# ---- block 1 ----
Fig. 1: block 1, placed standard cells
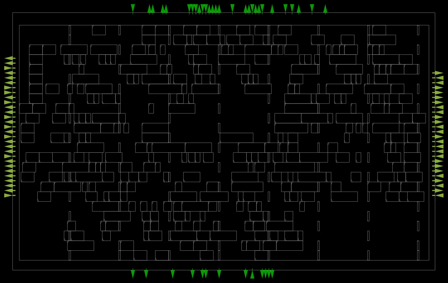

File: src/rtl/pc_seq_pkg.sv
// Shared types and widths for the PC fetch sequencer: state encoding,
// next-PC mux select codes and default bus widths.
package pc_seq_pkg;

    localparam int unsigned PC_W     = 11;
    localparam int unsigned INSTR_W  = 16;
    localparam int unsigned RETIRE_W = 16;
    localparam int unsigned TIMEOUT  = 15;

    typedef enum logic [1:0] {
        S_FETCH   = 2'b00,
        S_ISSUE   = 2'b01,
        S_RESOLVE = 2'b10,
        S_HALTED  = 2'b11
    } state_e;

    localparam logic [1:0] PCSRC_INC  = 2'b00;
    localparam logic [1:0] PCSRC_BEQ  = 2'b01;
    localparam logic [1:0] PCSRC_JRRA = 2'b10;
    localparam logic [1:0] PCSRC_JAL  = 2'b11;

endpackage

File: src/rtl/pc_fetch_sequencer.sv
// Owns the program counter and walks each instruction through fetch, issue
// and resolve. Define FETCH_TIMEOUT_EN to halt with fetch_err on a stuck fetch.
module pc_fetch_sequencer
    import pc_seq_pkg::*;
#(
    parameter logic [PC_W-1:0] RESET_PC = '0
) (
    input  logic                clk,
    input  logic                rst_n,
    output logic [PC_W-1:0]     pc,
    output logic                imem_req,
    output logic [PC_W-1:0]     imem_addr,
    input  logic                imem_ack,
    input  logic [INSTR_W-1:0]  imem_rdata,
    output logic [INSTR_W-1:0]  instr,
    output logic                instr_valid,
    input  logic                instr_ready,
    input  logic                resolve_valid,
    input  logic [1:0]          resolve_src,
    input  logic                halt,
    input  logic [PC_W-1:0]     next_pc,
    output logic [1:0]          pc_src,
    output logic                pc_we,
    output logic [RETIRE_W-1:0] retire_cnt,
    output logic                halted,
    output logic                fetch_err
);

    state_e state, state_nxt;
    logic   active;
    logic   fetch_hit;
    logic   timeout_hit;

    // Low for the first cycle out of reset so a stale ack is never latched.
    always_ff @(posedge clk) begin
        if (!rst_n) begin
            state  <= S_FETCH;
            active <= 1'b0;
        end else begin
            state  <= state_nxt;
            active <= 1'b1;
        end
    end

    always_comb begin
        state_nxt = state;
        fetch_hit = 1'b0;
        pc_we     = 1'b0;
        pc_src    = PCSRC_INC;
        case (state)
            S_FETCH: begin
                if (active) begin
                    if (imem_ack) begin
                        fetch_hit = 1'b1;
                        state_nxt = S_ISSUE;
                    end else if (timeout_hit) begin
                        state_nxt = S_HALTED;
                    end
                end
            end
            S_ISSUE: begin
                if (instr_ready) state_nxt = S_RESOLVE;
            end
            S_RESOLVE: begin
                pc_src = resolve_src;
                if (resolve_valid) begin
                    pc_we     = 1'b1;
                    state_nxt = halt ? S_HALTED : S_FETCH;
                end
            end
            S_HALTED: state_nxt = S_HALTED;
            default:  state_nxt = S_FETCH;
        endcase
    end

    // PC is loaded verbatim from the mux; wrap-around is the mux's job.
    always_ff @(posedge clk) begin
        if (!rst_n) begin
            pc         <= RESET_PC;
            instr      <= '0;
            retire_cnt <= '0;
        end else begin
            if (fetch_hit) instr <= imem_rdata;
            if (pc_we) begin
                pc         <= next_pc;
                retire_cnt <= retire_cnt + RETIRE_W'(1);
            end
        end
    end

`ifdef FETCH_TIMEOUT_EN
    localparam int unsigned WAIT_W = $clog2(TIMEOUT + 1);

    logic [WAIT_W-1:0] wait_cnt;
    logic              err_q;

    assign timeout_hit = (state == S_FETCH) && active && !imem_ack &&
                         (wait_cnt == WAIT_W'(TIMEOUT - 1));

    // Counts unanswered request cycles; zero whenever outside FETCH.
    always_ff @(posedge clk) begin
        if (!rst_n) begin
            wait_cnt <= '0;
            err_q    <= 1'b0;
        end else begin
            if ((state == S_FETCH) && active && !imem_ack) wait_cnt <= wait_cnt + WAIT_W'(1);
            else                                          wait_cnt <= '0;
            if (timeout_hit) err_q <= 1'b1;
        end
    end

    assign fetch_err = err_q;
`else
    assign timeout_hit = 1'b0;
    assign fetch_err   = 1'b0;
`endif

    assign imem_req    = active && (state == S_FETCH);
    assign imem_addr   = pc;
    assign instr_valid = (state == S_ISSUE);
    assign halted      = (state == S_HALTED);

endmodule

File: config.mk
export PLATFORM = sky130hd
export DESIGN_NAME = pc_fetch_sequencer
export DESIGN_NICKNAME = d
export VERILOG_FILES = /design/src/rtl/pc_seq_pkg.sv /design/src/rtl/pc_fetch_sequencer.sv
export SDC_FILE = /design/constraint.sdc
export NUM_CORES = 1
export LEC_CHECK = 0
export CORE_ASPECT_RATIO = 0.6
export CORE_MARGIN = 1.5
export CORE_UTILIZATION = 25
export DETAILED_ROUTE_END_ITERATION = 16
export HOLD_SLACK_MARGIN = 0.15
export PLACE_DENSITY = 0.5
export SKIP_CTS_REPAIR_TIMING = 1
export SLEW_MARGIN = 30
export SYNTH_ARGS = -nofsm -noshare
export SYNTH_HDL_FRONTEND = slang
export SYNTH_SLANG_ARGS = --single-unit
File: constraint.sdc
create_clock -name clk -period 1.8 [get_ports clk]
set_input_delay 0.36 -clock clk [delete_from_list [all_inputs] [get_ports clk]]
set_output_delay 0.36 -clock clk [all_outputs]
set_load 0.02 [all_outputs]
# ---- block 2 ----
$ cat src/rtl/hsadc_capture_core.sv
// Multi-channel high-speed ADC capture engine: divided encode strobe, delayed
// capture, channel packing into a framed single-entry AXI-Stream output.
module hsadc_capture_core #(
  parameter int NUM_CHANNELS  = 2,
  parameter int SAMPLE_WIDTH  = 8,
  parameter int DIV_WIDTH     = 16,
  parameter int CAPTURE_DELAY = 1,
  parameter int PACKET_LEN    = 64,
  parameter int OVF_WIDTH     = 16
) (
  input  logic                                 sample_clk,
  input  logic                                 reset,
  input  logic                                 enable,
  input  logic [DIV_WIDTH-1:0]                 divider,
  input  logic                                 mode_s1,
  input  logic                                 mode_s2,
  input  logic                                 mode_dfs,
  input  logic [NUM_CHANNELS*SAMPLE_WIDTH-1:0] adc_data,
  output logic                                 adc_enc,
  output logic                                 adc_s1,
  output logic                                 adc_s2,
  output logic                                 adc_dfs,
  output logic [NUM_CHANNELS*SAMPLE_WIDTH-1:0] m_axis_tdata,
  output logic                                 m_axis_tvalid,
  input  logic                                 m_axis_tready,
  output logic                                 m_axis_tlast,
  output logic                                 busy,
  output logic                                 overflow,
  input  logic                                 overflow_clear,
  output logic [OVF_WIDTH-1:0]                 ovf_count
);

  localparam int DW        = NUM_CHANNELS * SAMPLE_WIDTH;
  localparam int PKT_W     = (PACKET_LEN > 1) ? $clog2(PACKET_LEN) : 1;
  localparam int MIN_DIV_I = (CAPTURE_DELAY + 1 > 2) ? CAPTURE_DELAY + 1 : 2;

  localparam logic [DIV_WIDTH-1:0] MIN_DIV  = DIV_WIDTH'(MIN_DIV_I);
  localparam logic [DIV_WIDTH-1:0] CAP_AT   = DIV_WIDTH'(CAPTURE_DELAY);
  localparam logic [PKT_W-1:0]     PKT_LAST = PKT_W'(PACKET_LEN - 1);
  localparam logic [OVF_WIDTH-1:0] OVF_MAX  = '1;

  typedef enum logic {
    ST_IDLE = 1'b0,
    ST_RUN  = 1'b1
  } state_t;

  state_t               state_q, state_d;
  logic [DIV_WIDTH-1:0] cnt_q, cnt_d;
  logic [DIV_WIDTH-1:0] div_q, div_d;
  logic                 enc_q, enc_d;
  logic                 s1_q, s1_d;
  logic                 s2_q, s2_d;
  logic                 dfs_q, dfs_d;
  logic [DW-1:0]        tdata_q, tdata_d;
  logic                 tvalid_q, tvalid_d;
  logic                 tlast_q, tlast_d;
  logic [PKT_W-1:0]     pkt_q, pkt_d;
  logic                 ovf_q, ovf_d;
  logic [OVF_WIDTH-1:0] ovf_cnt_q, ovf_cnt_d;

  logic [DIV_WIDTH-1:0] div_eff;
  logic [DW-1:0]        packed_word;
  logic                 capture;
  logic                 handshake;
  logic                 load;
  logic                 drop;

  // Period never shorter than the capture offset, and never below two cycles.
  always_comb begin
    div_eff = (divider > MIN_DIV) ? divider : MIN_DIV;
  end

  // Channel 0 lands in the most significant field of the stream word.
  always_comb begin
    packed_word = '0;
    for (int i = 0; i < NUM_CHANNELS; i++) begin
      packed_word[(NUM_CHANNELS-1-i)*SAMPLE_WIDTH +: SAMPLE_WIDTH] =
        adc_data[i*SAMPLE_WIDTH +: SAMPLE_WIDTH];
    end
  end

  // Sequencer: a running period always completes before returning to idle.
  always_comb begin
    state_d = state_q;
    cnt_d   = cnt_q;
    div_d   = div_q;
    case (state_q)
      ST_IDLE: begin
        cnt_d = '0;
        if (enable) begin
          state_d = ST_RUN;
          div_d   = div_eff;
        end
      end
      ST_RUN: begin
        if (cnt_q == div_q - 1'b1) begin
          cnt_d = '0;
          if (!enable) begin
            state_d = ST_IDLE;
          end else begin
            div_d = div_eff;
          end
        end else begin
          cnt_d = cnt_q + 1'b1;
        end
      end
      default: begin
        state_d = ST_IDLE;
        cnt_d   = '0;
      end
    endcase
    enc_d = (state_d == ST_RUN) && (cnt_d == '0);
  end

  // Converter configuration only tracks its inputs while the ADC is idle.
  always_comb begin
    s1_d  = s1_q;
    s2_d  = s2_q;
    dfs_d = dfs_q;
    if (state_q == ST_IDLE) begin
      s1_d  = mode_s1;
      s2_d  = mode_s2;
      dfs_d = mode_dfs;
    end
  end

  always_comb begin
    capture   = (state_q == ST_RUN) && (cnt_q == CAP_AT);
    handshake = tvalid_q && m_axis_tready;
    load      = capture && (!tvalid_q || m_axis_tready);
    drop      = capture && tvalid_q && !m_axis_tready;
  end

  // Output slot and packet position; tlast is decided from the index the
  // loaded word will hold once the current handshake has been counted.
  always_comb begin
    pkt_d    = pkt_q;
    tdata_d  = tdata_q;
    tlast_d  = tlast_q;
    tvalid_d = tvalid_q;
    if (handshake) begin
      pkt_d = tlast_q ? '0 : pkt_q + 1'b1;
    end
    if (load) begin
      tdata_d  = packed_word;
      tlast_d  = (pkt_d == PKT_LAST);
      tvalid_d = 1'b1;
    end else if (handshake) begin
      tvalid_d = 1'b0;
    end
  end

  // A clear in the same cycle as a drop takes priority over the increment.
  always_comb begin
    ovf_d     = ovf_q;
    ovf_cnt_d = ovf_cnt_q;
    if (overflow_clear) begin
      ovf_d     = 1'b0;
      ovf_cnt_d = '0;
    end else if (drop) begin
      ovf_d = 1'b1;
      if (ovf_cnt_q != OVF_MAX) begin
        ovf_cnt_d = ovf_cnt_q + 1'b1;
      end
    end
  end

  always_ff @(posedge sample_clk or posedge reset) begin
    if (reset) begin
      state_q   <= ST_IDLE;
      cnt_q     <= '0;
      div_q     <= MIN_DIV;
      enc_q     <= 1'b0;
      s1_q      <= 1'b1;
      s2_q      <= 1'b0;
      dfs_q     <= 1'b1;
      tdata_q   <= '0;
      tvalid_q  <= 1'b0;
      tlast_q   <= 1'b0;
      pkt_q     <= '0;
      ovf_q     <= 1'b0;
      ovf_cnt_q <= '0;
    end else begin
      state_q   <= state_d;
      cnt_q     <= cnt_d;
      div_q     <= div_d;
      enc_q     <= enc_d;
      s1_q      <= s1_d;
      s2_q      <= s2_d;
      dfs_q     <= dfs_d;
      tdata_q   <= tdata_d;
      tvalid_q  <= tvalid_d;
      tlast_q   <= tlast_d;
      pkt_q     <= pkt_d;
      ovf_q     <= ovf_d;
      ovf_cnt_q <= ovf_cnt_d;
    end
  end

  always_comb begin
    adc_enc       = enc_q;
    adc_s1        = s1_q;
    adc_s2        = s2_q;
    adc_dfs       = dfs_q;
    m_axis_tdata  = tdata_q;
    m_axis_tvalid = tvalid_q;
    m_axis_tlast  = tlast_q;
    busy          = (state_q == ST_RUN);
    overflow      = ovf_q;
    ovf_count     = ovf_cnt_q;
  end

endmodule

$ cat config.mk
export PLATFORM = sky130hd
export DESIGN_NAME = hsadc_capture_core
export DESIGN_NICKNAME = d
export VERILOG_FILES = /design/src/rtl/hsadc_capture_core.sv
export SDC_FILE = /design/constraint.sdc
export NUM_CORES = 1
export LEC_CHECK = 0
export CAP_MARGIN = 0
export CORE_ASPECT_RATIO = 1.1
export CORE_MARGIN = 8
export CORE_UTILIZATION = 54
export CTS_BUF_LIST = sky130_fd_sc_hd__clkbuf_8
export CTS_CLUSTER_DIAMETER = 150
export CTS_CLUSTER_SIZE = 10
export DETAILED_ROUTE_END_ITERATION = 8
export GPL_TIMING_DRIVEN = 1
export MAX_ROUTING_LAYER = met4
export PLACE_DENSITY = 0.91
export SLEW_MARGIN = 25
export SYNTH_ARGS = -nofsm -noshare
export SYNTH_HDL_FRONTEND = slang
export SYNTH_SLANG_ARGS = --single-unit
export TNS_END_PERCENT = 20
$ cat constraint.sdc
create_clock -name sample_clk -period 3.93 [get_ports sample_clk]
set_input_delay 0.393 -clock sample_clk [delete_from_list [all_inputs] [get_ports sample_clk]]
set_output_delay 0.393 -clock sample_clk [all_outputs]
set_load 0.02 [all_outputs]
# ---- block 3 ----
File: config.mk
export PLATFORM = sky130hd
export DESIGN_NAME = uart_word_assembler
export DESIGN_NICKNAME = d
export VERILOG_FILES = /design/src/rtl/uart_word_assembler.sv
export SDC_FILE = /design/constraint.sdc
export NUM_CORES = 1
export LEC_CHECK = 0
export CAP_MARGIN = 40
export CORE_MARGIN = 2
export CORE_UTILIZATION = 35
export DETAILED_ROUTE_END_ITERATION = 8
export DONT_BUFFER_PORTS = 1
export PLACE_DENSITY_LB_ADDON = 0.25
export SYNTH_ARGS = -nofsm -noshare
export SYNTH_HDL_FRONTEND = slang
export SYNTH_SLANG_ARGS = --single-unit
File: constraint.sdc
create_clock -name clk -period 2.06 [get_ports clk]
set_input_delay 0.206 -clock clk [delete_from_list [all_inputs] [get_ports clk]]
set_output_delay 0.206 -clock clk [all_outputs]
set_load 0.02 [all_outputs]
File: src/rtl/uart_word_assembler.sv
// Packs NBYTES consecutive uart_rx bytes into one word, first byte in the MSBs.
// The word is offered on a valid/ready handshake. A stalled partial word is dropped after TIMEOUT_TICKS baud ticks.
module uart_word_assembler #(
    parameter int DBIT          = 8,
    parameter int NBYTES        = 4,
    parameter int TIMEOUT_TICKS = 4096,
    localparam int W            = NBYTES * DBIT,
    localparam int CW           = $clog2(NBYTES + 1)
) (
    input  logic          clk,
    input  logic          reset_n,
    input  logic          s_tick,
    input  logic          rx_done_tick,
    input  logic [DBIT-1:0] rx_in,
    output logic [W-1:0]  word_out,
    output logic          word_valid,
    input  logic          word_ready,
    output logic [CW-1:0] byte_cnt,
    output logic          overrun,
    output logic          timeout_err,
    output logic [1:0]    dbg_state
);

    localparam int              TW        = $clog2(TIMEOUT_TICKS + 1);
    localparam logic [CW-1:0]   LAST_CNT  = CW'(NBYTES - 1);
    localparam logic [TW-1:0]   LAST_TICK = TW'(TIMEOUT_TICKS - 1);
    localparam bit              SINGLE    = (NBYTES == 1);

    // Handshake: a word transfers on any cycle where word_valid and word_ready are both high.
    // word_valid is held high until that happens, and word_out does not change while it is high.
    // word_ready has no effect while word_valid is low.
    typedef enum logic [1:0] {
        S_IDLE = 2'd0,
        S_FILL = 2'd1,
        S_HOLD = 2'd2
    } state_t;

    state_t          r_state;
    logic [W-1:0]    r_sr;
    logic [CW-1:0]   r_cnt;
    logic [TW-1:0]   r_tcnt;
    logic            r_valid;
    logic            r_overrun;
    logic            r_timeout;

    logic [W-1:0]    w_shifted;
    logic            w_handshake;

    generate
        if (NBYTES == 1) begin : g_single
            assign w_shifted = rx_in;
        end else begin : g_multi
            assign w_shifted = {r_sr[W-DBIT-1:0], rx_in};
        end
    endgenerate

    assign w_handshake = r_valid & word_ready;

    always_ff @(posedge clk) begin
        if (!reset_n) begin
            r_state   <= S_IDLE;
            r_sr      <= '0;
            r_cnt     <= '0;
            r_tcnt    <= '0;
            r_valid   <= 1'b0;
            r_overrun <= 1'b0;
            r_timeout <= 1'b0;
        end else begin
            r_overrun <= 1'b0;
            r_timeout <= 1'b0;
            case (r_state)
                S_IDLE: begin
                    if (rx_done_tick) begin
                        r_sr    <= w_shifted;
                        r_cnt   <= CW'(1);
                        r_tcnt  <= '0;
                        r_valid <= SINGLE;
                        r_state <= SINGLE ? S_HOLD : S_FILL;
                    end
                end
                S_FILL: begin
                    // A byte in the same cycle as a tick wins; the tick is not counted.
                    if (rx_done_tick) begin
                        r_sr   <= w_shifted;
                        r_cnt  <= r_cnt + CW'(1);
                        r_tcnt <= '0;
                        if (r_cnt == LAST_CNT) begin
                            r_valid <= 1'b1;
                            r_state <= S_HOLD;
                        end
                    end else if (s_tick) begin
                        if (r_tcnt == LAST_TICK) begin
                            r_timeout <= 1'b1;
                            r_cnt     <= '0;
                            r_sr      <= '0;
                            r_tcnt    <= '0;
                            r_state   <= S_IDLE;
                        end else begin
                            r_tcnt <= r_tcnt + TW'(1);
                        end
                    end
                end
                S_HOLD: begin
                    if (w_handshake) begin
                        // A byte arriving on the handshake cycle starts the next word.
                        if (rx_done_tick) begin
                            r_sr    <= w_shifted;
                            r_cnt   <= CW'(1);
                            r_tcnt  <= '0;
                            r_valid <= SINGLE;
                            r_state <= SINGLE ? S_HOLD : S_FILL;
                        end else begin
                            r_valid <= 1'b0;
                            r_cnt   <= '0;
                            r_tcnt  <= '0;
                            r_state <= S_IDLE;
                        end
                    end else if (rx_done_tick) begin
                        r_overrun <= 1'b1;
                    end
                end
                default: begin
                    r_state <= S_IDLE;
                    r_valid <= 1'b0;
                    r_cnt   <= '0;
                    r_tcnt  <= '0;
                end
            endcase
        end
    end

    assign word_out    = r_sr;
    assign word_valid  = r_valid;
    assign byte_cnt    = r_cnt;
    assign overrun     = r_overrun;
    assign timeout_err = r_timeout;
    assign dbg_state   = r_state;

endmodule
Fig. 2: block 2, pin map
Scale: 4 px per um. Pins as bars across the die edge, other pins in grey.
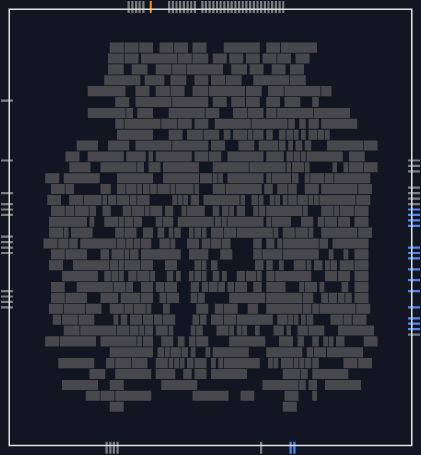
[ovf_count] blue | pins: 16 | direction: output | edge: 14 east, 2 south
[adc_s2] orange | pins: 1 | direction: output | edge: north
all pins by edge: 37 north, 22 east, 14 west, 7 south

==> changes_impl.md, block 2 <==
### Implementation results

* Status: finished, final reports clean
* Seq group at 1.17 mW
* Sw Share at 34.4%
* Post-DP Area at 0.00510 mm2
* Adder Area Share at 1.48%
* CP required at 4.17 ns
* Stage-log warning count at 27
* Number of cell rows at 34
* Placeable Area at 0.00774 mm2
* CP startpoint kind: flip-flop
* # Post-CTS Setup Buffers at 0
* Filler cell count at 597
* Power Total at 2.65 mW
* Met2 wire length at 5.36 mm
* Floorplan core density at 54.5%
* Gr busiest metal: met2
* CP Depth at 10
* Most frequent cells after synthesis: dfrtp_1, nor2_1, nand2_1, mux2_2, nand3_1
* Layout Area Growth over Synthesis at 25.5%
* Buffering overhead at 15.6%
* Floorplan net count at 471
* Achievable Freq at 0.313 GHz
* Logic pwr share at 33.2%
* Xor/xnor share at 8.10%
* Final #Nets at 547
* Met1 usage at 22.8%
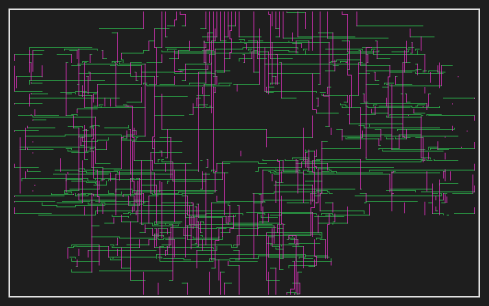
Fig. 3. Routed metal, one colour a layer (block 1).
Scale: 4 px per um. Only two layers are drawn.
[M2] magenta | wire length: 2,040 um
[M1] green | wire length: 3,060 um
all-layer global routing usage: 13.2%
wire per inst: 12.9 um
final wirelength: 5.54 mm
vias: 1,832

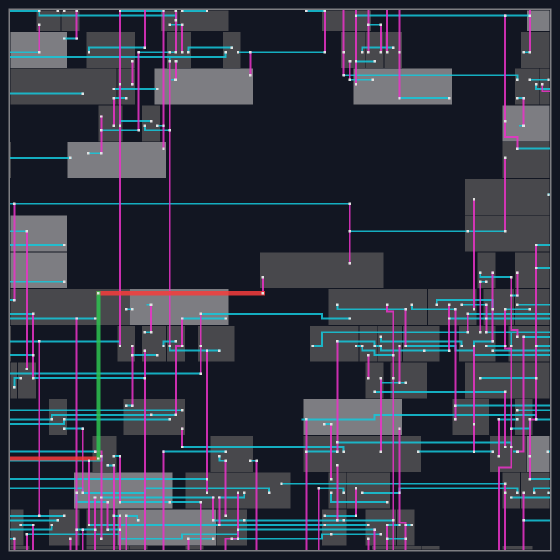
Fig. 4. A small window of the routed layout (block 1).
Window x 39 to 79, y 16 to 56 um. Cells in grey, sequential cells in the stronger grey; small squares are vias.
[M4] green
[M1] cyan
[M2] magenta
[M3] red
sequential cells in the window: 10
cells with their middle in the window: 72
netlist names of flops here include: retire_cnt (6), imem_addr (2), instr (2)
most frequent: nand2_1 (15), dfxtp_1 (10), a21oi_1 (7)

About Fig. 1:
filler cell count: 749
final core occ: 42.7%
Placeable Area: 0.00742 mm2
flip-flops: 46
Well Taps: 104

==> changes_impl.md, block 1 <==
### Implementation results

* Ys flops at 46
* # IOs at 96
* Top power group: sequential cells
* Diodes inserted at 0
* Wire length on met1 at 3.06 mm
* Clock power frac at 42.5%
* Pwr dens at 751 mW/mm2
* Worst-path fanout max at 6
* Dpl cells at 422
* ClkCell Share at 5.13%
* CP cell instances: clkdlybuf4s50_1
* Status: finished, final reports clean
* Yosys top cell by area: dfxtp_1
* Seq group at 1.07 mW
* Chip area at 0.00837 mm2
* Worst reg2reg path depth at 5
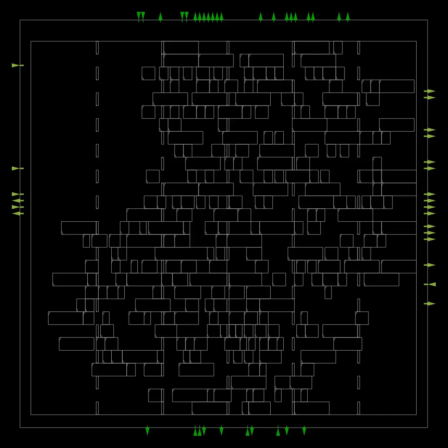
Fig. 5. Placed standard cells (block 3).
Placeable Area: 0.00642 mm2
Well Taps: 77

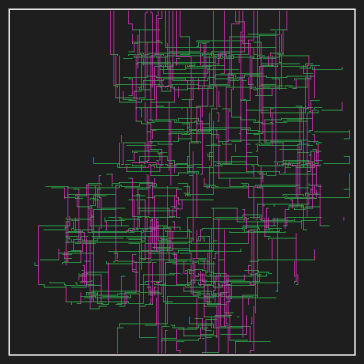
Fig. 6. Routed metal, one colour a layer (block 3).
Scale: 4 px per um. Only two layers are drawn.
[M2] magenta | wire length: 2,470 um
[M1] green | wire length: 2,640 um

==> changes_impl.md, block 3 <==
### Implementation results

* Status: finished, final reports clean
* Cells on Worst Hold Path at 2
* Setup CP Type: reg -> reg
* DRT Pass-1 Iters at 4
* Cts repair resizes at 0
* Final Hold Viols at 0
* Top Layout Cells: dfxtp_1, a21oi_1, o21ai_0
* Seq/total area at 41.1%
* Yosys top cell by area: dfxtp_1
* Logic pwr share at 9.0%
* FF+latch area at 0.00106 mm2
* Asr flop ratio synth at 0%
* Flop pwr share at 55.2%
* Final Cell Area at 0.00258 mm2
* CP required at 2.25 ns
* Total clock buffers created by CTS at 5
* Hold slack at 0.0248 ns
* CTS tree: built
* Floorplan core density at 36.7%
* Floorplan net count at 284
* Gr busiest metal: met2
* Ys flops at 53
* Grt met2 use at 21.6%
* Final #Nets at 282
* ClkCell Share at 4.36%
* Met3 Resource Use GR at 5.87%

# ---- block 4 ----
**config.mk**
```make
export PLATFORM = sky130hd
export DESIGN_NAME = multdiv_ctrl_flat
export DESIGN_NICKNAME = d
export VERILOG_FILES = /design/src/rtl/multdiv_ctrl_if.sv /design/src/rtl/multdiv_ctrl.sv /design/src/flat_wrapper.sv
export SDC_FILE = /design/constraint.sdc
export NUM_CORES = 1
export LEC_CHECK = 0
export CAP_MARGIN = 30
export CORE_AREA = 2 2 121 123
export DETAILED_ROUTE_END_ITERATION = 12
export DIE_AREA = 0 0 123 125
export PLACE_DENSITY = 0.86
export SKIP_LAST_GASP = 1
export SLEW_MARGIN = 30
export SYNTH_ARGS = -nofsm -noshare
export SYNTH_HDL_FRONTEND = slang
export SYNTH_SLANG_ARGS = --single-unit
```
**constraint.sdc**
```tcl
create_clock -name clock -period 1.6 [get_ports clock]
set_input_delay 0.32 -clock clock [delete_from_list [all_inputs] [get_ports clock]]
set_output_delay 0.32 -clock clock [all_outputs]
set_load 0.005 [all_outputs]
```
**src/rtl/multdiv_ctrl_if.sv**
```systemverilog
// Bundle between the execute stage, the iterative multiply/divide units and the
// writeback port of multdiv_ctrl. The slave modport is the controller's view.
interface multdiv_ctrl_if;
  // Issue side: start_* are sampled only while the controller is idle.
  logic        start_mult;
  logic        start_div;
  logic [31:0] opA;
  logic [31:0] opB;
  logic [4:0]  dest_in;
  // Unit side: one-cycle start pulses, held operands, and per-unit results.
  logic        ctrl_MULT;
  logic        ctrl_DIV;
  logic [31:0] unit_operandA;
  logic [31:0] unit_operandB;
  logic [31:0] mult_result;
  logic        mult_exception;
  logic        mult_resultRDY;
  logic [31:0] div_result;
  logic        div_exception;
  logic        div_resultRDY;
  // Writeback handshake: wb_valid stays high with wb_dest/wb_data/wb_exception
  // frozen until a cycle with wb_ack high; the transfer completes on that edge
  // and wb_ack has no effect while wb_valid is low.
  logic        busy;
  logic        wb_valid;
  logic [4:0]  wb_dest;
  logic [31:0] wb_data;
  logic        wb_exception;
  logic        wb_ack;
  logic [1:0]  state_dbg;

  modport master (
    output start_mult, start_div, opA, opB, dest_in,
    output mult_result, mult_exception, mult_resultRDY,
    output div_result, div_exception, div_resultRDY, wb_ack,
    input  ctrl_MULT, ctrl_DIV, unit_operandA, unit_operandB,
    input  busy, wb_valid, wb_dest, wb_data, wb_exception, state_dbg
  );

  modport slave (
    input  start_mult, start_div, opA, opB, dest_in,
    input  mult_result, mult_exception, mult_resultRDY,
    input  div_result, div_exception, div_resultRDY, wb_ack,
    output ctrl_MULT, ctrl_DIV, unit_operandA, unit_operandB,
    output busy, wb_valid, wb_dest, wb_data, wb_exception, state_dbg
  );
endinterface

```
**src/rtl/multdiv_ctrl.sv**
```systemverilog
// Sequences one MULT/DIV at a time: latch, pulse the unit, wait for resultRDY
// (bounded by a watchdog), then hold the writeback until it is acknowledged.
module multdiv_ctrl #(
  parameter int TIMEOUT = 40  // must be >= 34 to cover the slowest unit
) (
  input logic           clock,
  input logic           resetn,
  multdiv_ctrl_if.slave bus
);
  typedef enum logic [1:0] {
    S_IDLE  = 2'd0,
    S_START = 2'd1,
    S_WAIT  = 2'd2,
    S_DONE  = 2'd3
  } state_t;

  localparam logic [1:0] OP_MUL = 2'b01;
  localparam logic [1:0] OP_DIV = 2'b10;
  localparam int CW = $clog2(TIMEOUT + 1);
  localparam logic [CW-1:0] TIMEOUT_C = CW'(TIMEOUT);

  state_t        state;
  logic [1:0]    op;
  logic [4:0]    dest;
  logic [CW-1:0] wdog;
  logic          ctrl_mult_q;
  logic          ctrl_div_q;
  logic [31:0]   opa_q;
  logic [31:0]   opb_q;
  logic          busy_q;
  logic          wb_valid_q;
  logic [4:0]    wb_dest_q;
  logic [31:0]   wb_data_q;
  logic          wb_exc_q;

  logic          sel_rdy;
  logic          sel_exc;
  logic [31:0]   sel_result;
  logic [CW-1:0] wdog_next;
  logic          timed_out;
  logic          cap_exc;

  // Only the unit that was actually started is listened to.
  always_comb begin
    sel_rdy    = 1'b0;
    sel_exc    = 1'b0;
    sel_result = '0;
    if (op == OP_MUL) begin
      sel_rdy    = bus.mult_resultRDY;
      sel_exc    = bus.mult_exception;
      sel_result = bus.mult_result;
    end else if (op == OP_DIV) begin
      sel_rdy    = bus.div_resultRDY;
      sel_exc    = bus.div_exception;
      sel_result = bus.div_result;
    end
  end

  // Comparing the incremented count puts the forced DONE in cycle TIMEOUT+2.
  assign wdog_next = wdog + 1'b1;
  assign timed_out = (wdog_next == TIMEOUT_C);
  assign cap_exc   = sel_rdy ? sel_exc : 1'b1;

  always_ff @(posedge clock or negedge resetn) begin
    if (!resetn) begin
      state       <= S_IDLE;
      op          <= 2'b00;
      dest        <= '0;
      wdog        <= '0;
      ctrl_mult_q <= 1'b0;
      ctrl_div_q  <= 1'b0;
      opa_q       <= '0;
      opb_q       <= '0;
      busy_q      <= 1'b0;
      wb_valid_q  <= 1'b0;
      wb_dest_q   <= '0;
      wb_data_q   <= '0;
      wb_exc_q    <= 1'b0;
    end else begin
      ctrl_mult_q <= 1'b0;
      ctrl_div_q  <= 1'b0;
      case (state)
        S_IDLE: begin
          if (bus.start_mult || bus.start_div) begin
            op          <= bus.start_mult ? OP_MUL : OP_DIV;
            opa_q       <= bus.opA;
            opb_q       <= bus.opB;
            dest        <= bus.dest_in;
            ctrl_mult_q <= bus.start_mult;
            ctrl_div_q  <= !bus.start_mult;
            busy_q      <= 1'b1;
            state       <= S_START;
          end
        end
        S_START: begin
          wdog  <= '0;
          state <= S_WAIT;
        end
        S_WAIT: begin
          wdog <= wdog_next;
          if (sel_rdy || timed_out) begin
            wb_exception_capture: begin
              wb_exc_q  <= cap_exc;
              wb_dest_q <= cap_exc ? 5'd30 : dest;
              wb_data_q <= cap_exc ? ((op == OP_MUL) ? 32'd4 : 32'd5) : sel_result;
            end
            wb_valid_q <= 1'b1;
            state      <= S_DONE;
          end
        end
        S_DONE: begin
          if (bus.wb_ack) begin
            wb_valid_q <= 1'b0;
            busy_q     <= 1'b0;
            state      <= S_IDLE;
          end
        end
        default: state <= S_IDLE;
      endcase
    end
  end

  assign bus.ctrl_MULT     = ctrl_mult_q;
  assign bus.ctrl_DIV      = ctrl_div_q;
  assign bus.unit_operandA = opa_q;
  assign bus.unit_operandB = opb_q;
  assign bus.busy          = busy_q;
  assign bus.wb_valid      = wb_valid_q;
  assign bus.wb_dest       = wb_dest_q;
  assign bus.wb_data       = wb_data_q;
  assign bus.wb_exception  = wb_exc_q;
  assign bus.state_dbg     = state;
endmodule

```
**src/flat_wrapper.sv**
```systemverilog
// flat-port wrapper written by rule: the top's interface ports become plain ports
module multdiv_ctrl_flat 
#(
  parameter int TIMEOUT = 40                                            
)
  (clock, resetn, bus_start_mult, bus_start_div, bus_opA, bus_opB, bus_dest_in, bus_mult_result, bus_mult_exception, bus_mult_resultRDY, bus_div_result, bus_div_exception, bus_div_resultRDY, bus_wb_ack, bus_ctrl_MULT, bus_ctrl_DIV, bus_unit_operandA, bus_unit_operandB, bus_busy, bus_wb_valid, bus_wb_dest, bus_wb_data, bus_wb_exception, bus_state_dbg);
  multdiv_ctrl_if bus_i ();
  input logic clock;
  input logic resetn;
  input wire logic [$bits(bus_i.start_mult)-1:0] bus_start_mult;
  input wire logic [$bits(bus_i.start_div)-1:0] bus_start_div;
  input wire logic [$bits(bus_i.opA)-1:0] bus_opA;
  input wire logic [$bits(bus_i.opB)-1:0] bus_opB;
  input wire logic [$bits(bus_i.dest_in)-1:0] bus_dest_in;
  input wire logic [$bits(bus_i.mult_result)-1:0] bus_mult_result;
  input wire logic [$bits(bus_i.mult_exception)-1:0] bus_mult_exception;
  input wire logic [$bits(bus_i.mult_resultRDY)-1:0] bus_mult_resultRDY;
  input wire logic [$bits(bus_i.div_result)-1:0] bus_div_result;
  input wire logic [$bits(bus_i.div_exception)-1:0] bus_div_exception;
  input wire logic [$bits(bus_i.div_resultRDY)-1:0] bus_div_resultRDY;
  input wire logic [$bits(bus_i.wb_ack)-1:0] bus_wb_ack;
  output wire logic [$bits(bus_i.ctrl_MULT)-1:0] bus_ctrl_MULT;
  output wire logic [$bits(bus_i.ctrl_DIV)-1:0] bus_ctrl_DIV;
  output wire logic [$bits(bus_i.unit_operandA)-1:0] bus_unit_operandA;
  output wire logic [$bits(bus_i.unit_operandB)-1:0] bus_unit_operandB;
  output wire logic [$bits(bus_i.busy)-1:0] bus_busy;
  output wire logic [$bits(bus_i.wb_valid)-1:0] bus_wb_valid;
  output wire logic [$bits(bus_i.wb_dest)-1:0] bus_wb_dest;
  output wire logic [$bits(bus_i.wb_data)-1:0] bus_wb_data;
  output wire logic [$bits(bus_i.wb_exception)-1:0] bus_wb_exception;
  output wire logic [$bits(bus_i.state_dbg)-1:0] bus_state_dbg;
  assign bus_i.start_mult = bus_start_mult;
  assign bus_i.start_div = bus_start_div;
  assign bus_i.opA = bus_opA;
  assign bus_i.opB = bus_opB;
  assign bus_i.dest_in = bus_dest_in;
  assign bus_i.mult_result = bus_mult_result;
  assign bus_i.mult_exception = bus_mult_exception;
  assign bus_i.mult_resultRDY = bus_mult_resultRDY;
  assign bus_i.div_result = bus_div_result;
  assign bus_i.div_exception = bus_div_exception;
  assign bus_i.div_resultRDY = bus_div_resultRDY;
  assign bus_i.wb_ack = bus_wb_ack;
  assign bus_ctrl_MULT = bus_i.ctrl_MULT;
  assign bus_ctrl_DIV = bus_i.ctrl_DIV;
  assign bus_unit_operandA = bus_i.unit_operandA;
  assign bus_unit_operandB = bus_i.unit_operandB;
  assign bus_busy = bus_i.busy;
  assign bus_wb_valid = bus_i.wb_valid;
  assign bus_wb_dest = bus_i.wb_dest;
  assign bus_wb_data = bus_i.wb_data;
  assign bus_wb_exception = bus_i.wb_exception;
  assign bus_state_dbg = bus_i.state_dbg;
  multdiv_ctrl #(.TIMEOUT(TIMEOUT)) u_core (.clock(clock), .resetn(resetn), .bus(bus_i));
endmodule
```
# ---- block 5 ----
### src/rtl/frontmon_pkg.sv
// Shared types and constants for the front-panel monitor capture path.
// MODECODE values must track the select decode in the monitor mux.
package frontmon_pkg;

    typedef enum logic [2:0] {
        ST_IDLE  = 3'd0,
        ST_PRE   = 3'd1,
        ST_ARMED = 3'd2,
        ST_POST  = 3'd3,
        ST_DONE  = 3'd4
    } capState_t;

    localparam logic [3:0] MC_FIFO_FE = 4'd1;
    localparam logic [3:0] MC_FIFO_FF = 4'd2;
    localparam logic [3:0] MC_FIFO_HF = 4'd3;
    localparam logic [3:0] MC_OE      = 4'd4;
    localparam logic [3:0] MC_REN     = 4'd5;
    localparam logic [3:0] MC_LCT_VLD = 4'd6;
    localparam logic [3:0] MC_LCT_Q   = 4'd7;
    localparam logic [3:0] MC_LCT_KEY = 4'd8;
    localparam logic [3:0] MC_ALCT    = 4'd9;
    localparam logic [3:0] MC_L1A     = 4'd10;
    localparam logic [3:0] MC_BXN     = 4'd11;
    localparam logic [3:0] MC_ERR     = 4'd12;
    localparam logic [3:0] MC_CFEB    = 4'd13;
    localparam logic [3:0] MC_TSTAT   = 4'd14;

    function automatic int clog2(input int value);
        int result;
        result = 0;
        while ((1 << result) < value) begin
            result++;
        end
        return result;
    endfunction

endpackage

### src/rtl/frontmon_capbuf.sv
// Snapshot buffer: DEPTH x 16 simple dual-port RAM, synchronous write and
// registered read, small enough to map onto distributed RAM.
module frontmon_capbuf
    import frontmon_pkg::*;
#(
    parameter int DEPTH = 16,
    parameter int AW    = clog2(DEPTH)
) (
    input  logic          i_clk,
    input  logic          i_rstB,
    input  logic          i_we,
    input  logic [AW-1:0] i_waddr,
    input  logic [15:0]   i_wdata,
    input  logic          i_re,
    input  logic [AW-1:0] i_raddr,
    output logic [15:0]   o_rdata
);

    logic [15:0] r_mem [DEPTH];
    logic [15:0] r_rdData;

    // The array carries no reset so it stays a plain RAM; stale contents are
    // never presented because reads are only issued from a completed capture.
    always_ff @(posedge i_clk) begin
        if (i_we) begin
            r_mem[i_waddr] <= i_wdata;
        end
    end

    always_ff @(posedge i_clk) begin
        if (!i_rstB) begin
            r_rdData <= '0;
        end else if (i_re) begin
            r_rdData <= r_mem[i_raddr];
        end
    end

    assign o_rdata = r_rdData;

endmodule

### src/rtl/frontmon_capture.sv
// Pre/post-trigger snapshot of the monitor mux output, frozen on a masked
// pattern edge or an external strobe, then read out oldest word first.
module frontmon_capture
    import frontmon_pkg::*;
#(
    parameter int TMR       = 0,
    parameter int DEPTH     = 16,
    parameter int POST_TRIG = 8
) (
    input  logic        i_clk,
    input  logic        i_rstB,
    input  logic [3:0]  i_modecode,
    input  logic [15:0] i_multout,
    input  logic        i_arm,
    input  logic        i_trigExt,
    input  logic [15:0] i_trigMask,
    input  logic [15:0] i_trigVal,
    input  logic        i_rdEn,
    output logic [15:0] o_rdData,
    output logic        o_rdVld,
    output logic        o_busy,
    output logic        o_ready,
    output logic        o_aborted,
    output logic [3:0]  o_trigMode
);

    localparam int AW    = clog2(DEPTH);
    localparam int CW    = AW + 1;
    localparam int NCOPY = (TMR != 0) ? 3 : 1;

    localparam logic [CW-1:0] PRE_LEN  = CW'(DEPTH - POST_TRIG - 1);
    localparam logic [CW-1:0] POST_LEN = CW'(POST_TRIG);
    localparam logic [CW-1:0] RD_LEN   = CW'(DEPTH);
    localparam logic [CW-1:0] CNT_ONE  = CW'(1);
    localparam logic [AW-1:0] PTR_ONE  = AW'(1);

    logic [15:0] r_syncA;
    logic [15:0] r_syncB;
    logic [3:0]  r_modeA;
    logic [3:0]  r_modeB;
    logic        r_hitPrev;
    logic        r_extPrev;

    logic        w_hit;
    logic        w_trig;
    logic        w_modeChange;

    // MULTOUT mixes asynchronous FIFO flags, so it gets two flops; MODECODE is
    // already synchronous and only needs the second stage to stay aligned.
    always_ff @(posedge i_clk) begin
        if (!i_rstB) begin
            r_syncA   <= '0;
            r_syncB   <= '0;
            r_modeA   <= '0;
            r_modeB   <= '0;
            r_hitPrev <= 1'b0;
            r_extPrev <= 1'b0;
        end else begin
            r_syncA   <= i_multout;
            r_syncB   <= r_syncA;
            r_modeA   <= i_modecode;
            r_modeB   <= r_modeA;
            r_hitPrev <= w_hit;
            r_extPrev <= i_trigExt;
        end
    end

    assign w_hit        = (i_trigMask != 16'h0000) &&
                          (((r_syncB ^ i_trigVal) & i_trigMask) == 16'h0000);
    assign w_trig       = (w_hit && !r_hitPrev) || (i_trigExt && !r_extPrev);
    assign w_modeChange = (r_modeA != r_modeB);

    capState_t     r_state [NCOPY];
    logic [AW-1:0] r_wp    [NCOPY];
    logic [AW-1:0] r_rp    [NCOPY];

    capState_t     w_state;
    logic [AW-1:0] w_wp;
    logic [AW-1:0] w_rp;

    generate
        if (TMR != 0) begin : g_vote
            assign w_state = capState_t'((r_state[0] & r_state[1]) |
                                         (r_state[0] & r_state[2]) |
                                         (r_state[1] & r_state[2]));
            assign w_wp    = (r_wp[0] & r_wp[1]) | (r_wp[0] & r_wp[2]) | (r_wp[1] & r_wp[2]);
            assign w_rp    = (r_rp[0] & r_rp[1]) | (r_rp[0] & r_rp[2]) | (r_rp[1] & r_rp[2]);
        end else begin : g_single
            assign w_state = r_state[0];
            assign w_wp    = r_wp[0];
            assign w_rp    = r_rp[0];
        end
    endgenerate

    logic [CW-1:0] r_cnt;
    logic [3:0]    r_trigMode;
    logic          r_aborted;
    logic          r_busy;
    logic          r_ready;
    logic          r_rdVld;

    capState_t     w_stateNext;
    logic [AW-1:0] w_wpNext;
    logic [AW-1:0] w_rpNext;
    logic [CW-1:0] w_cntNext;
    logic [3:0]    w_trigModeNext;
    logic          w_abortedNext;
    logic          w_capturing;
    logic          w_we;
    logic          w_rdFire;

    assign w_capturing = (w_state == ST_PRE) || (w_state == ST_ARMED) || (w_state == ST_POST);

    // One counter serves the pre, post and readout phases since they never overlap.
    // A mode change while capturing means the history mixes two mux selections,
    // so it kills the capture even if a trigger lands in the same clock.
    always_comb begin
        w_stateNext    = w_state;
        w_wpNext       = w_wp;
        w_rpNext       = w_rp;
        w_cntNext      = r_cnt;
        w_trigModeNext = r_trigMode;
        w_abortedNext  = r_aborted;
        w_we           = 1'b0;
        w_rdFire       = 1'b0;

        if (w_capturing) begin
            w_we     = 1'b1;
            w_wpNext = w_wp + PTR_ONE;
        end

        if (w_capturing && w_modeChange) begin
            w_stateNext   = ST_IDLE;
            w_abortedNext = 1'b1;
        end else begin
            case (w_state)
                ST_IDLE: begin
                    if (i_arm) begin
                        w_stateNext   = (PRE_LEN == '0) ? ST_ARMED : ST_PRE;
                        w_wpNext      = '0;
                        w_cntNext     = '0;
                        w_abortedNext = 1'b0;
                    end
                end
                ST_PRE: begin
                    if (r_cnt + CNT_ONE >= PRE_LEN) begin
                        w_stateNext = ST_ARMED;
                    end else begin
                        w_cntNext = r_cnt + CNT_ONE;
                    end
                end
                ST_ARMED: begin
                    if (w_trig) begin
                        w_trigModeNext = r_modeB;
                        w_cntNext      = '0;
                        if (POST_LEN == '0) begin
                            w_stateNext = ST_DONE;
                            w_rpNext    = w_wp + PTR_ONE;
                        end else begin
                            w_stateNext = ST_POST;
                        end
                    end
                end
                ST_POST: begin
                    if (r_cnt + CNT_ONE >= POST_LEN) begin
                        w_stateNext = ST_DONE;
                        w_rpNext    = w_wp + PTR_ONE;
                        w_cntNext   = '0;
                    end else begin
                        w_cntNext = r_cnt + CNT_ONE;
                    end
                end
                ST_DONE: begin
                    if (i_arm) begin
                        w_stateNext   = (PRE_LEN == '0) ? ST_ARMED : ST_PRE;
                        w_wpNext      = '0;
                        w_cntNext     = '0;
                        w_abortedNext = 1'b0;
                    end else if (i_rdEn && (r_cnt < RD_LEN)) begin
                        w_rdFire  = 1'b1;
                        w_rpNext  = w_rp + PTR_ONE;
                        w_cntNext = r_cnt + CNT_ONE;
                        if (r_cnt + CNT_ONE >= RD_LEN) begin
                            w_stateNext = ST_IDLE;
                        end
                    end
                end
                default: begin
                    w_stateNext = ST_IDLE;
                end
            endcase
        end
    end

    always_ff @(posedge i_clk) begin
        if (!i_rstB) begin
            for (int k = 0; k < NCOPY; k++) begin
                r_state[k] <= ST_IDLE;
                r_wp[k]    <= '0;
                r_rp[k]    <= '0;
            end
            r_cnt      <= '0;
            r_trigMode <= '0;
            r_aborted  <= 1'b0;
            r_busy     <= 1'b0;
            r_ready    <= 1'b0;
            r_rdVld    <= 1'b0;
        end else begin
            for (int k = 0; k < NCOPY; k++) begin
                r_state[k] <= w_stateNext;
                r_wp[k]    <= w_wpNext;
                r_rp[k]    <= w_rpNext;
            end
            r_cnt      <= w_cntNext;
            r_trigMode <= w_trigModeNext;
            r_aborted  <= w_abortedNext;
            r_busy     <= (w_stateNext == ST_PRE) || (w_stateNext == ST_ARMED) ||
                          (w_stateNext == ST_POST);
            r_ready    <= (w_stateNext == ST_DONE);
            r_rdVld    <= w_rdFire;
        end
    end

    frontmon_capbuf #(
        .DEPTH (DEPTH),
        .AW    (AW)
    ) u_capbuf (
        .i_clk   (i_clk),
        .i_rstB  (i_rstB),
        .i_we    (w_we),
        .i_waddr (w_wp),
        .i_wdata (r_syncB),
        .i_re    (w_rdFire),
        .i_raddr (w_rp),
        .o_rdata (o_rdData)
    );

    assign o_rdVld    = r_rdVld;
    assign o_busy     = r_busy;
    assign o_ready    = r_ready;
    assign o_aborted  = r_aborted;
    assign o_trigMode = r_trigMode;

endmodule
### config.mk
export PLATFORM = sky130hd
export DESIGN_NAME = frontmon_capture
export DESIGN_NICKNAME = d
export VERILOG_FILES = /design/src/rtl/frontmon_pkg.sv /design/src/rtl/frontmon_capbuf.sv /design/src/rtl/frontmon_capture.sv
export SDC_FILE = /design/constraint.sdc
export NUM_CORES = 1
export LEC_CHECK = 0
export CORE_MARGIN = 10
export CORE_UTILIZATION = 48
export CTS_CLUSTER_SIZE = 24
export DETAILED_ROUTE_END_ITERATION = 6
export PLACE_DENSITY = 0.67
export SYNTH_ARGS = -nofsm -noshare
export SYNTH_HDL_FRONTEND = slang
export SYNTH_SLANG_ARGS = --single-unit
### constraint.sdc
create_clock -name i_clk -period 4.1 [get_ports i_clk]
set_input_delay 0.82 -clock i_clk [delete_from_list [all_inputs] [get_ports i_clk]]
set_output_delay 0.82 -clock i_clk [all_outputs]
set_load 0.1 [all_outputs]
Fig. 7: block 4, a small window of the routed layout
Window x 42 to 82, y 42 to 82 um. Cells in grey, sequential cells in the stronger grey; small squares are vias.
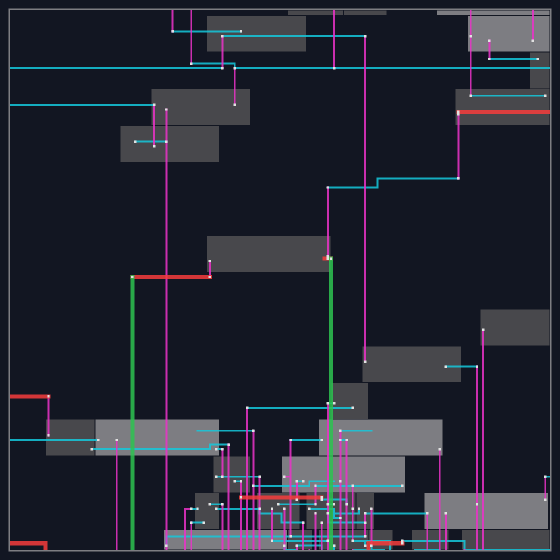
[M1] cyan
[M4] green
[M2] magenta
[M3] red
netlist names of flops here include: u_core.wdog (4)
cells with their middle in the window: 26
most frequent: dfrtp_1 (6), buf_12 (5), nand3_1 (4)
sequential cells in the window: 6

==> changes_impl.md, block 4 <==
### Implementation results

* Status: finished, final reports clean
* Top power group: combinational logic
* # IOs at 250
* Worst Setup End Kind: flip-flop
* Area share, top type at 61.0%
* Chip width at 123 um
* Root buffer cell: clkbuf_16
* Floorplan net count at 500
* Fin worst setup slack at 0.0463 ns
* Final wirelength at 14.5 mm
* Top cells by area: dfrtp_1, mux2_2, o2bb2ai_1
* Share of cells above drive strength 1 at 24.1%
* Crit path largest cell delay at 0.43 ns
* Clock Latency Late Sink at 0.41 ns
* Buffers, non-clock at 289
* Top delay family on crit path: flip-flops
* Number of cell rows at 44
* Post-synth mux share at 16.4%
* Die Ht at 125 um
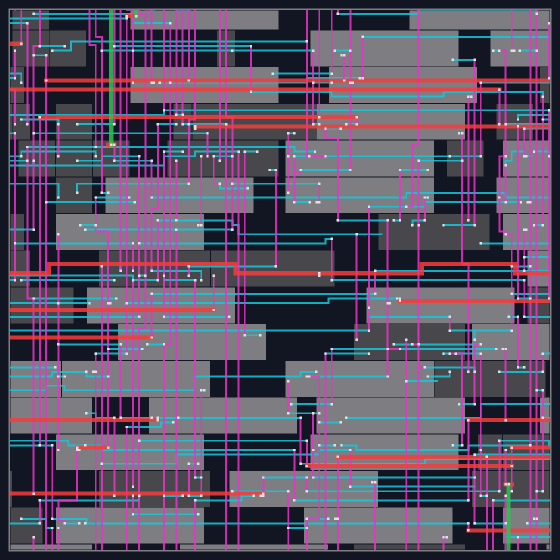
Fig. 8. A small window of the routed layout (block 5).
Window x 73 to 113, y 73 to 113 um. Cells in grey, sequential cells in the stronger grey; small squares are vias.
[M3] red
[M2] magenta
[M1] cyan
[M4] green
netlist names of flops here include: u_capbuf.r_mem (24)
most frequent: edfxtp_1 (24), buf_4 (10), mux4_2 (7)
cells with their middle in the window: 49
sequential cells in the window: 24

==> changes_impl.md, block 5 <==
### Implementation results

* All-layer global routing usage at 16.9%
* Cts repair resizes at 0
* CP cell instances: clkdlybuf4s50_1
* Status: finished, final reports clean
* ClkCell Share at 6.88%
* Main flop type: edfxtp_1
* Logic inverters at 11
* Final #Nets at 920
* Top cell excl fill/tap: edfxtp_1
* Critical Path End: o_trigMode[1]
* Reg with most FFs: u_capbuf.r_mem
* Multi-input gates at 366
* Flip-flops with a built-in enable at 256
* Final setup fails at 0
* DRT Pass-1 Iters at 5
* Comb/total area at 23.3%
* Cells on Worst Hold Path at 1
* WL met3 at 2.18 mm
* Floorplan core density at 48.7%
* Root buffer cell: clkbuf_16
* Distinct cells, synth at 52
* Reg2reg start: r_state[0][1]

# ---- block 6 ----
Fig. 9: block 6, the metal 2 layer
Scale: 3 px per um.
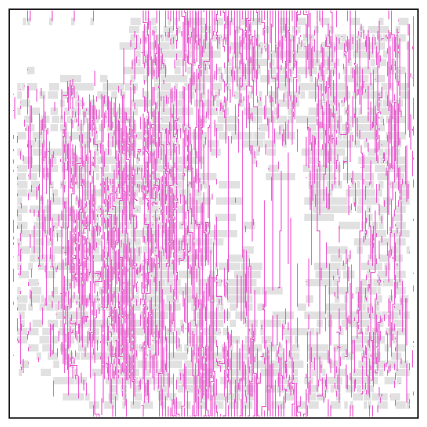

## src/rtl/trap_controller.sv

```systemverilog
// ---------------------------------------------------------------------------
// trap_controller
//
// Machine-mode trap sequencer. Arbitrates synchronous exceptions, mret and
// synchronized interrupt lines; drives the trap fields of the CSR bus; flushes
// and stalls the pipeline; redirects fetch to the handler or return address.
// It is the only agent that raises TRAP_ENTER / TRAP_RETURN.
//
// Parameters
//   IRQ_SYNC_STAGES : flip-flop stages on each async irq line (>= 1)
//   VECTORED_EN     : 1 = honour mtvec mode 1 (vectored) for interrupts
//
// Ports
//   clk            in   core clock
//   start          in   synchronous active-low reset (low = reset)
//   exc_valid      in   exception from pipeline this cycle
//   exc_cause      in   exception code (mcause[3:0])
//   exc_pc         in   PC of faulting instruction
//   exc_tval       in   trap value for the exception
//   mret_valid     in   mret reached commit this cycle
//   irq_ext        in   external interrupt line (async, level)
//   irq_timer      in   timer interrupt line (async, level)
//   irq_soft       in   software interrupt line (async, level)
//   int_ok         in   pipeline at an instruction boundary
//   int_pc         in   PC of next instruction (mepc on interrupt)
//   mstatus_mie    in   mstatus.MIE
//   mie            in   mie CSR (bits 3, 7, 11 used)
//   mtvec          in   mtvec CSR
//   mepc           in   mepc CSR
//   trap_mode      out  TRAP_NONE / TRAP_ENTER / TRAP_RETURN
//   trap_cause     out  mcause value, bit 31 = interrupt
//   trap_pc        out  PC for mepc
//   trap_tval      out  mtval value (0 for interrupts)
//   flush          out  kill all in-flight instructions
//   stall          out  hold fetch/decode
//   redirect_valid out  fetch must jump to redirect_pc
//   redirect_pc    out  handler or return target
//   busy           out  sequencer not idle
// ---------------------------------------------------------------------------
package trap_pkg;
   typedef enum logic [1:0] {
      TRAP_NONE   = 2'd0,
      TRAP_ENTER  = 2'd1,
      TRAP_RETURN = 2'd2
   } trap_mode_t;
endpackage

module trap_controller
   import trap_pkg::*;
#(
   parameter int unsigned IRQ_SYNC_STAGES = 2,
   parameter bit          VECTORED_EN     = 1'b1
) (
   input  logic        clk,
   input  logic        start,
   input  logic        exc_valid,
   input  logic [3:0]  exc_cause,
   input  logic [31:0] exc_pc,
   input  logic [31:0] exc_tval,
   input  logic        mret_valid,
   input  logic        irq_ext,
   input  logic        irq_timer,
   input  logic        irq_soft,
   input  logic        int_ok,
   input  logic [31:0] int_pc,
   input  logic        mstatus_mie,
   input  logic [31:0] mie,
   input  logic [31:0] mtvec,
   input  logic [31:0] mepc,
   output trap_mode_t  trap_mode,
   output logic [31:0] trap_cause,
   output logic [31:0] trap_pc,
   output logic [31:0] trap_tval,
   output logic        flush,
   output logic        stall,
   output logic        redirect_valid,
   output logic [31:0] redirect_pc,
   output logic        busy
);

   typedef enum logic [1:0] {
      S_IDLE,
      S_ENTER,
      S_RETURN,
      S_REDIRECT
   } state_t;

   localparam logic [3:0] CODE_SOFT  = 4'd3;
   localparam logic [3:0] CODE_TIMER = 4'd7;
   localparam logic [3:0] CODE_EXT   = 4'd11;

   state_t state_q, state_d;

   logic [IRQ_SYNC_STAGES-1:0] ext_sync_q;
   logic [IRQ_SYNC_STAGES-1:0] soft_sync_q;
   logic [IRQ_SYNC_STAGES-1:0] tmr_sync_q;

   logic [31:0] cause_q,  cause_d;
   logic [31:0] pc_q,     pc_d;
   logic [31:0] tval_q,   tval_d;
   logic [31:0] target_q, target_d;

   logic        ext_pend, soft_pend, tmr_pend, irq_any;
   logic [3:0]  irq_code;
   logic [31:0] base;
   logic        vec_mode;
   logic [31:0] irq_target;

   // Only bits 3/7/11 of mie and the word-aligned part of the PCs matter.
   logic unused_inputs;
   assign unused_inputs = ^{mie[31:12], mie[10:8], mie[6:4], mie[2:0],
                            exc_pc[1:0], int_pc[1:0]};

   // ------------------------------------------------------------------
   // Interrupt line synchronizers
   // ------------------------------------------------------------------
   always_ff @(posedge clk) begin
      if (!start) begin
         ext_sync_q  <= '0;
         soft_sync_q <= '0;
         tmr_sync_q  <= '0;
      end else begin
         ext_sync_q[0]  <= irq_ext;
         soft_sync_q[0] <= irq_soft;
         tmr_sync_q[0]  <= irq_timer;
         for (int unsigned i = 1; i < IRQ_SYNC_STAGES; i++) begin
            ext_sync_q[i]  <= ext_sync_q[i-1];
            soft_sync_q[i] <= soft_sync_q[i-1];
            tmr_sync_q[i]  <= tmr_sync_q[i-1];
         end
      end
   end

   // ------------------------------------------------------------------
   // Interrupt qualification and fixed priority: ext > soft > timer
   // ------------------------------------------------------------------
   assign ext_pend  = ext_sync_q[IRQ_SYNC_STAGES-1]  & mie[11] & mstatus_mie & int_ok;
   assign soft_pend = soft_sync_q[IRQ_SYNC_STAGES-1] & mie[3]  & mstatus_mie & int_ok;
   assign tmr_pend  = tmr_sync_q[IRQ_SYNC_STAGES-1]  & mie[7]  & mstatus_mie & int_ok;
   assign irq_any   = ext_pend | soft_pend | tmr_pend;

   always_comb begin
      irq_code = CODE_TIMER;
      if (ext_pend) begin
         irq_code = CODE_EXT;
      end else if (soft_pend) begin
         irq_code = CODE_SOFT;
      end
   end

   // Handler address; modes 2 and 3 fall back to direct. Sum wraps mod 2^32.
   assign base       = {mtvec[31:2], 2'b00};
   assign vec_mode   = VECTORED_EN && (mtvec[1:0] == 2'b01);
   assign irq_target = vec_mode ? (base + {26'd0, irq_code, 2'b00}) : base;

   // ------------------------------------------------------------------
   // State and latched trap fields
   // ------------------------------------------------------------------
   always_ff @(posedge clk) begin
      if (!start) begin
         state_q  <= S_IDLE;
         cause_q  <= '0;
         pc_q     <= '0;
         tval_q   <= '0;
         target_q <= '0;
      end else begin
         state_q  <= state_d;
         cause_q  <= cause_d;
         pc_q     <= pc_d;
         tval_q   <= tval_d;
         target_q <= target_d;
      end
   end

   // ------------------------------------------------------------------
   // Next state, accept logic and outputs
   // ------------------------------------------------------------------
   always_comb begin
      state_d        = state_q;
      cause_d        = cause_q;
      pc_d           = pc_q;
      tval_d         = tval_q;
      target_d       = target_q;
      trap_mode      = TRAP_NONE;
      trap_cause     = '0;
      trap_pc        = '0;
      trap_tval      = '0;
      flush          = 1'b0;
      stall          = 1'b0;
      redirect_valid = 1'b0;
      redirect_pc    = '0;
      busy           = (state_q != S_IDLE);

      unique case (state_q)
         S_IDLE: begin
            // One event per cycle; losers are dropped (pipeline re-issues
            // exceptions/mret, interrupt lines are level and re-sampled).
            if (exc_valid) begin
               state_d  = S_ENTER;
               cause_d  = {28'd0, exc_cause};
               pc_d     = {exc_pc[31:2], 2'b00};
               tval_d   = exc_tval;
               target_d = base;
            end else if (mret_valid) begin
               state_d  = S_RETURN;
               cause_d  = '0;
               pc_d     = '0;
               tval_d   = '0;
               target_d = mepc;
            end else if (irq_any) begin
               state_d  = S_ENTER;
               cause_d  = {1'b1, 27'd0, irq_code};
               pc_d     = {int_pc[31:2], 2'b00};
               tval_d   = '0;
               target_d = irq_target;
            end
         end
         S_ENTER: begin
            trap_mode  = TRAP_ENTER;
            trap_cause = cause_q;
            trap_pc    = pc_q;
            trap_tval  = tval_q;
            flush      = 1'b1;
            stall      = 1'b1;
            state_d    = S_REDIRECT;
         end
         S_RETURN: begin
            trap_mode = TRAP_RETURN;
            flush     = 1'b1;
            stall     = 1'b1;
            state_d   = S_REDIRECT;
         end
         S_REDIRECT: begin
            redirect_valid = 1'b1;
            redirect_pc    = target_q;
            stall          = 1'b1;
            state_d        = S_IDLE;
         end
         default: begin
            state_d = S_IDLE;
         end
      endcase
   end

endmodule

```

## config.mk

```make
export PLATFORM = sky130hd
export DESIGN_NAME = trap_controller
export DESIGN_NICKNAME = d
export VERILOG_FILES = /design/src/rtl/trap_controller.sv
export SDC_FILE = /design/constraint.sdc
export NUM_CORES = 1
export LEC_CHECK = 0
export CAP_MARGIN = 40
export CORE_MARGIN = 2
export CORE_UTILIZATION = 36
export CTS_CLUSTER_SIZE = 30
export DETAILED_ROUTE_END_ITERATION = 6
export HOLD_SLACK_MARGIN = 0.08
export PLACE_DENSITY_LB_ADDON = 0.3
export REMOVE_ABC_BUFFERS = 1
export SETUP_SLACK_MARGIN = 0.5
export SLEW_MARGIN = 20
export SYNTH_ARGS = -nofsm -noshare
export SYNTH_HDL_FRONTEND = slang
export SYNTH_SLANG_ARGS = --single-unit
```

## constraint.sdc

```tcl
create_clock -name clk -period 2.6 [get_ports clk]
set_input_delay 0.52 -clock clk [delete_from_list [all_inputs] [get_ports clk]]
set_output_delay 0.52 -clock clk [all_outputs]
set_load 0.01 [all_outputs]
```

# ---- block 7 ----
==> config.mk <==
export PLATFORM = sky130hd
export DESIGN_NAME = serial_receiver
export DESIGN_NICKNAME = d
export VERILOG_FILES = /design/src/rtl/serial_receiver.sv
export SDC_FILE = /design/constraint.sdc
export NUM_CORES = 1
export LEC_CHECK = 0
export CORE_MARGIN = 2
export CORE_UTILIZATION = 45
export CTS_CLUSTER_DIAMETER = 80
export CTS_CLUSTER_SIZE = 40
export DETAILED_ROUTE_END_ITERATION = 8
export PLACE_DENSITY = 0.73
export SLEW_MARGIN = 15
export SYNTH_ARGS = -nofsm -noshare
export SYNTH_HDL_FRONTEND = slang
export SYNTH_SLANG_ARGS = --single-unit
==> constraint.sdc <==
create_clock -name s_clk -period 2 [get_ports s_clk]
set_clock_uncertainty 0.05 [all_clocks]
set_input_delay 0.4 -clock s_clk [delete_from_list [all_inputs] [get_ports s_clk]]
set_output_delay 0.4 -clock s_clk [all_outputs]
set_load 0.05 [all_outputs]
==> src/rtl/serial_receiver.sv <==
// rtl/serial_receiver.sv - serial frame receiver with SOF hunt, EOF check and word-drain buffer
//
// Recovers frames of the form: idle 0s, SOF 8'h5a, 2**data_width payload bits, EOF 8'h0f
// (all MSB first) and drains committed payloads as word_width-bit words over valid/ready.
//
// Ports:
//   s_clk     in   clock, rising edge
//   rst_n     in   asynchronous active-low reset
//   datain    in   serial line, sampled every rising edge
//   rd_ready  in   consumer accepts rd_data this cycle
//   rd_valid  out  rd_data holds a committed word
//   rd_data   out  current word; first-received bits are the MSBs of word 0
//   frame_ok  out  1-cycle pulse: frame committed
//   frame_err out  1-cycle pulse: EOF mismatch, frame dropped
//   overrun   out  1-cycle pulse: good frame dropped because the buffer was busy
//   busy      out  high while receiving payload or checking EOF
module serial_receiver #(
    parameter int data_width = 5,
    parameter int word_width = 8
) (
    input  logic                  s_clk,
    input  logic                  rst_n,
    input  logic                  datain,
    input  logic                  rd_ready,
    output logic                  rd_valid,
    output logic [word_width-1:0] rd_data,
    output logic                  frame_ok,
    output logic                  frame_err,
    output logic                  overrun,
    output logic                  busy
);

    localparam int PAYLOAD = 2 ** data_width;
    localparam int N_WORDS = PAYLOAD / word_width;
    // Bit counter must cover both the payload range and the 8 EOF bits.
    localparam int CNT_W   = (data_width > 3) ? data_width : 3;
    localparam int WCNT_W  = $clog2(N_WORDS + 1);

    localparam logic [7:0] SOF = 8'h5a;
    localparam logic [7:0] EOF = 8'h0f;

    typedef enum logic [1:0] {
        HUNT    = 2'd0,
        DATA    = 2'd1,
        EOF_CHK = 2'd2
    } state_t;

    state_t               state_q, state_d;
    logic [7:0]           shreg_q, shreg_d;
    logic [CNT_W-1:0]     bitcnt_q, bitcnt_d;
    logic [PAYLOAD-1:0]   asm_q, asm_d;
    logic [PAYLOAD-1:0]   buf_q, buf_d;
    logic [WCNT_W-1:0]    wcnt_q, wcnt_d;
    logic                 frame_ok_q, frame_ok_d;
    logic                 frame_err_q, frame_err_d;
    logic                 overrun_q, overrun_d;

    logic [7:0]           window;
    logic                 xfer;
    logic                 buf_free;
    logic                 commit;

    assign window = {shreg_q[6:0], datain};
    assign xfer   = rd_valid && rd_ready;
    // A commit on the same edge as the final transfer is accepted so rd_valid has no gap.
    assign buf_free = (wcnt_q == '0) || ((wcnt_q == WCNT_W'(1)) && xfer);

    always_comb begin
        state_d     = state_q;
        shreg_d     = shreg_q;
        bitcnt_d    = bitcnt_q;
        asm_d       = asm_q;
        buf_d       = buf_q;
        wcnt_d      = wcnt_q;
        frame_ok_d  = 1'b0;
        frame_err_d = 1'b0;
        overrun_d   = 1'b0;
        commit      = 1'b0;

        case (state_q)
            HUNT: begin
                shreg_d = window;
                if (window == SOF) begin
                    state_d  = DATA;
                    bitcnt_d = '0;
                end
            end
            DATA: begin
                asm_d    = {asm_q[PAYLOAD-2:0], datain};
                bitcnt_d = bitcnt_q + CNT_W'(1);
                if (bitcnt_q == CNT_W'(PAYLOAD - 1)) begin
                    state_d  = EOF_CHK;
                    bitcnt_d = '0;
                end
            end
            EOF_CHK: begin
                shreg_d  = window;
                bitcnt_d = bitcnt_q + CNT_W'(1);
                if (bitcnt_q == CNT_W'(7)) begin
                    state_d  = HUNT;
                    bitcnt_d = '0;
                    // Clearing the window keeps EOF bits from combining into a false SOF.
                    shreg_d  = '0;
                    if (window == EOF) begin
                        if (buf_free) begin
                            commit     = 1'b1;
                            frame_ok_d = 1'b1;
                        end else begin
                            overrun_d  = 1'b1;
                        end
                    end else begin
                        frame_err_d = 1'b1;
                    end
                end
            end
            default: begin
                state_d  = HUNT;
                shreg_d  = '0;
                bitcnt_d = '0;
            end
        endcase

        if (commit) begin
            buf_d  = asm_q;
            wcnt_d = WCNT_W'(N_WORDS);
        end else if (xfer) begin
            buf_d  = buf_q << word_width;
            wcnt_d = wcnt_q - WCNT_W'(1);
        end
    end

    always_ff @(posedge s_clk or negedge rst_n) begin
        if (!rst_n) begin
            state_q     <= HUNT;
            shreg_q     <= '0;
            bitcnt_q    <= '0;
            asm_q       <= '0;
            buf_q       <= '0;
            wcnt_q      <= '0;
            frame_ok_q  <= 1'b0;
            frame_err_q <= 1'b0;
            overrun_q   <= 1'b0;
        end else begin
            state_q     <= state_d;
            shreg_q     <= shreg_d;
            bitcnt_q    <= bitcnt_d;
            asm_q       <= asm_d;
            buf_q       <= buf_d;
            wcnt_q      <= wcnt_d;
            frame_ok_q  <= frame_ok_d;
            frame_err_q <= frame_err_d;
            overrun_q   <= overrun_d;
        end
    end

    assign rd_valid  = (wcnt_q != '0);
    assign rd_data   = buf_q[PAYLOAD-1 -: word_width];
    assign frame_ok  = frame_ok_q;
    assign frame_err = frame_err_q;
    assign overrun   = overrun_q;
    assign busy      = (state_q == DATA) || (state_q == EOF_CHK);

endmodule

Fig. 10: block 7, pin map
Scale: 4 px per um. Pins as bars across the die edge, other pins in grey.
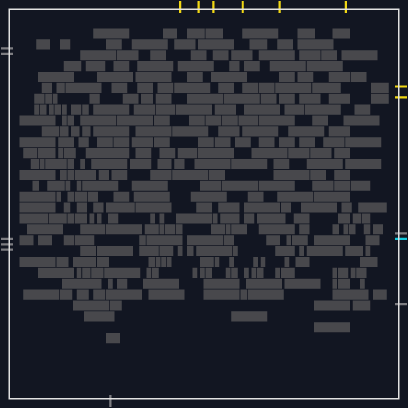
[rd_ready] cyan | pins: 1 | direction: input | edge: east
[rd_data] yellow | pins: 8 | direction: output | edge: 6 north, 2 east
all pins by edge: 6 north, 5 west, 5 east, 1 south

==> changes_impl.md, block 7 <==
### Implementation results

* Status: finished, final reports clean
* Ys flops at 84
* Max Cap Violations at 0
* Reg2reg end: buf_q[10]
* Switch Pwr at 1.38 mW
* # Post-CTS Setup Buffers at 0
* Total clock buffers created by CTS at 9
* DP Worst Slack at -0.0773 ns
* Layout Area Growth over Synthesis at 17.7%
* Slowest CP cell: clkdlybuf4s50_1
* DP HPWL at 4.51 mm
* Seq group at 2.18 mW
* Sw Share at 31.2%
* GP Congestion at 0.738
* Stage-log warning count at 30
* Top cells by area: dfrtp_1, mux2_2, mux2_4
* Die Ht at 97.0 um
* Buffers, non-clock at 40
* Chip area at 0.00941 mm2
* Flip-flops with a built-in enable at 0
* CTS HTree Levels at 3
* Final Max Slew Viols at 0
* Distinct cells, synth at 37
* Flip-flops at 84
* Post-synth mux share at 24.8%
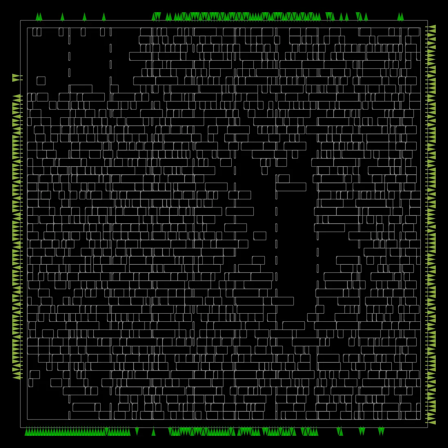
Fig. 11. Placed standard cells (block 6).
flip-flops: 107
Well Taps: 225
Placeable Area: 0.0171 mm2
final non-filler cell total: 1,398
number of cell rows: 48

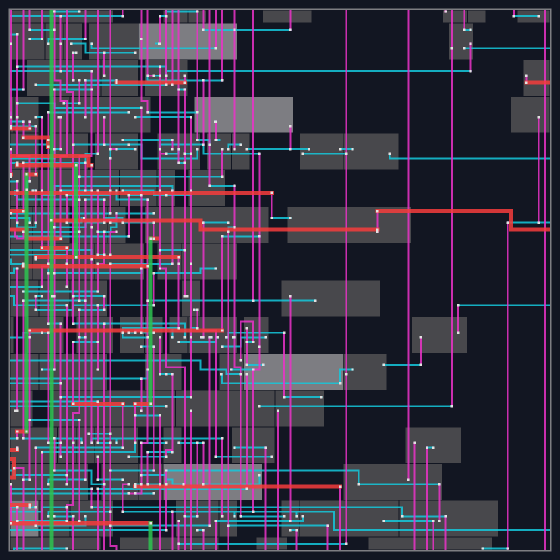
Fig. 12. A small window of the routed layout (block 6).
Window x 48 to 88, y 48 to 88 um. Cells in grey, sequential cells in the stronger grey; small squares are vias.
[M2] magenta
[M4] green
[M1] cyan
[M3] red
most frequent: buf_4 (12), nand2_1 (8)
sequential cells in the window: 4
netlist names of flops here include: target_q (4)
cells with their middle in the window: 78

## Picture notes: Fig. 9
wire length on this layer: 12,700 um
share of all routed wire: 48%
longest straight run: 59.8 um
grt met2 use: 44.8%
vias: 7,657
final wirelength: 26.3 mm

==> changes_impl.md, block 6 <==
### Implementation results

* Status: finished, final reports clean
* # IOs at 339
* Gr busiest metal: met2
* Reg2reg end: target_q[27]
* Lkg Pwr at 4.49 nW
* CP Data Arrival Time at 2.67 ns
* Mapped Area at 0.00625 mm2
* Met1 usage at 33.2%
* Slew Limit Headroom at 62.1%
* Worst VDD drop at 0.000325 V
* Post-DP Area at 0.00961 mm2
* Pwr dens at 503 mW/mm2
* # Post-CTS Setup Buffers at 18
* Number of port buffers at 276
* Adder Area Share at 1.60%
* Clock-pin transition on the worst setup and hold timing paths at 0.07 ns
* Min-Delay Startpoint: tmr_sync_q[0]
* Largest logic family: simple AND/OR/NAND/NOR gates
* R2R setup slack at 0.18 ns

# ---- block 8 ----
Fig. 13: block 8, pin map
Scale: 3 px per um. Pins as bars across the die edge, other pins in grey.
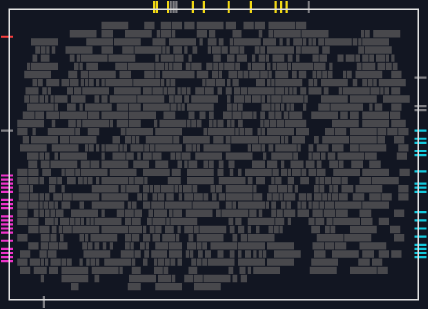

===== src/rtl/mic_level_meter_pkg.sv =====
// Shared types and elaboration-time helpers for the microphone level meter.
package mic_level_meter_pkg;

   typedef enum logic [1:0] {
      MODE_BAR  = 2'b00,
      MODE_DOT  = 2'b01,
      MODE_SIGN = 2'b10,
      MODE_RSVD = 2'b11
   } mode_t;

   localparam int HOLD_W = 8;

   // Threshold for LED i: (i+1)/(num_leds+1) of full magnitude scale, rounded down.
   function automatic longint unsigned thr(input int i, input int mag_w, input int num_leds);
      longint unsigned full_s;
      full_s = 64'd1 << mag_w;
      return (64'(i + 1) * full_s) / 64'(num_leds + 1);
   endfunction

endpackage


===== src/rtl/mic_level_meter_if.sv =====
// Sample stream from the microphone sampler into the level meter.
interface mic_level_meter_if #(
   parameter int SAMPLE_W = 18
);
   logic                sample_valid;
   logic [SAMPLE_W-1:0] sample;

   modport master (output sample_valid, output sample);
   modport slave  (input  sample_valid, input  sample);
endinterface


===== src/rtl/mic_level_meter_sample_abs_sat.sv =====
// Combinational magnitude of a two's-complement sample, saturating the most-negative code.
module sample_abs_sat #(
   parameter int SAMPLE_W = 18
) (
   input  logic [SAMPLE_W-1:0] sample,
   output logic [SAMPLE_W-2:0] mag
);
   localparam int MAG_W = SAMPLE_W - 1;
   localparam logic [MAG_W-1:0] MAG_ONE = MAG_W'(1);

   logic [MAG_W-1:0] neg_s;

   assign neg_s = (~sample[MAG_W-1:0]) + MAG_ONE;

   // Most-negative code has no positive twin, so it clamps to full scale.
   always_comb begin
      if (!sample[SAMPLE_W-1]) begin
         mag = sample[MAG_W-1:0];
      end else if (sample[MAG_W-1:0] == '0) begin
         mag = '1;
      end else begin
         mag = neg_s;
      end
   end
endmodule


===== src/rtl/mic_level_meter.sv =====
// Per-frame peak level meter driving an LED bar, bar with decaying hold dot, or sign bits.
module mic_level_meter
   import mic_level_meter_pkg::*;
#(
   parameter int SAMPLE_W    = 18,
   parameter int NUM_LEDS    = 10,
   parameter int FRAME_LEN   = 16,
   parameter int HOLD_FRAMES = 8,
   localparam int MAG_W      = SAMPLE_W - 1,
   localparam int LVL_W      = $clog2(NUM_LEDS + 1)
) (
   input  logic                clk_25,
   input  logic                rst_n,
   mic_level_meter_if.slave    smp,
   input  logic [1:0]          mode,
   output logic [NUM_LEDS-1:0] leds,
   output logic [LVL_W-1:0]    level,
   output logic [MAG_W-1:0]    peak,
   output logic                frame_strobe
);
   localparam int CNT_W = $clog2(FRAME_LEN);
   localparam logic [CNT_W-1:0]    CNT_LAST  = CNT_W'(FRAME_LEN - 1);
   localparam logic [CNT_W-1:0]    CNT_ONE   = CNT_W'(1);
   localparam logic [LVL_W-1:0]    LVL_ONE   = LVL_W'(1);
   localparam logic [NUM_LEDS-1:0] LED_ONE   = NUM_LEDS'(1);
   localparam logic [HOLD_W-1:0]   HOLD_INIT = HOLD_W'(HOLD_FRAMES);

   logic [MAG_W-1:0]    mag_s, max_s, mag_r, acc_r, frame_peak_r;
   logic [CNT_W-1:0]    cnt_r;
   logic                wrap_s, v1_r, last_r, done2_r;
   logic [NUM_LEDS-1:0] sign_sr_r, sign_frame_r, bar_s, dot_s, leds_nxt_s;
   logic [LVL_W-1:0]    new_lvl_s, hold_lvl_r, hold_lvl_nxt_s;
   logic [HOLD_W-1:0]   hold_cnt_r, hold_cnt_nxt_s;

   sample_abs_sat #(.SAMPLE_W(SAMPLE_W)) u_abs (
      .sample (smp.sample),
      .mag    (mag_s)
   );

   assign wrap_s = (cnt_r == CNT_LAST);
   assign max_s  = (mag_r > acc_r) ? mag_r : acc_r;

   // Stage 1: capture magnitude, frame position and per-sample sign bit.
   always_ff @(posedge clk_25 or negedge rst_n) begin
      if (!rst_n) begin
         mag_r     <= '0;
         cnt_r     <= '0;
         v1_r      <= 1'b0;
         last_r    <= 1'b0;
         sign_sr_r <= '0;
      end else if (smp.sample_valid) begin
         mag_r  <= mag_s;
         v1_r   <= 1'b1;
         last_r <= wrap_s;
         cnt_r  <= wrap_s ? '0 : cnt_r + CNT_ONE;
         if (int'(cnt_r) < NUM_LEDS) begin
            sign_sr_r[cnt_r] <= smp.sample[SAMPLE_W-1];
         end
      end else begin
         v1_r   <= 1'b0;
         last_r <= 1'b0;
      end
   end

   // Stage 2: running peak; sign bits are snapshotted before the next frame overwrites them.
   always_ff @(posedge clk_25 or negedge rst_n) begin
      if (!rst_n) begin
         acc_r        <= '0;
         frame_peak_r <= '0;
         sign_frame_r <= '0;
         done2_r      <= 1'b0;
      end else begin
         done2_r <= v1_r & last_r;
         if (v1_r) begin
            if (last_r) begin
               frame_peak_r <= max_s;
               sign_frame_r <= sign_sr_r;
               acc_r        <= '0;
            end else begin
               acc_r <= max_s;
            end
         end
      end
   end

   for (genvar g = 0; g < NUM_LEDS; g++) begin : g_thr
      localparam logic [MAG_W-1:0] THR_G = MAG_W'(thr(g, MAG_W, NUM_LEDS));
      assign bar_s[g] = (frame_peak_r >= THR_G);
   end

   // Stage 3 next-state: level, hold dot decay and LED pattern for the selected mode.
   always_comb begin
      new_lvl_s = '0;
      for (int i = 0; i < NUM_LEDS; i++) begin
         new_lvl_s = new_lvl_s + LVL_W'(bar_s[i]);
      end
      hold_lvl_nxt_s = hold_lvl_r;
      hold_cnt_nxt_s = hold_cnt_r;
      if (new_lvl_s >= hold_lvl_r) begin
         hold_lvl_nxt_s = new_lvl_s;
         hold_cnt_nxt_s = HOLD_INIT;
      end else if (hold_cnt_r != '0) begin
         hold_cnt_nxt_s = hold_cnt_r - 8'd1;
      end else if (hold_lvl_r != '0) begin
         hold_lvl_nxt_s = hold_lvl_r - LVL_ONE;
      end else begin
         hold_lvl_nxt_s = '0;
      end
      if (hold_lvl_nxt_s != '0) begin
         dot_s = LED_ONE << (hold_lvl_nxt_s - LVL_ONE);
      end else begin
         dot_s = '0;
      end
      case (mode_t'(mode))
         MODE_DOT:  leds_nxt_s = bar_s | dot_s;
         MODE_SIGN: leds_nxt_s = sign_frame_r;
         default:   leds_nxt_s = bar_s;
      endcase
   end

   // Stage 3: publish frame results and pulse the strobe.
   always_ff @(posedge clk_25 or negedge rst_n) begin
      if (!rst_n) begin
         leds         <= '0;
         level        <= '0;
         peak         <= '0;
         frame_strobe <= 1'b0;
         hold_lvl_r   <= '0;
         hold_cnt_r   <= '0;
      end else if (done2_r) begin
         leds         <= leds_nxt_s;
         level        <= new_lvl_s;
         peak         <= frame_peak_r;
         frame_strobe <= 1'b1;
         hold_lvl_r   <= hold_lvl_nxt_s;
         hold_cnt_r   <= hold_cnt_nxt_s;
      end else begin
         frame_strobe <= 1'b0;
      end
   end
endmodule


===== src/flat_wrapper.sv =====
// flat-port wrapper written by rule: the top's interface ports become plain ports
module mic_level_meter_flat import mic_level_meter_pkg::*;
#(
   parameter int SAMPLE_W    = 18,
   parameter int NUM_LEDS    = 10,
   parameter int FRAME_LEN   = 16,
   parameter int HOLD_FRAMES = 8,
   localparam int MAG_W      = SAMPLE_W - 1,
   localparam int LVL_W      = $clog2(NUM_LEDS + 1)
)
  (clk_25, rst_n, mode, leds, level, peak, frame_strobe, smp_sample_valid, smp_sample);
  mic_level_meter_if #(.SAMPLE_W(SAMPLE_W)) smp_i ();
  input  logic clk_25;
  input  logic rst_n;
  input  logic [1:0] mode;
  output logic [NUM_LEDS-1:0] leds;
  output logic [LVL_W-1:0] level;
  output logic [MAG_W-1:0] peak;
  output logic frame_strobe;
  input wire logic [$bits(smp_i.sample_valid)-1:0] smp_sample_valid;
  input wire logic [$bits(smp_i.sample)-1:0] smp_sample;
  assign smp_i.sample_valid = smp_sample_valid;
  assign smp_i.sample = smp_sample;
  mic_level_meter #(.SAMPLE_W(SAMPLE_W), .NUM_LEDS(NUM_LEDS), .FRAME_LEN(FRAME_LEN), .HOLD_FRAMES(HOLD_FRAMES)) u_core (.clk_25(clk_25), .rst_n(rst_n), .smp(smp_i), .mode(mode), .leds(leds), .level(level), .peak(peak), .frame_strobe(frame_strobe));
endmodule

===== config.mk =====
export PLATFORM = sky130hd
export DESIGN_NAME = mic_level_meter_flat
export DESIGN_NICKNAME = d
export VERILOG_FILES = /design/src/rtl/mic_level_meter_pkg.sv /design/src/rtl/mic_level_meter_if.sv /design/src/rtl/mic_level_meter_sample_abs_sat.sv /design/src/rtl/mic_level_meter.sv /design/src/flat_wrapper.sv
export SDC_FILE = /design/constraint.sdc
export NUM_CORES = 1
export LEC_CHECK = 0
export CAP_MARGIN = 10
export CORE_ASPECT_RATIO = 0.7
export CORE_MARGIN = 2
export CORE_UTILIZATION = 60
export DETAILED_ROUTE_END_ITERATION = 12
export GPL_ROUTABILITY_DRIVEN = 0
export PLACE_DENSITY = 0.82
export SYNTH_ARGS = -nofsm -noshare
export SYNTH_HDL_FRONTEND = slang
export SYNTH_SLANG_ARGS = --single-unit

===== constraint.sdc =====
create_clock -name clk_25 -period 17.86 [get_ports clk_25]
set_input_delay 1.786 -clock clk_25 [delete_from_list [all_inputs] [get_ports clk_25]]
set_output_delay 1.786 -clock clk_25 [all_outputs]
set_load 0.01 [all_outputs]

# ---- block 9 ----
$ cat config.mk
export PLATFORM = sky130hd
export DESIGN_NAME = csi_header_decoder
export DESIGN_NICKNAME = d
export VERILOG_FILES = /design/src/rtl/csi_header_decoder.sv
export SDC_FILE = /design/constraint.sdc
export NUM_CORES = 1
export LEC_CHECK = 0
export CORE_MARGIN = 2
export CORE_UTILIZATION = 32
export DETAILED_ROUTE_END_ITERATION = 8
export GPL_TIMING_DRIVEN = 0
export SLEW_MARGIN = 25
export SYNTH_ARGS = -nofsm -noshare
export SYNTH_HDL_FRONTEND = slang
export SYNTH_SLANG_ARGS = --single-unit
$ cat constraint.sdc
create_clock -name clock -period 2.3 [get_ports clock]
set_input_delay 0.69 -clock clock [delete_from_list [all_inputs] [get_ports clock]]
set_output_delay 0.69 -clock clock [all_outputs]
set_load 0.005 [all_outputs]
$ cat src/rtl/csi_header_decoder.sv
// CSI-2 packet header decoder: collects DI/WC0/WC1/ECC bytes, checks the header ECC, emits the decoded fields.
// Optional single-bit correction is enabled by defining CSI_HDR_ECC_CORRECT_EN.
module csi_header_decoder #(
    parameter logic [5:0] LONG_DT_MIN = 6'h10
) (
    input  logic        clock,
    input  logic        reset,
    input  logic        enable,
    input  logic [7:0]  in_byte,
    input  logic        in_valid,
    input  logic        in_sop,
    output logic        hdr_valid,
    output logic [1:0]  vc,
    output logic [5:0]  dt,
    output logic [15:0] wc,
    output logic        is_long,
    output logic        ecc_corrected,
    output logic        ecc_error
);

    typedef enum logic [1:0] {IDLE, COLLECT, CHECK, EMIT} state_t;

    // Parity-bit pattern {P5..P0} contributed by each header data bit D0..D23.
    localparam logic [5:0] H_COL [24] = '{
        6'h07, 6'h0B, 6'h0D, 6'h0E, 6'h13, 6'h15, 6'h16, 6'h19,
        6'h1A, 6'h1C, 6'h23, 6'h25, 6'h26, 6'h29, 6'h2A, 6'h2C,
        6'h31, 6'h32, 6'h34, 6'h38, 6'h1F, 6'h2F, 6'h37, 6'h3B
    };

    state_t      state, state_nxt;
    logic [7:0]  hdr [4];
    logic [1:0]  byte_cnt;
    logic [5:0]  syndrome;
    logic [5:0]  parity;
    logic [23:0] data, fixed;
    logic        corr_nxt, err_nxt;

    assign data = {hdr[2], hdr[1], hdr[0]};

    always_ff @(posedge clock) begin
        if (reset) state <= IDLE;
        else       state <= state_nxt;
    end

    always_comb begin
        state_nxt = state;
        if (!enable) begin
            state_nxt = IDLE;
        end else begin
            case (state)
                IDLE:    if (in_valid && in_sop) state_nxt = COLLECT;
                COLLECT: if (in_valid && !in_sop && byte_cnt == 2'd3) state_nxt = CHECK;
                CHECK:   state_nxt = EMIT;
                EMIT:    state_nxt = IDLE;
                default: state_nxt = IDLE;
            endcase
        end
    end

    always_comb begin
        parity = '0;
        for (int unsigned i = 0; i < 24; i++) begin
            for (int unsigned j = 0; j < 6; j++) begin
                parity[j] = parity[j] ^ (data[i] & H_COL[i][j]);
            end
        end
    end

    // Decode of the registered syndrome into the header presented at EMIT.
    always_comb begin
        fixed    = data;
        corr_nxt = 1'b0;
        err_nxt  = 1'b0;
`ifdef CSI_HDR_ECC_CORRECT_EN
        if (hdr[3][7:6] != 2'b00) begin
            err_nxt = 1'b1;
        end else if (syndrome != '0) begin
            if ($onehot(syndrome)) begin
                corr_nxt = 1'b1;
            end else begin
                err_nxt = 1'b1;
                for (int unsigned i = 0; i < 24; i++) begin
                    if (syndrome == H_COL[i]) begin
                        fixed[i] = ~data[i];
                        corr_nxt = 1'b1;
                        err_nxt  = 1'b0;
                    end
                end
            end
        end
`else
        err_nxt = (hdr[3][7:6] != 2'b00) || (syndrome != '0);
`endif
    end

    always_ff @(posedge clock) begin
        if (reset) begin
            for (int unsigned i = 0; i < 4; i++) hdr[i] <= '0;
            byte_cnt      <= '0;
            syndrome      <= '0;
            hdr_valid     <= 1'b0;
            vc            <= '0;
            dt            <= '0;
            wc            <= '0;
            is_long       <= 1'b0;
            ecc_corrected <= 1'b0;
            ecc_error     <= 1'b0;
        end else begin
            hdr_valid <= 1'b0;
            if (!enable) begin
                byte_cnt <= '0;
            end else begin
                case (state)
                    IDLE: if (in_valid && in_sop) begin
                        hdr[0]   <= in_byte;
                        byte_cnt <= 2'd1;
                    end
                    COLLECT: if (in_valid) begin
                        if (in_sop) begin
                            hdr[0]   <= in_byte;
                            byte_cnt <= 2'd1;
                        end else begin
                            hdr[byte_cnt] <= in_byte;
                            byte_cnt      <= byte_cnt + 2'd1;
                        end
                    end
                    CHECK: syndrome <= parity ^ hdr[3][5:0];
                    EMIT: begin
                        hdr_valid     <= 1'b1;
                        vc            <= fixed[7:6];
                        dt            <= fixed[5:0];
                        wc            <= fixed[23:8];
                        is_long       <= (fixed[5:0] >= LONG_DT_MIN);
                        ecc_corrected <= corr_nxt;
                        ecc_error     <= err_nxt;
                    end
                    default: ;
                endcase
            end
        end
    end

endmodule

Fig. 14: block 9, pin map
Scale: 4 px per um. Pins as bars across the die edge, other pins in grey.
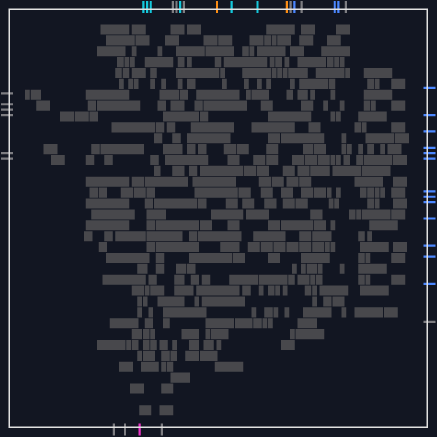
[vc] orange | pins: 2 | direction: output | edge: north
[wc] blue | pins: 16 | direction: output | edge: 13 east, 3 north
[dt] cyan | pins: 6 | direction: output | edge: north
[enable] magenta | pins: 1 | direction: input | edge: south
all pins by edge: 17 north, 14 east, 6 west, 4 south

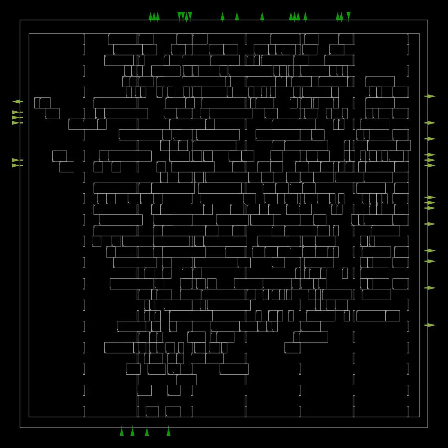
Fig. 15. Placed standard cells (block 9).
Seq/total area: 42.4%
final core occ: 41.1%
final non-filler cell total: 501
flip-flops: 69

==> changes_impl.md, block 9 <==
### Implementation results

* Status: finished, final reports clean
* DP Worst Slack at -0.746 ns
* WP buf/inv at 2
* Clk sink count at 69
* Buffering overhead at 11.6%
* Number of port buffers at 39
* Slowest CP cell: clkdlybuf4s50_1
* Comb. cell area at 0.00145 mm2
* Top power group: sequential cells
* Logic inverters at 6
* DRT Pass-1 Iters at 4
* Distinct cells, synth at 35
* GP Congestion at 0.805
* CP startpoint kind: primary input
* Cts hold-fix bufs at 0
* Top delay family on crit path: simple AND/OR/NAND/NOR gates
* Die Ht at 104 um
* Reg2reg end: hdr[2][1]
* Simple-gate area share of the yosys netlist at 18.5%
* CTS HTree Levels at 3
* Worst-path fanout max at 9
* Yosys top cell by area: edfxtp_1
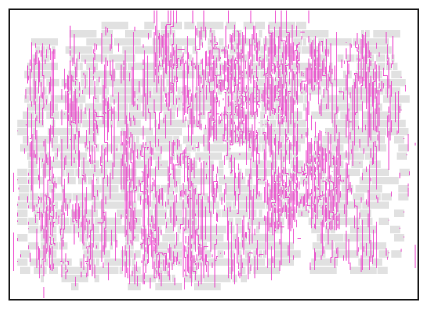
Fig. 16. The metal 2 layer (block 8).
Scale: 3 px per um.
share of all routed wire: 43%
wire length on this layer: 7,800 um
nets with wire on the layer: 746
main direction: vertical
final wirelength: 18.0 mm
vias: 6,419
grt met2 use: 43.4%

About Fig. 13:
[clk_25] red | pins: 1 | direction: input | edge: west
[leds] yellow | pins: 10 | direction: output | edge: north
[smp_sample] magenta | pins: 18 | direction: input | edge: west
[peak] cyan | pins: 17 | direction: output | edge: east

==> changes_impl.md, block 8 <==
### Implementation results

* Status: finished, final reports clean
* Comb/total area at 45.4%
* DRT iter0 DRCs at 767
* CTS HTree Levels at 4
* WP buf/inv at 4
* Met3 Resource Use GR at 7.95%
* Floorplan net count at 855
* Comb. cell area at 0.00385 mm2
* # Post-CTS Setup Buffers at 0
* Worst reg2reg path depth at 20
* Cts hold-fix bufs at 0
* Met2 wire length at 7.80 mm
* Final setup fails at 0
* DRC at 0
* Crit path largest cell delay at 0.68 ns
* Floorplan core density at 62.1%

==> gallery <==
Routed metal, one colour a layer.
Plate I
Scale: 3 px per um. Only two layers are drawn.
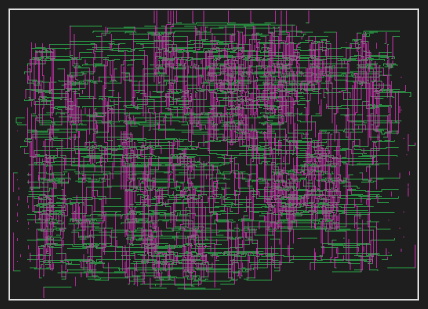
Plate II
Scale: 4 px per um. Only two layers are drawn.
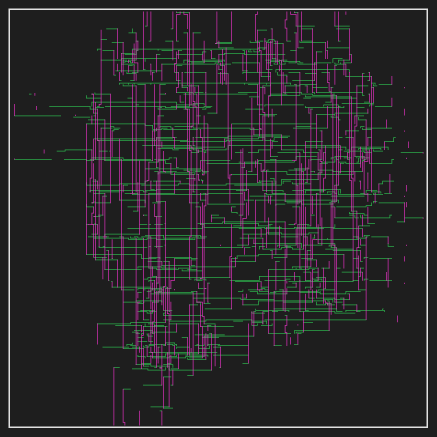
Plate II: block 9
Plate I: block 8
Of these, largest die: Plate I
Of these, most wire: Plate I

Key to Plate I:
[M2] magenta | wire length: 7,800 um
[M1] green | wire length: 8,070 um


# ---- block 10 ----
Fig. 17: block 10, the metal 2 layer
Scale: 2 px per um.
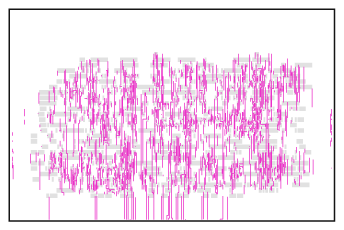

--- config.mk ---
export PLATFORM = sky130hd
export DESIGN_NAME = blink_sequencer
export DESIGN_NICKNAME = d
export VERILOG_FILES = /design/src/rtl/blink_sequencer_pkg.sv /design/src/rtl/blink_sequencer_tick_prescaler.sv /design/src/rtl/dffr.sv /design/src/rtl/blink_sequencer.sv
export SDC_FILE = /design/constraint.sdc
export NUM_CORES = 1
export LEC_CHECK = 0
export ABC_AREA = 1
export CAP_MARGIN = 20
export CORE_ASPECT_RATIO = 0.6
export CORE_MARGIN = 10
export CORE_UTILIZATION = 40
export CTS_CLUSTER_SIZE = 8
export DETAILED_ROUTE_END_ITERATION = 8
export HOLD_SLACK_MARGIN = 0.06
export PLACE_DENSITY = 0.65
export SETUP_SLACK_MARGIN = 0.2
export SLEW_MARGIN = 40
export SYNTH_ARGS = -nofsm -noshare
export SYNTH_HDL_FRONTEND = slang
export SYNTH_SLANG_ARGS = --single-unit
--- constraint.sdc ---
create_clock -name clk -period 7.25 [get_ports clk]
set_clock_uncertainty 0.2 [all_clocks]
set_input_delay 1.45 -clock clk [delete_from_list [all_inputs] [get_ports clk]]
set_output_delay 1.45 -clock clk [all_outputs]
set_load 0.005 [all_outputs]
--- src/rtl/blink_sequencer_pkg.sv ---
// Shared encodings for the blinker-bank sequencer: pattern modes and controller states.
package blink_sequencer_pkg;

  typedef enum logic [1:0] {
    MODE_OFF   = 2'd0,
    MODE_ALL   = 2'd1,
    MODE_CHASE = 2'd2,
    MODE_BURST = 2'd3
  } mode_e;

  typedef enum logic [1:0] {
    ST_IDLE  = 2'd0,
    ST_DRAIN = 2'd1,
    ST_RUN   = 2'd2
  } state_e;

endpackage

--- src/rtl/blink_sequencer_tick_prescaler.sv ---
// Free-running tick prescaler: counts 0..P-1 while run is high, P = max(period, 1).
module tick_prescaler
  import blink_sequencer_pkg::*;
#(
  parameter int unsigned CNT_W = 24
) (
  input  logic             clk,
  input  logic             reset_n,
  input  logic             clear,
  input  logic             run,
  input  logic [CNT_W-1:0] period,
  output logic             tick
);

  logic [CNT_W-1:0] cnt_q;
  logic [CNT_W-1:0] cnt_d;
  logic [CNT_W-1:0] last;

  assign last = (period == '0) ? '0 : period - CNT_W'(1);
  assign tick = run && (cnt_q == last);

  always_comb begin
    cnt_d = cnt_q;
    if (clear)    cnt_d = '0;
    else if (run) cnt_d = tick ? '0 : cnt_q + CNT_W'(1);
  end

  dffr #(.W(CNT_W)) u_cnt (.clk(clk), .rst(~reset_n), .d(cnt_d), .q(cnt_q));

endmodule

--- src/rtl/dffr.sv ---
// Plain flop (dffr) and load-enable flop (dffre), each with an async active-high reset to zero.
module dffr #(
  parameter int unsigned W = 1
) (
  input  logic         clk,
  input  logic         rst,
  input  logic [W-1:0] d,
  output logic [W-1:0] q
);

  always_ff @(posedge clk or posedge rst) begin
    if (rst) q <= '0;
    else     q <= d;
  end

endmodule

module dffre #(
  parameter int unsigned W = 1
) (
  input  logic         clk,
  input  logic         rst,
  input  logic         en,
  input  logic [W-1:0] d,
  output logic [W-1:0] q
);

  always_ff @(posedge clk or posedge rst) begin
    if (rst)     q <= '0;
    else if (en) q <= d;
  end

endmodule

--- src/rtl/blink_sequencer.sv ---
// Sequences a bank of blinkers through OFF/ALL/CHASE/BURST patterns; every new
// configuration first drains all lamps to 0 before the pattern starts.
module blink_sequencer
  import blink_sequencer_pkg::*;
#(
  parameter int unsigned NUM_CH  = 4,
  parameter int unsigned CNT_W   = 24,
  parameter int unsigned BURST_W = 4
) (
  input  logic               clk,
  input  logic               reset_n,
  input  logic               cfg_valid,
  output logic               cfg_ready,
  input  logic [1:0]         cfg_mode,
  input  logic [CNT_W-1:0]   cfg_period,
  input  logic [BURST_W-1:0] cfg_burst,
  input  logic [NUM_CH-1:0]  cfg_mask,
  input  logic [NUM_CH-1:0]  blink_state,
  output logic [NUM_CH-1:0]  blink_en,
  output logic [NUM_CH-1:0]  blink_switch,
  output logic               tick,
  output logic               busy,
  output logic               done
);

  localparam int unsigned PTR_W  = (NUM_CH > 1) ? $clog2(NUM_CH) : 1;
  localparam int unsigned BCNT_W = BURST_W + 1;

  // First set bit strictly above 'from', wrapping; from = NUM_CH-1 yields the lowest set bit.
  function automatic logic [PTR_W-1:0] next_set(input logic [NUM_CH-1:0] mask,
                                                input logic [PTR_W-1:0]  from);
    logic [PTR_W-1:0] res;
    int unsigned      idx;
    res = from;
    for (int unsigned k = NUM_CH; k > 0; k--) begin
      idx = (32'(from) + k) % NUM_CH;
      if (mask[PTR_W'(idx)]) res = PTR_W'(idx);
    end
    return res;
  endfunction

  logic [1:0]         state_q;
  state_e             state;
  state_e             state_d;
  logic [1:0]         mode_q;
  logic [CNT_W-1:0]   period_q;
  logic [BURST_W-1:0] burst_q;
  logic [NUM_CH-1:0]  mask_q;
  logic [PTR_W-1:0]   ptr_q, ptr_d, ptr_new;
  logic               chase_go_q, chase_go_d;
  logic [BCNT_W-1:0]  bcnt_q, bcnt_d;
  logic               fin_q, fin_d;
  logic               accept;

  assign state     = state_e'(state_q);
  assign cfg_ready = (state != ST_DRAIN);
  assign accept    = cfg_valid && cfg_ready;
  assign busy      = (state != ST_IDLE);
  // Completion flag survives into the first IDLE cycle so done is a registered-state pulse.
  assign done      = (state == ST_IDLE) && fin_q;
  assign ptr_new   = chase_go_q ? next_set(mask_q, ptr_q)
                                : next_set(mask_q, PTR_W'(NUM_CH - 1));

  tick_prescaler #(.CNT_W(CNT_W)) u_prescaler (
    .clk     (clk),
    .reset_n (reset_n),
    .clear   (accept),
    .run     (state == ST_RUN),
    .period  (period_q),
    .tick    (tick)
  );

  dffr  #(.W(2))       u_state  (.clk(clk), .rst(~reset_n), .d(state_d), .q(state_q));
  dffre #(.W(2))       u_mode   (.clk(clk), .rst(~reset_n), .en(accept), .d(cfg_mode),   .q(mode_q));
  dffre #(.W(CNT_W))   u_period (.clk(clk), .rst(~reset_n), .en(accept), .d(cfg_period), .q(period_q));
  dffre #(.W(BURST_W)) u_burst  (.clk(clk), .rst(~reset_n), .en(accept), .d(cfg_burst),  .q(burst_q));
  dffre #(.W(NUM_CH))  u_mask   (.clk(clk), .rst(~reset_n), .en(accept), .d(cfg_mask),   .q(mask_q));
  dffr  #(.W(PTR_W))   u_ptr    (.clk(clk), .rst(~reset_n), .d(ptr_d),      .q(ptr_q));
  dffr  #(.W(1))       u_go     (.clk(clk), .rst(~reset_n), .d(chase_go_d), .q(chase_go_q));
  dffr  #(.W(BCNT_W))  u_bcnt   (.clk(clk), .rst(~reset_n), .d(bcnt_d),     .q(bcnt_q));
  dffr  #(.W(1))       u_fin    (.clk(clk), .rst(~reset_n), .d(fin_d),      .q(fin_q));

  always_comb begin
    state_d    = state;
    ptr_d      = ptr_q;
    chase_go_d = chase_go_q;
    bcnt_d     = bcnt_q;
    fin_d      = fin_q;
    unique case (state)
      ST_IDLE: fin_d = 1'b0;
      ST_DRAIN: begin
        if (blink_state == '0) begin
          if (fin_q || mode_q == MODE_OFF || mask_q == '0 ||
              (mode_q == MODE_BURST && burst_q == '0))
            state_d = ST_IDLE;
          else
            state_d = ST_RUN;
        end
      end
      ST_RUN: begin
        if (tick) begin
          if (mode_q == MODE_CHASE) begin
            ptr_d      = ptr_new;
            chase_go_d = 1'b1;
          end
          if (mode_q == MODE_BURST) begin
            bcnt_d = bcnt_q + BCNT_W'(1);
            if (bcnt_d == {burst_q, 1'b0}) begin
              state_d = ST_DRAIN;
              fin_d   = 1'b1;
            end
          end
        end
      end
      default: state_d = ST_IDLE;
    endcase
    // Accept wins over tick/completion; the tick's toggle is still driven by the output logic.
    if (accept) begin
      state_d    = ST_DRAIN;
      ptr_d      = '0;
      chase_go_d = 1'b0;
      bcnt_d     = '0;
      fin_d      = 1'b0;
    end
  end

  always_comb begin
    blink_en     = '0;
    blink_switch = '0;
    unique case (state)
      ST_DRAIN: begin
        blink_en     = '1;
        blink_switch = blink_state;
      end
      ST_RUN: begin
        for (int unsigned i = 0; i < NUM_CH; i++) begin
          if (!mask_q[PTR_W'(i)]) begin
            blink_en[PTR_W'(i)]     = blink_state[PTR_W'(i)];
            blink_switch[PTR_W'(i)] = 1'b1;
          end else if (tick) begin
            blink_en[PTR_W'(i)]     = 1'b1;
            blink_switch[PTR_W'(i)] = (mode_q == MODE_CHASE)
                                    ? (blink_state[PTR_W'(i)] ^ (PTR_W'(i) == ptr_new))
                                    : 1'b1;
          end
        end
      end
      default: ;
    endcase
  end

endmodule

# ---- block 11 ----
### config.mk
export PLATFORM = sky130hd
export DESIGN_NAME = fetch_sequencer_flat
export DESIGN_NICKNAME = d
export VERILOG_FILES = /design/src/rtl/fetch_sequencer_if.sv /design/src/rtl/fetch_sequencer.sv /design/src/flat_wrapper.sv
export SDC_FILE = /design/constraint.sdc
export NUM_CORES = 1
export LEC_CHECK = 0
export ABC_CLOCK_PERIOD_IN_PS = 5860
export CAP_MARGIN = 0
export CORE_ASPECT_RATIO = 0.9
export CORE_MARGIN = 3
export CORE_UTILIZATION = 30
export CTS_BUF_LIST = sky130_fd_sc_hd__clkbuf_4 sky130_fd_sc_hd__clkbuf_8 sky130_fd_sc_hd__clkbuf_16
export CTS_CLUSTER_SIZE = 24
export DETAILED_ROUTE_END_ITERATION = 7
export PLACE_DENSITY = 0.63
export SLEW_MARGIN = 40
export SYNTH_ARGS = -nofsm -noshare
export SYNTH_HDL_FRONTEND = slang
export SYNTH_SLANG_ARGS = --single-unit
### constraint.sdc
create_clock -name CLK -period 5.86 [get_ports CLK]
set_input_delay 0.586 -clock CLK [delete_from_list [all_inputs] [get_ports CLK]]
set_output_delay 0.586 -clock CLK [all_outputs]
set_load 0.005 [all_outputs]
### src/rtl/fetch_sequencer_if.sv
// Bundle of PC, control and memory signals around the fetch sequencer.
// The slave modport is the sequencer; master is the PC/control/memory side.
interface fetch_sequencer_if #(
  parameter int DATA_W = 16
);
  logic [DATA_W-1:0] pc_in;
  logic              pc_write;
  logic [DATA_W-1:0] pc_next;
  logic              fetch_start;
  logic              redirect_valid;
  logic [DATA_W-1:0] redirect_target;
  logic              mem_req;
  logic [DATA_W-1:0] mem_addr;
  logic              mem_ack;
  logic [DATA_W-1:0] mem_rdata;
  logic [DATA_W-1:0] instr;
  logic              instr_valid;
  logic              busy;
  logic              fetch_err;

  modport slave (
    input  pc_in, fetch_start, redirect_valid, redirect_target, mem_ack, mem_rdata,
    output pc_write, pc_next, mem_req, mem_addr, instr, instr_valid, busy, fetch_err
  );

  modport master (
    output pc_in, fetch_start, redirect_valid, redirect_target, mem_ack, mem_rdata,
    input  pc_write, pc_next, mem_req, mem_addr, instr, instr_valid, busy, fetch_err
  );
endinterface

### src/rtl/fetch_sequencer.sv
// Multi-cycle instruction fetch: reads PC, fetches one word over req/ack,
// writes the next PC (sequential or redirected) and loads RESET_PC after reset.
module fetch_sequencer #(
  parameter int                DATA_W   = 16,
  parameter int                PC_INC   = 2,
  parameter logic [DATA_W-1:0] RESET_PC = '0,
  parameter int                TIMEOUT  = 15
) (
  input  logic CLK,
  input  logic RST_N,
  fetch_sequencer_if.slave bus
);

  localparam int CNT_W = $clog2(TIMEOUT + 1);

  typedef enum logic [1:0] {
    S_INIT,
    S_IDLE,
    S_REQ,
    S_UPDATE
  } state_t;

  state_t            state_q, state_d;
  logic              pc_write_q, pc_write_d;
  logic [DATA_W-1:0] pc_next_q, pc_next_d;
  logic              mem_req_q, mem_req_d;
  logic [DATA_W-1:0] mem_addr_q, mem_addr_d;
  logic [DATA_W-1:0] instr_q, instr_d;
  logic              instr_valid_q, instr_valid_d;
  logic              busy_q, busy_d;
  logic              fetch_err_q, fetch_err_d;
  logic              pend_vld_q, pend_vld_d;
  logic [DATA_W-1:0] pend_tgt_q, pend_tgt_d;
  logic [CNT_W-1:0]  cnt_q, cnt_d;

  always_ff @(posedge CLK or negedge RST_N) begin
    if (!RST_N) begin
      state_q       <= S_INIT;
      pc_write_q    <= 1'b0;
      pc_next_q     <= '0;
      mem_req_q     <= 1'b0;
      mem_addr_q    <= '0;
      instr_q       <= '0;
      instr_valid_q <= 1'b0;
      busy_q        <= 1'b1;
      fetch_err_q   <= 1'b0;
      pend_vld_q    <= 1'b0;
      pend_tgt_q    <= '0;
      cnt_q         <= '0;
    end else begin
      state_q       <= state_d;
      pc_write_q    <= pc_write_d;
      pc_next_q     <= pc_next_d;
      mem_req_q     <= mem_req_d;
      mem_addr_q    <= mem_addr_d;
      instr_q       <= instr_d;
      instr_valid_q <= instr_valid_d;
      busy_q        <= busy_d;
      fetch_err_q   <= fetch_err_d;
      pend_vld_q    <= pend_vld_d;
      pend_tgt_q    <= pend_tgt_d;
      cnt_q         <= cnt_d;
    end
  end

  // Outputs are registered: the _d values computed here appear on the bus
  // in the same cycle the FSM enters state_d.
  always_comb begin
    state_d       = state_q;
    pc_write_d    = 1'b0;
    pc_next_d     = pc_next_q;
    mem_req_d     = mem_req_q;
    mem_addr_d    = mem_addr_q;
    instr_d       = instr_q;
    instr_valid_d = 1'b0;
    fetch_err_d   = fetch_err_q;
    pend_vld_d    = pend_vld_q;
    pend_tgt_d    = pend_tgt_q;
    cnt_d         = cnt_q;

    case (state_q)
      S_INIT: begin
        pc_write_d = 1'b1;
        pc_next_d  = RESET_PC;
        state_d    = S_IDLE;
      end
      S_IDLE: begin
        // A redirect takes priority; a coincident fetch_start is dropped.
        if (bus.redirect_valid) begin
          pc_write_d = 1'b1;
          pc_next_d  = bus.redirect_target;
        end else if (bus.fetch_start) begin
          mem_addr_d  = bus.pc_in;
          mem_req_d   = 1'b1;
          fetch_err_d = 1'b0;
          cnt_d       = '0;
          state_d     = S_REQ;
        end
      end
      S_REQ: begin
        if (bus.redirect_valid) begin
          pend_vld_d = 1'b1;
          pend_tgt_d = bus.redirect_target;
        end
        if (bus.mem_ack) begin
          instr_d       = bus.mem_rdata;
          mem_req_d     = 1'b0;
          instr_valid_d = 1'b1;
          pc_write_d    = 1'b1;
          if (bus.redirect_valid)  pc_next_d = bus.redirect_target;
          else if (pend_vld_q)     pc_next_d = pend_tgt_q;
          else                     pc_next_d = mem_addr_q + DATA_W'(PC_INC);
          pend_vld_d    = 1'b0;
          state_d       = S_UPDATE;
        end else if (cnt_q == CNT_W'(TIMEOUT - 1)) begin
          mem_req_d   = 1'b0;
          fetch_err_d = 1'b1;
          pend_vld_d  = 1'b0;
          state_d     = S_IDLE;
        end else begin
          cnt_d = cnt_q + 1'b1;
        end
      end
      S_UPDATE: begin
        // A redirect arriving during the write cycle follows up immediately.
        if (bus.redirect_valid) begin
          pc_write_d = 1'b1;
          pc_next_d  = bus.redirect_target;
        end
        state_d = S_IDLE;
      end
      default: state_d = S_IDLE;
    endcase

    busy_d = (state_d != S_IDLE);
  end

  assign bus.pc_write    = pc_write_q;
  assign bus.pc_next     = pc_next_q;
  assign bus.mem_req     = mem_req_q;
  assign bus.mem_addr    = mem_addr_q;
  assign bus.instr       = instr_q;
  assign bus.instr_valid = instr_valid_q;
  assign bus.busy        = busy_q;
  assign bus.fetch_err   = fetch_err_q;

endmodule

### src/flat_wrapper.sv
// flat-port wrapper written by rule: the top's interface ports become plain ports
module fetch_sequencer_flat 
#(
  parameter int                DATA_W   = 16,
  parameter int                PC_INC   = 2,
  parameter logic [DATA_W-1:0] RESET_PC = '0,
  parameter int                TIMEOUT  = 15
)
  (CLK, RST_N, bus_pc_in, bus_fetch_start, bus_redirect_valid, bus_redirect_target, bus_mem_ack, bus_mem_rdata, bus_pc_write, bus_pc_next, bus_mem_req, bus_mem_addr, bus_instr, bus_instr_valid, bus_busy, bus_fetch_err);
  fetch_sequencer_if #(.DATA_W(DATA_W)) bus_i ();
  input  logic CLK;
  input  logic RST_N;
  input wire logic [$bits(bus_i.pc_in)-1:0] bus_pc_in;
  input wire logic [$bits(bus_i.fetch_start)-1:0] bus_fetch_start;
  input wire logic [$bits(bus_i.redirect_valid)-1:0] bus_redirect_valid;
  input wire logic [$bits(bus_i.redirect_target)-1:0] bus_redirect_target;
  input wire logic [$bits(bus_i.mem_ack)-1:0] bus_mem_ack;
  input wire logic [$bits(bus_i.mem_rdata)-1:0] bus_mem_rdata;
  output wire logic [$bits(bus_i.pc_write)-1:0] bus_pc_write;
  output wire logic [$bits(bus_i.pc_next)-1:0] bus_pc_next;
  output wire logic [$bits(bus_i.mem_req)-1:0] bus_mem_req;
  output wire logic [$bits(bus_i.mem_addr)-1:0] bus_mem_addr;
  output wire logic [$bits(bus_i.instr)-1:0] bus_instr;
  output wire logic [$bits(bus_i.instr_valid)-1:0] bus_instr_valid;
  output wire logic [$bits(bus_i.busy)-1:0] bus_busy;
  output wire logic [$bits(bus_i.fetch_err)-1:0] bus_fetch_err;
  assign bus_i.pc_in = bus_pc_in;
  assign bus_i.fetch_start = bus_fetch_start;
  assign bus_i.redirect_valid = bus_redirect_valid;
  assign bus_i.redirect_target = bus_redirect_target;
  assign bus_i.mem_ack = bus_mem_ack;
  assign bus_i.mem_rdata = bus_mem_rdata;
  assign bus_pc_write = bus_i.pc_write;
  assign bus_pc_next = bus_i.pc_next;
  assign bus_mem_req = bus_i.mem_req;
  assign bus_mem_addr = bus_i.mem_addr;
  assign bus_instr = bus_i.instr;
  assign bus_instr_valid = bus_i.instr_valid;
  assign bus_busy = bus_i.busy;
  assign bus_fetch_err = bus_i.fetch_err;
  fetch_sequencer #(.DATA_W(DATA_W), .PC_INC(PC_INC), .RESET_PC(RESET_PC), .TIMEOUT(TIMEOUT)) u_core (.CLK(CLK), .RST_N(RST_N), .bus(bus_i));
endmodule

## Gallery

Routed metal, one colour a layer.
image #1
Scale: 3 px per um. Only two layers are drawn.
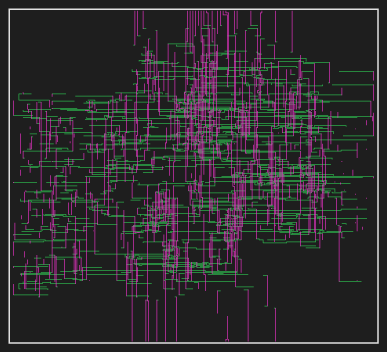
image #2
Scale: 2 px per um. Only two layers are drawn.
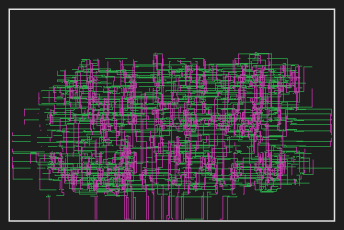
For block 10, see image #2.
For block 11, see image #1.

Key to image #2:
[M2] magenta | wire length: 5,550 um
[M1] green | wire length: 7,390 um

Fig. 18: block 11, placed standard cells
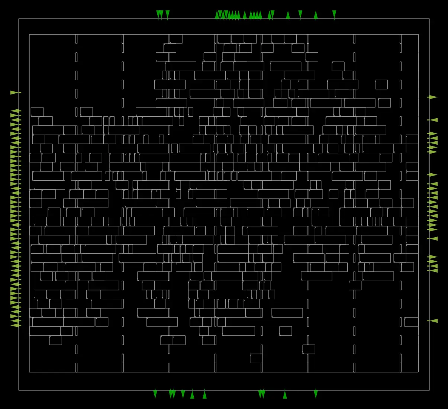
Seq/total area: 36.8%
Well Taps: 156
final non-filler cell total: 605
final core occ: 44.3%
Placeable Area: 0.0117 mm2

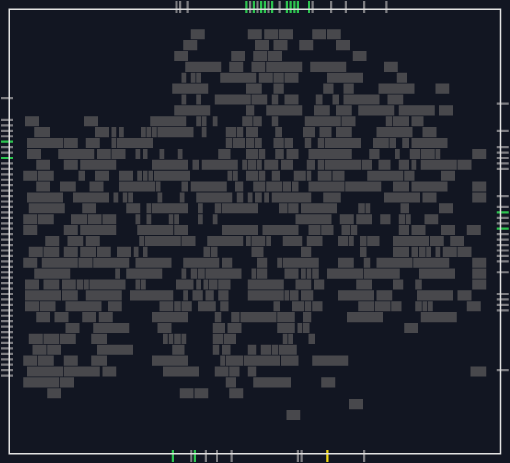
Fig. 19. Pin map (block 11).
Scale: 4 px per um. Pins as bars across the die edge, other pins in grey.
[bus_redirect_valid] yellow | pins: 1 | direction: input | edge: south
[bus_mem_addr] green | pins: 16 | direction: output | edge: 10 north, 2 south, 2 east, 2 west
chip width: 122 um
Die Ht: 111 um
number of port buffers: 105

==> changes_impl.md, block 11 <==
### Implementation results

* Status: finished, final reports clean
* Clock Latency Late Sink at 0.33 ns
* Diodes inserted at 0
* Internal power at 1.70 mW
* Achievable Freq at 0.410 GHz
* Setup CP Type: reg -> reg
* # IOs at 106
* GP Congestion at 0.786
* Met3 Resource Use GR at 7.14%
* Clk sink count at 76
* Final Max Slew Viols at 0
* Mapped Area at 0.00366 mm2
* Yosys Chip Area at 0.00366 mm2
* CTS tree: built
* All-layer global routing usage at 15.3%
* CP cell instances: inv_1 -> ha_1 -> nand2_2 -> or2_4 -> a2111oi_4 -> nand3b_1
* Cts repair resizes at 0
* Area share, top type at 51.3%
* Yosys top cell by area: dfrtp_1
* Yosys cell count at 345
* Floorplan core density at 31.4%
* Worst-path fanout max at 21
* Register share after synthesis at 52.0%
* DRT Pass-1 Iters at 4
* Fin worst setup slack at 3.42 ns
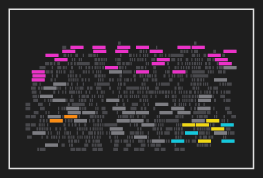
Fig. 20. Hierarchy map of the flops (block 10).
Scale: 1.5 px per um.
[u_bcnt] yellow | flops: 5 | where: south-east
[u_burst] cyan | flops: 4 | where: south-east
[u_ptr] orange | flops: 2
[u_prescaler] magenta | flops: 24
not coloured: 34
final non-filler cell total: 940
final core occ: 49.8%
chip area: 0.0170 mm2

About Fig. 17:
longest straight run: 43.2 um
share of all routed wire: 39%
wire length on this layer: 5,550 um
nets with wire on the layer: 638

==> changes_impl.md, block 10 <==
### Implementation results

* Adder Area Share at 1.55%
* # Post-CTS Setup Buffers at 0
* Number of cell rows at 30
* Buffering overhead at 9.27%
* Status: finished, final reports clean
* R2R setup slack at 3.72 ns
* Multi-input gates at 547
* Main flop type: dfrtp_1
* Wire length on met1 at 7.39 mm
* Clock power frac at 22.6%
* Clock-pin transition on the worst setup and hold timing paths at 0.06 ns
* Worst VDD drop at 0.000143 V
* Dpl cells at 924
* Syn_area_per_cell at 6.62 um2
* Placeable Area at 0.0116 mm2
* RSZ-0062 raised after global routing: false
* Diodes inserted at 0
* Crit path largest cell delay at 0.53 ns
* All-layer global routing usage at 16.6%


==> notes/layouts.md <==
Pictures saved along the way, in no particular order.

Routed metal, one colour a layer.
panel A
Scale: 3 px per um. Only two layers are drawn.
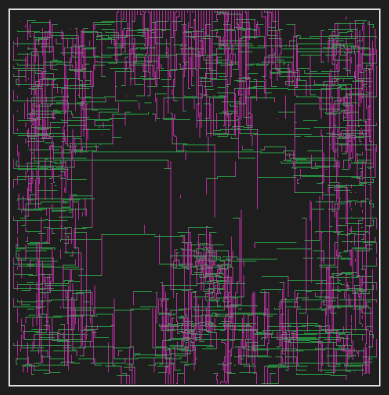
panel B
Scale: 2 px per um. Only two layers are drawn.
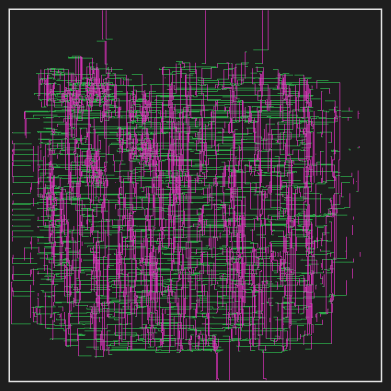
panel C
Scale: 4 px per um. Only two layers are drawn.
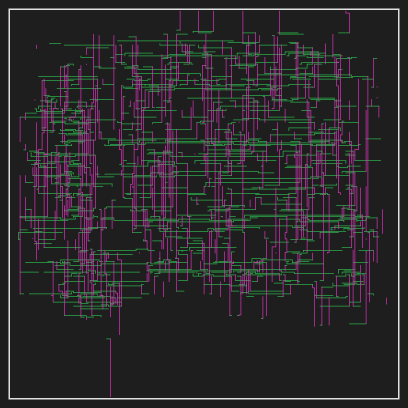
panel D
Scale: 3 px per um. Only two layers are drawn.
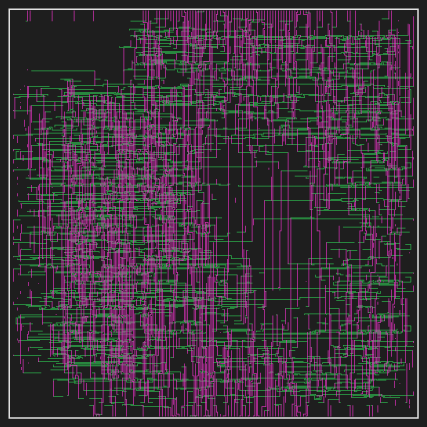
panel E
Scale: 3 px per um. Only two layers are drawn.
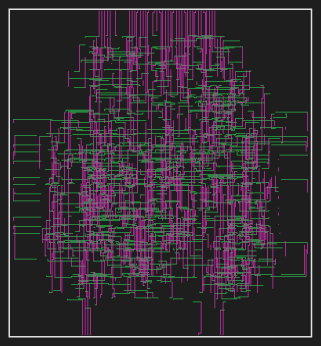
block 2 -> panel E
block 6 -> panel D
block 7 -> panel C
block 5 -> panel B
block 4 -> panel A
- largest die: panel B


==> screenshots <==
A small window of the routed layout.
shot_01.png
Window x 23 to 63, y 23 to 63 um. Cells in grey, sequential cells in the stronger grey; small squares are vias.
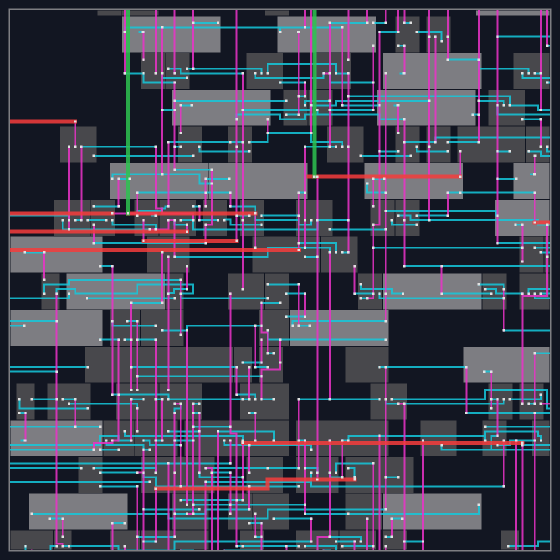
shot_02.png
Window x 48 to 88, y 28 to 68 um. Cells in grey, sequential cells in the stronger grey; small squares are vias.
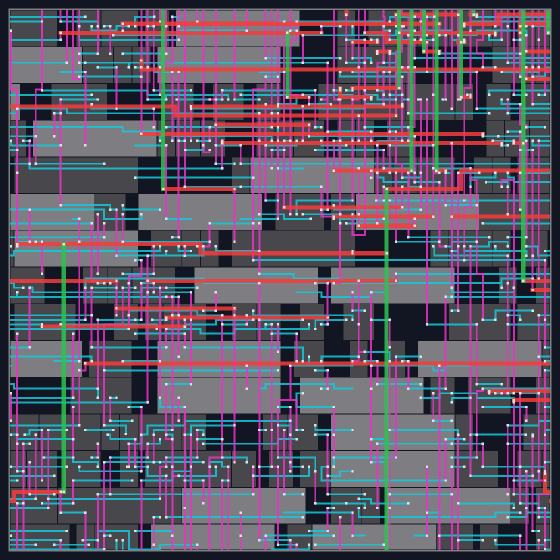
shot_03.png
Window x 61 to 101, y 33 to 73 um. Cells in grey, sequential cells in the stronger grey; small squares are vias.
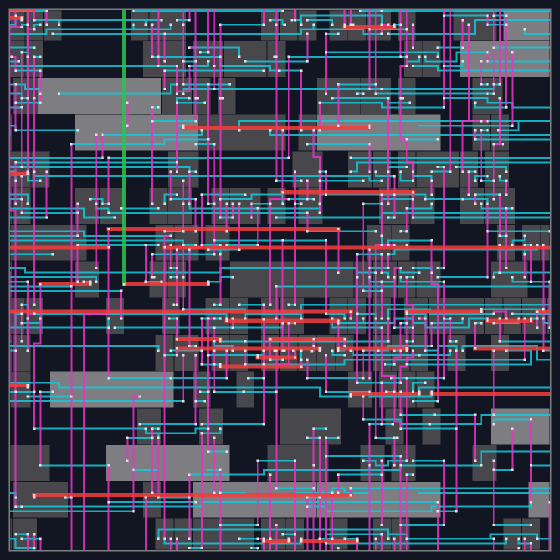
shot_04.png
Window x 32 to 72, y 32 to 72 um. Cells in grey, sequential cells in the stronger grey; small squares are vias.
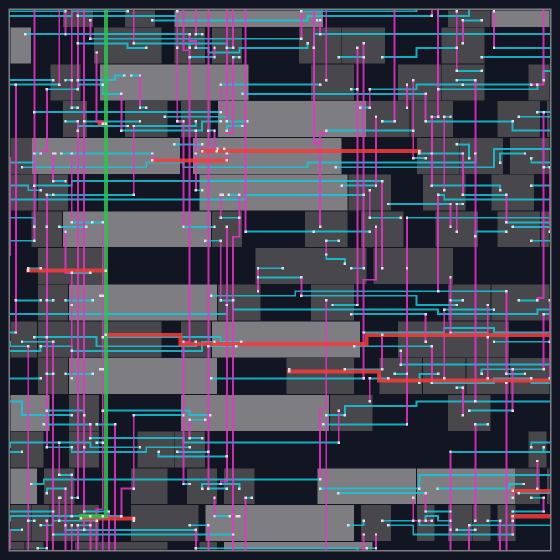
shot_05.png
Window x 30 to 70, y 34 to 74 um. Cells in grey, sequential cells in the stronger grey; small squares are vias.
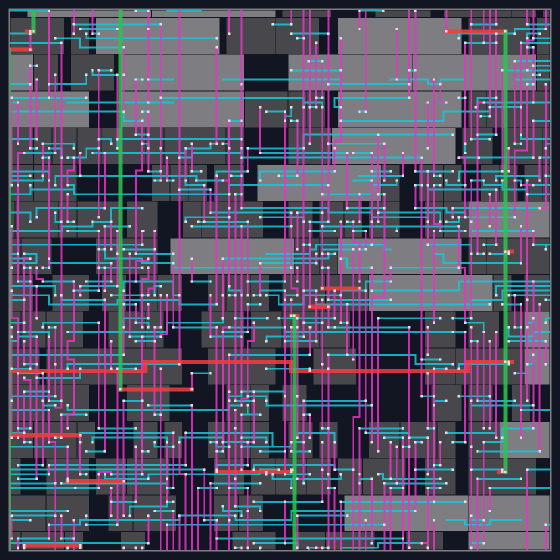
shot_06.png
Window x 41 to 81, y 35 to 75 um. Cells in grey, sequential cells in the stronger grey; small squares are vias.
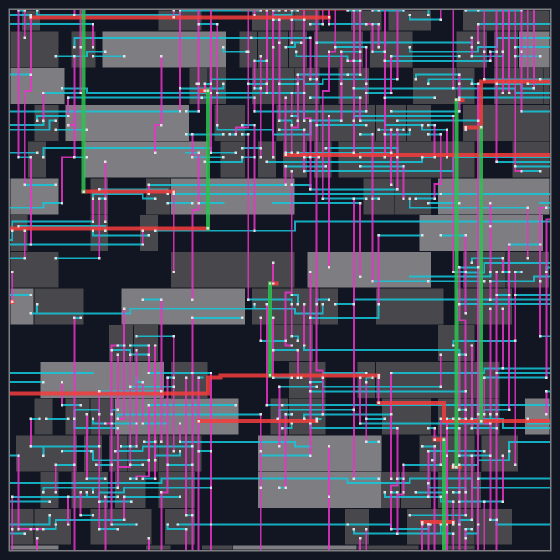
Block 3 is shot_01.png.
Block 2 is shot_05.png.
Block 9 is shot_04.png.
Block 10 is shot_03.png.
Block 8 is shot_02.png.
Block 11 is shot_06.png.

Key to shot_04.png:
[M2] magenta
[M4] green
[M1] cyan
[M3] red
most frequent: xnor2_1 (23), and2_1 (14), edfxtp_1 (11)
sequential cells in the window: 13
netlist names of flops here include: hdr (11), syndrome (2)
cells with their middle in the window: 82

Power and IR drop assume default switching activity.
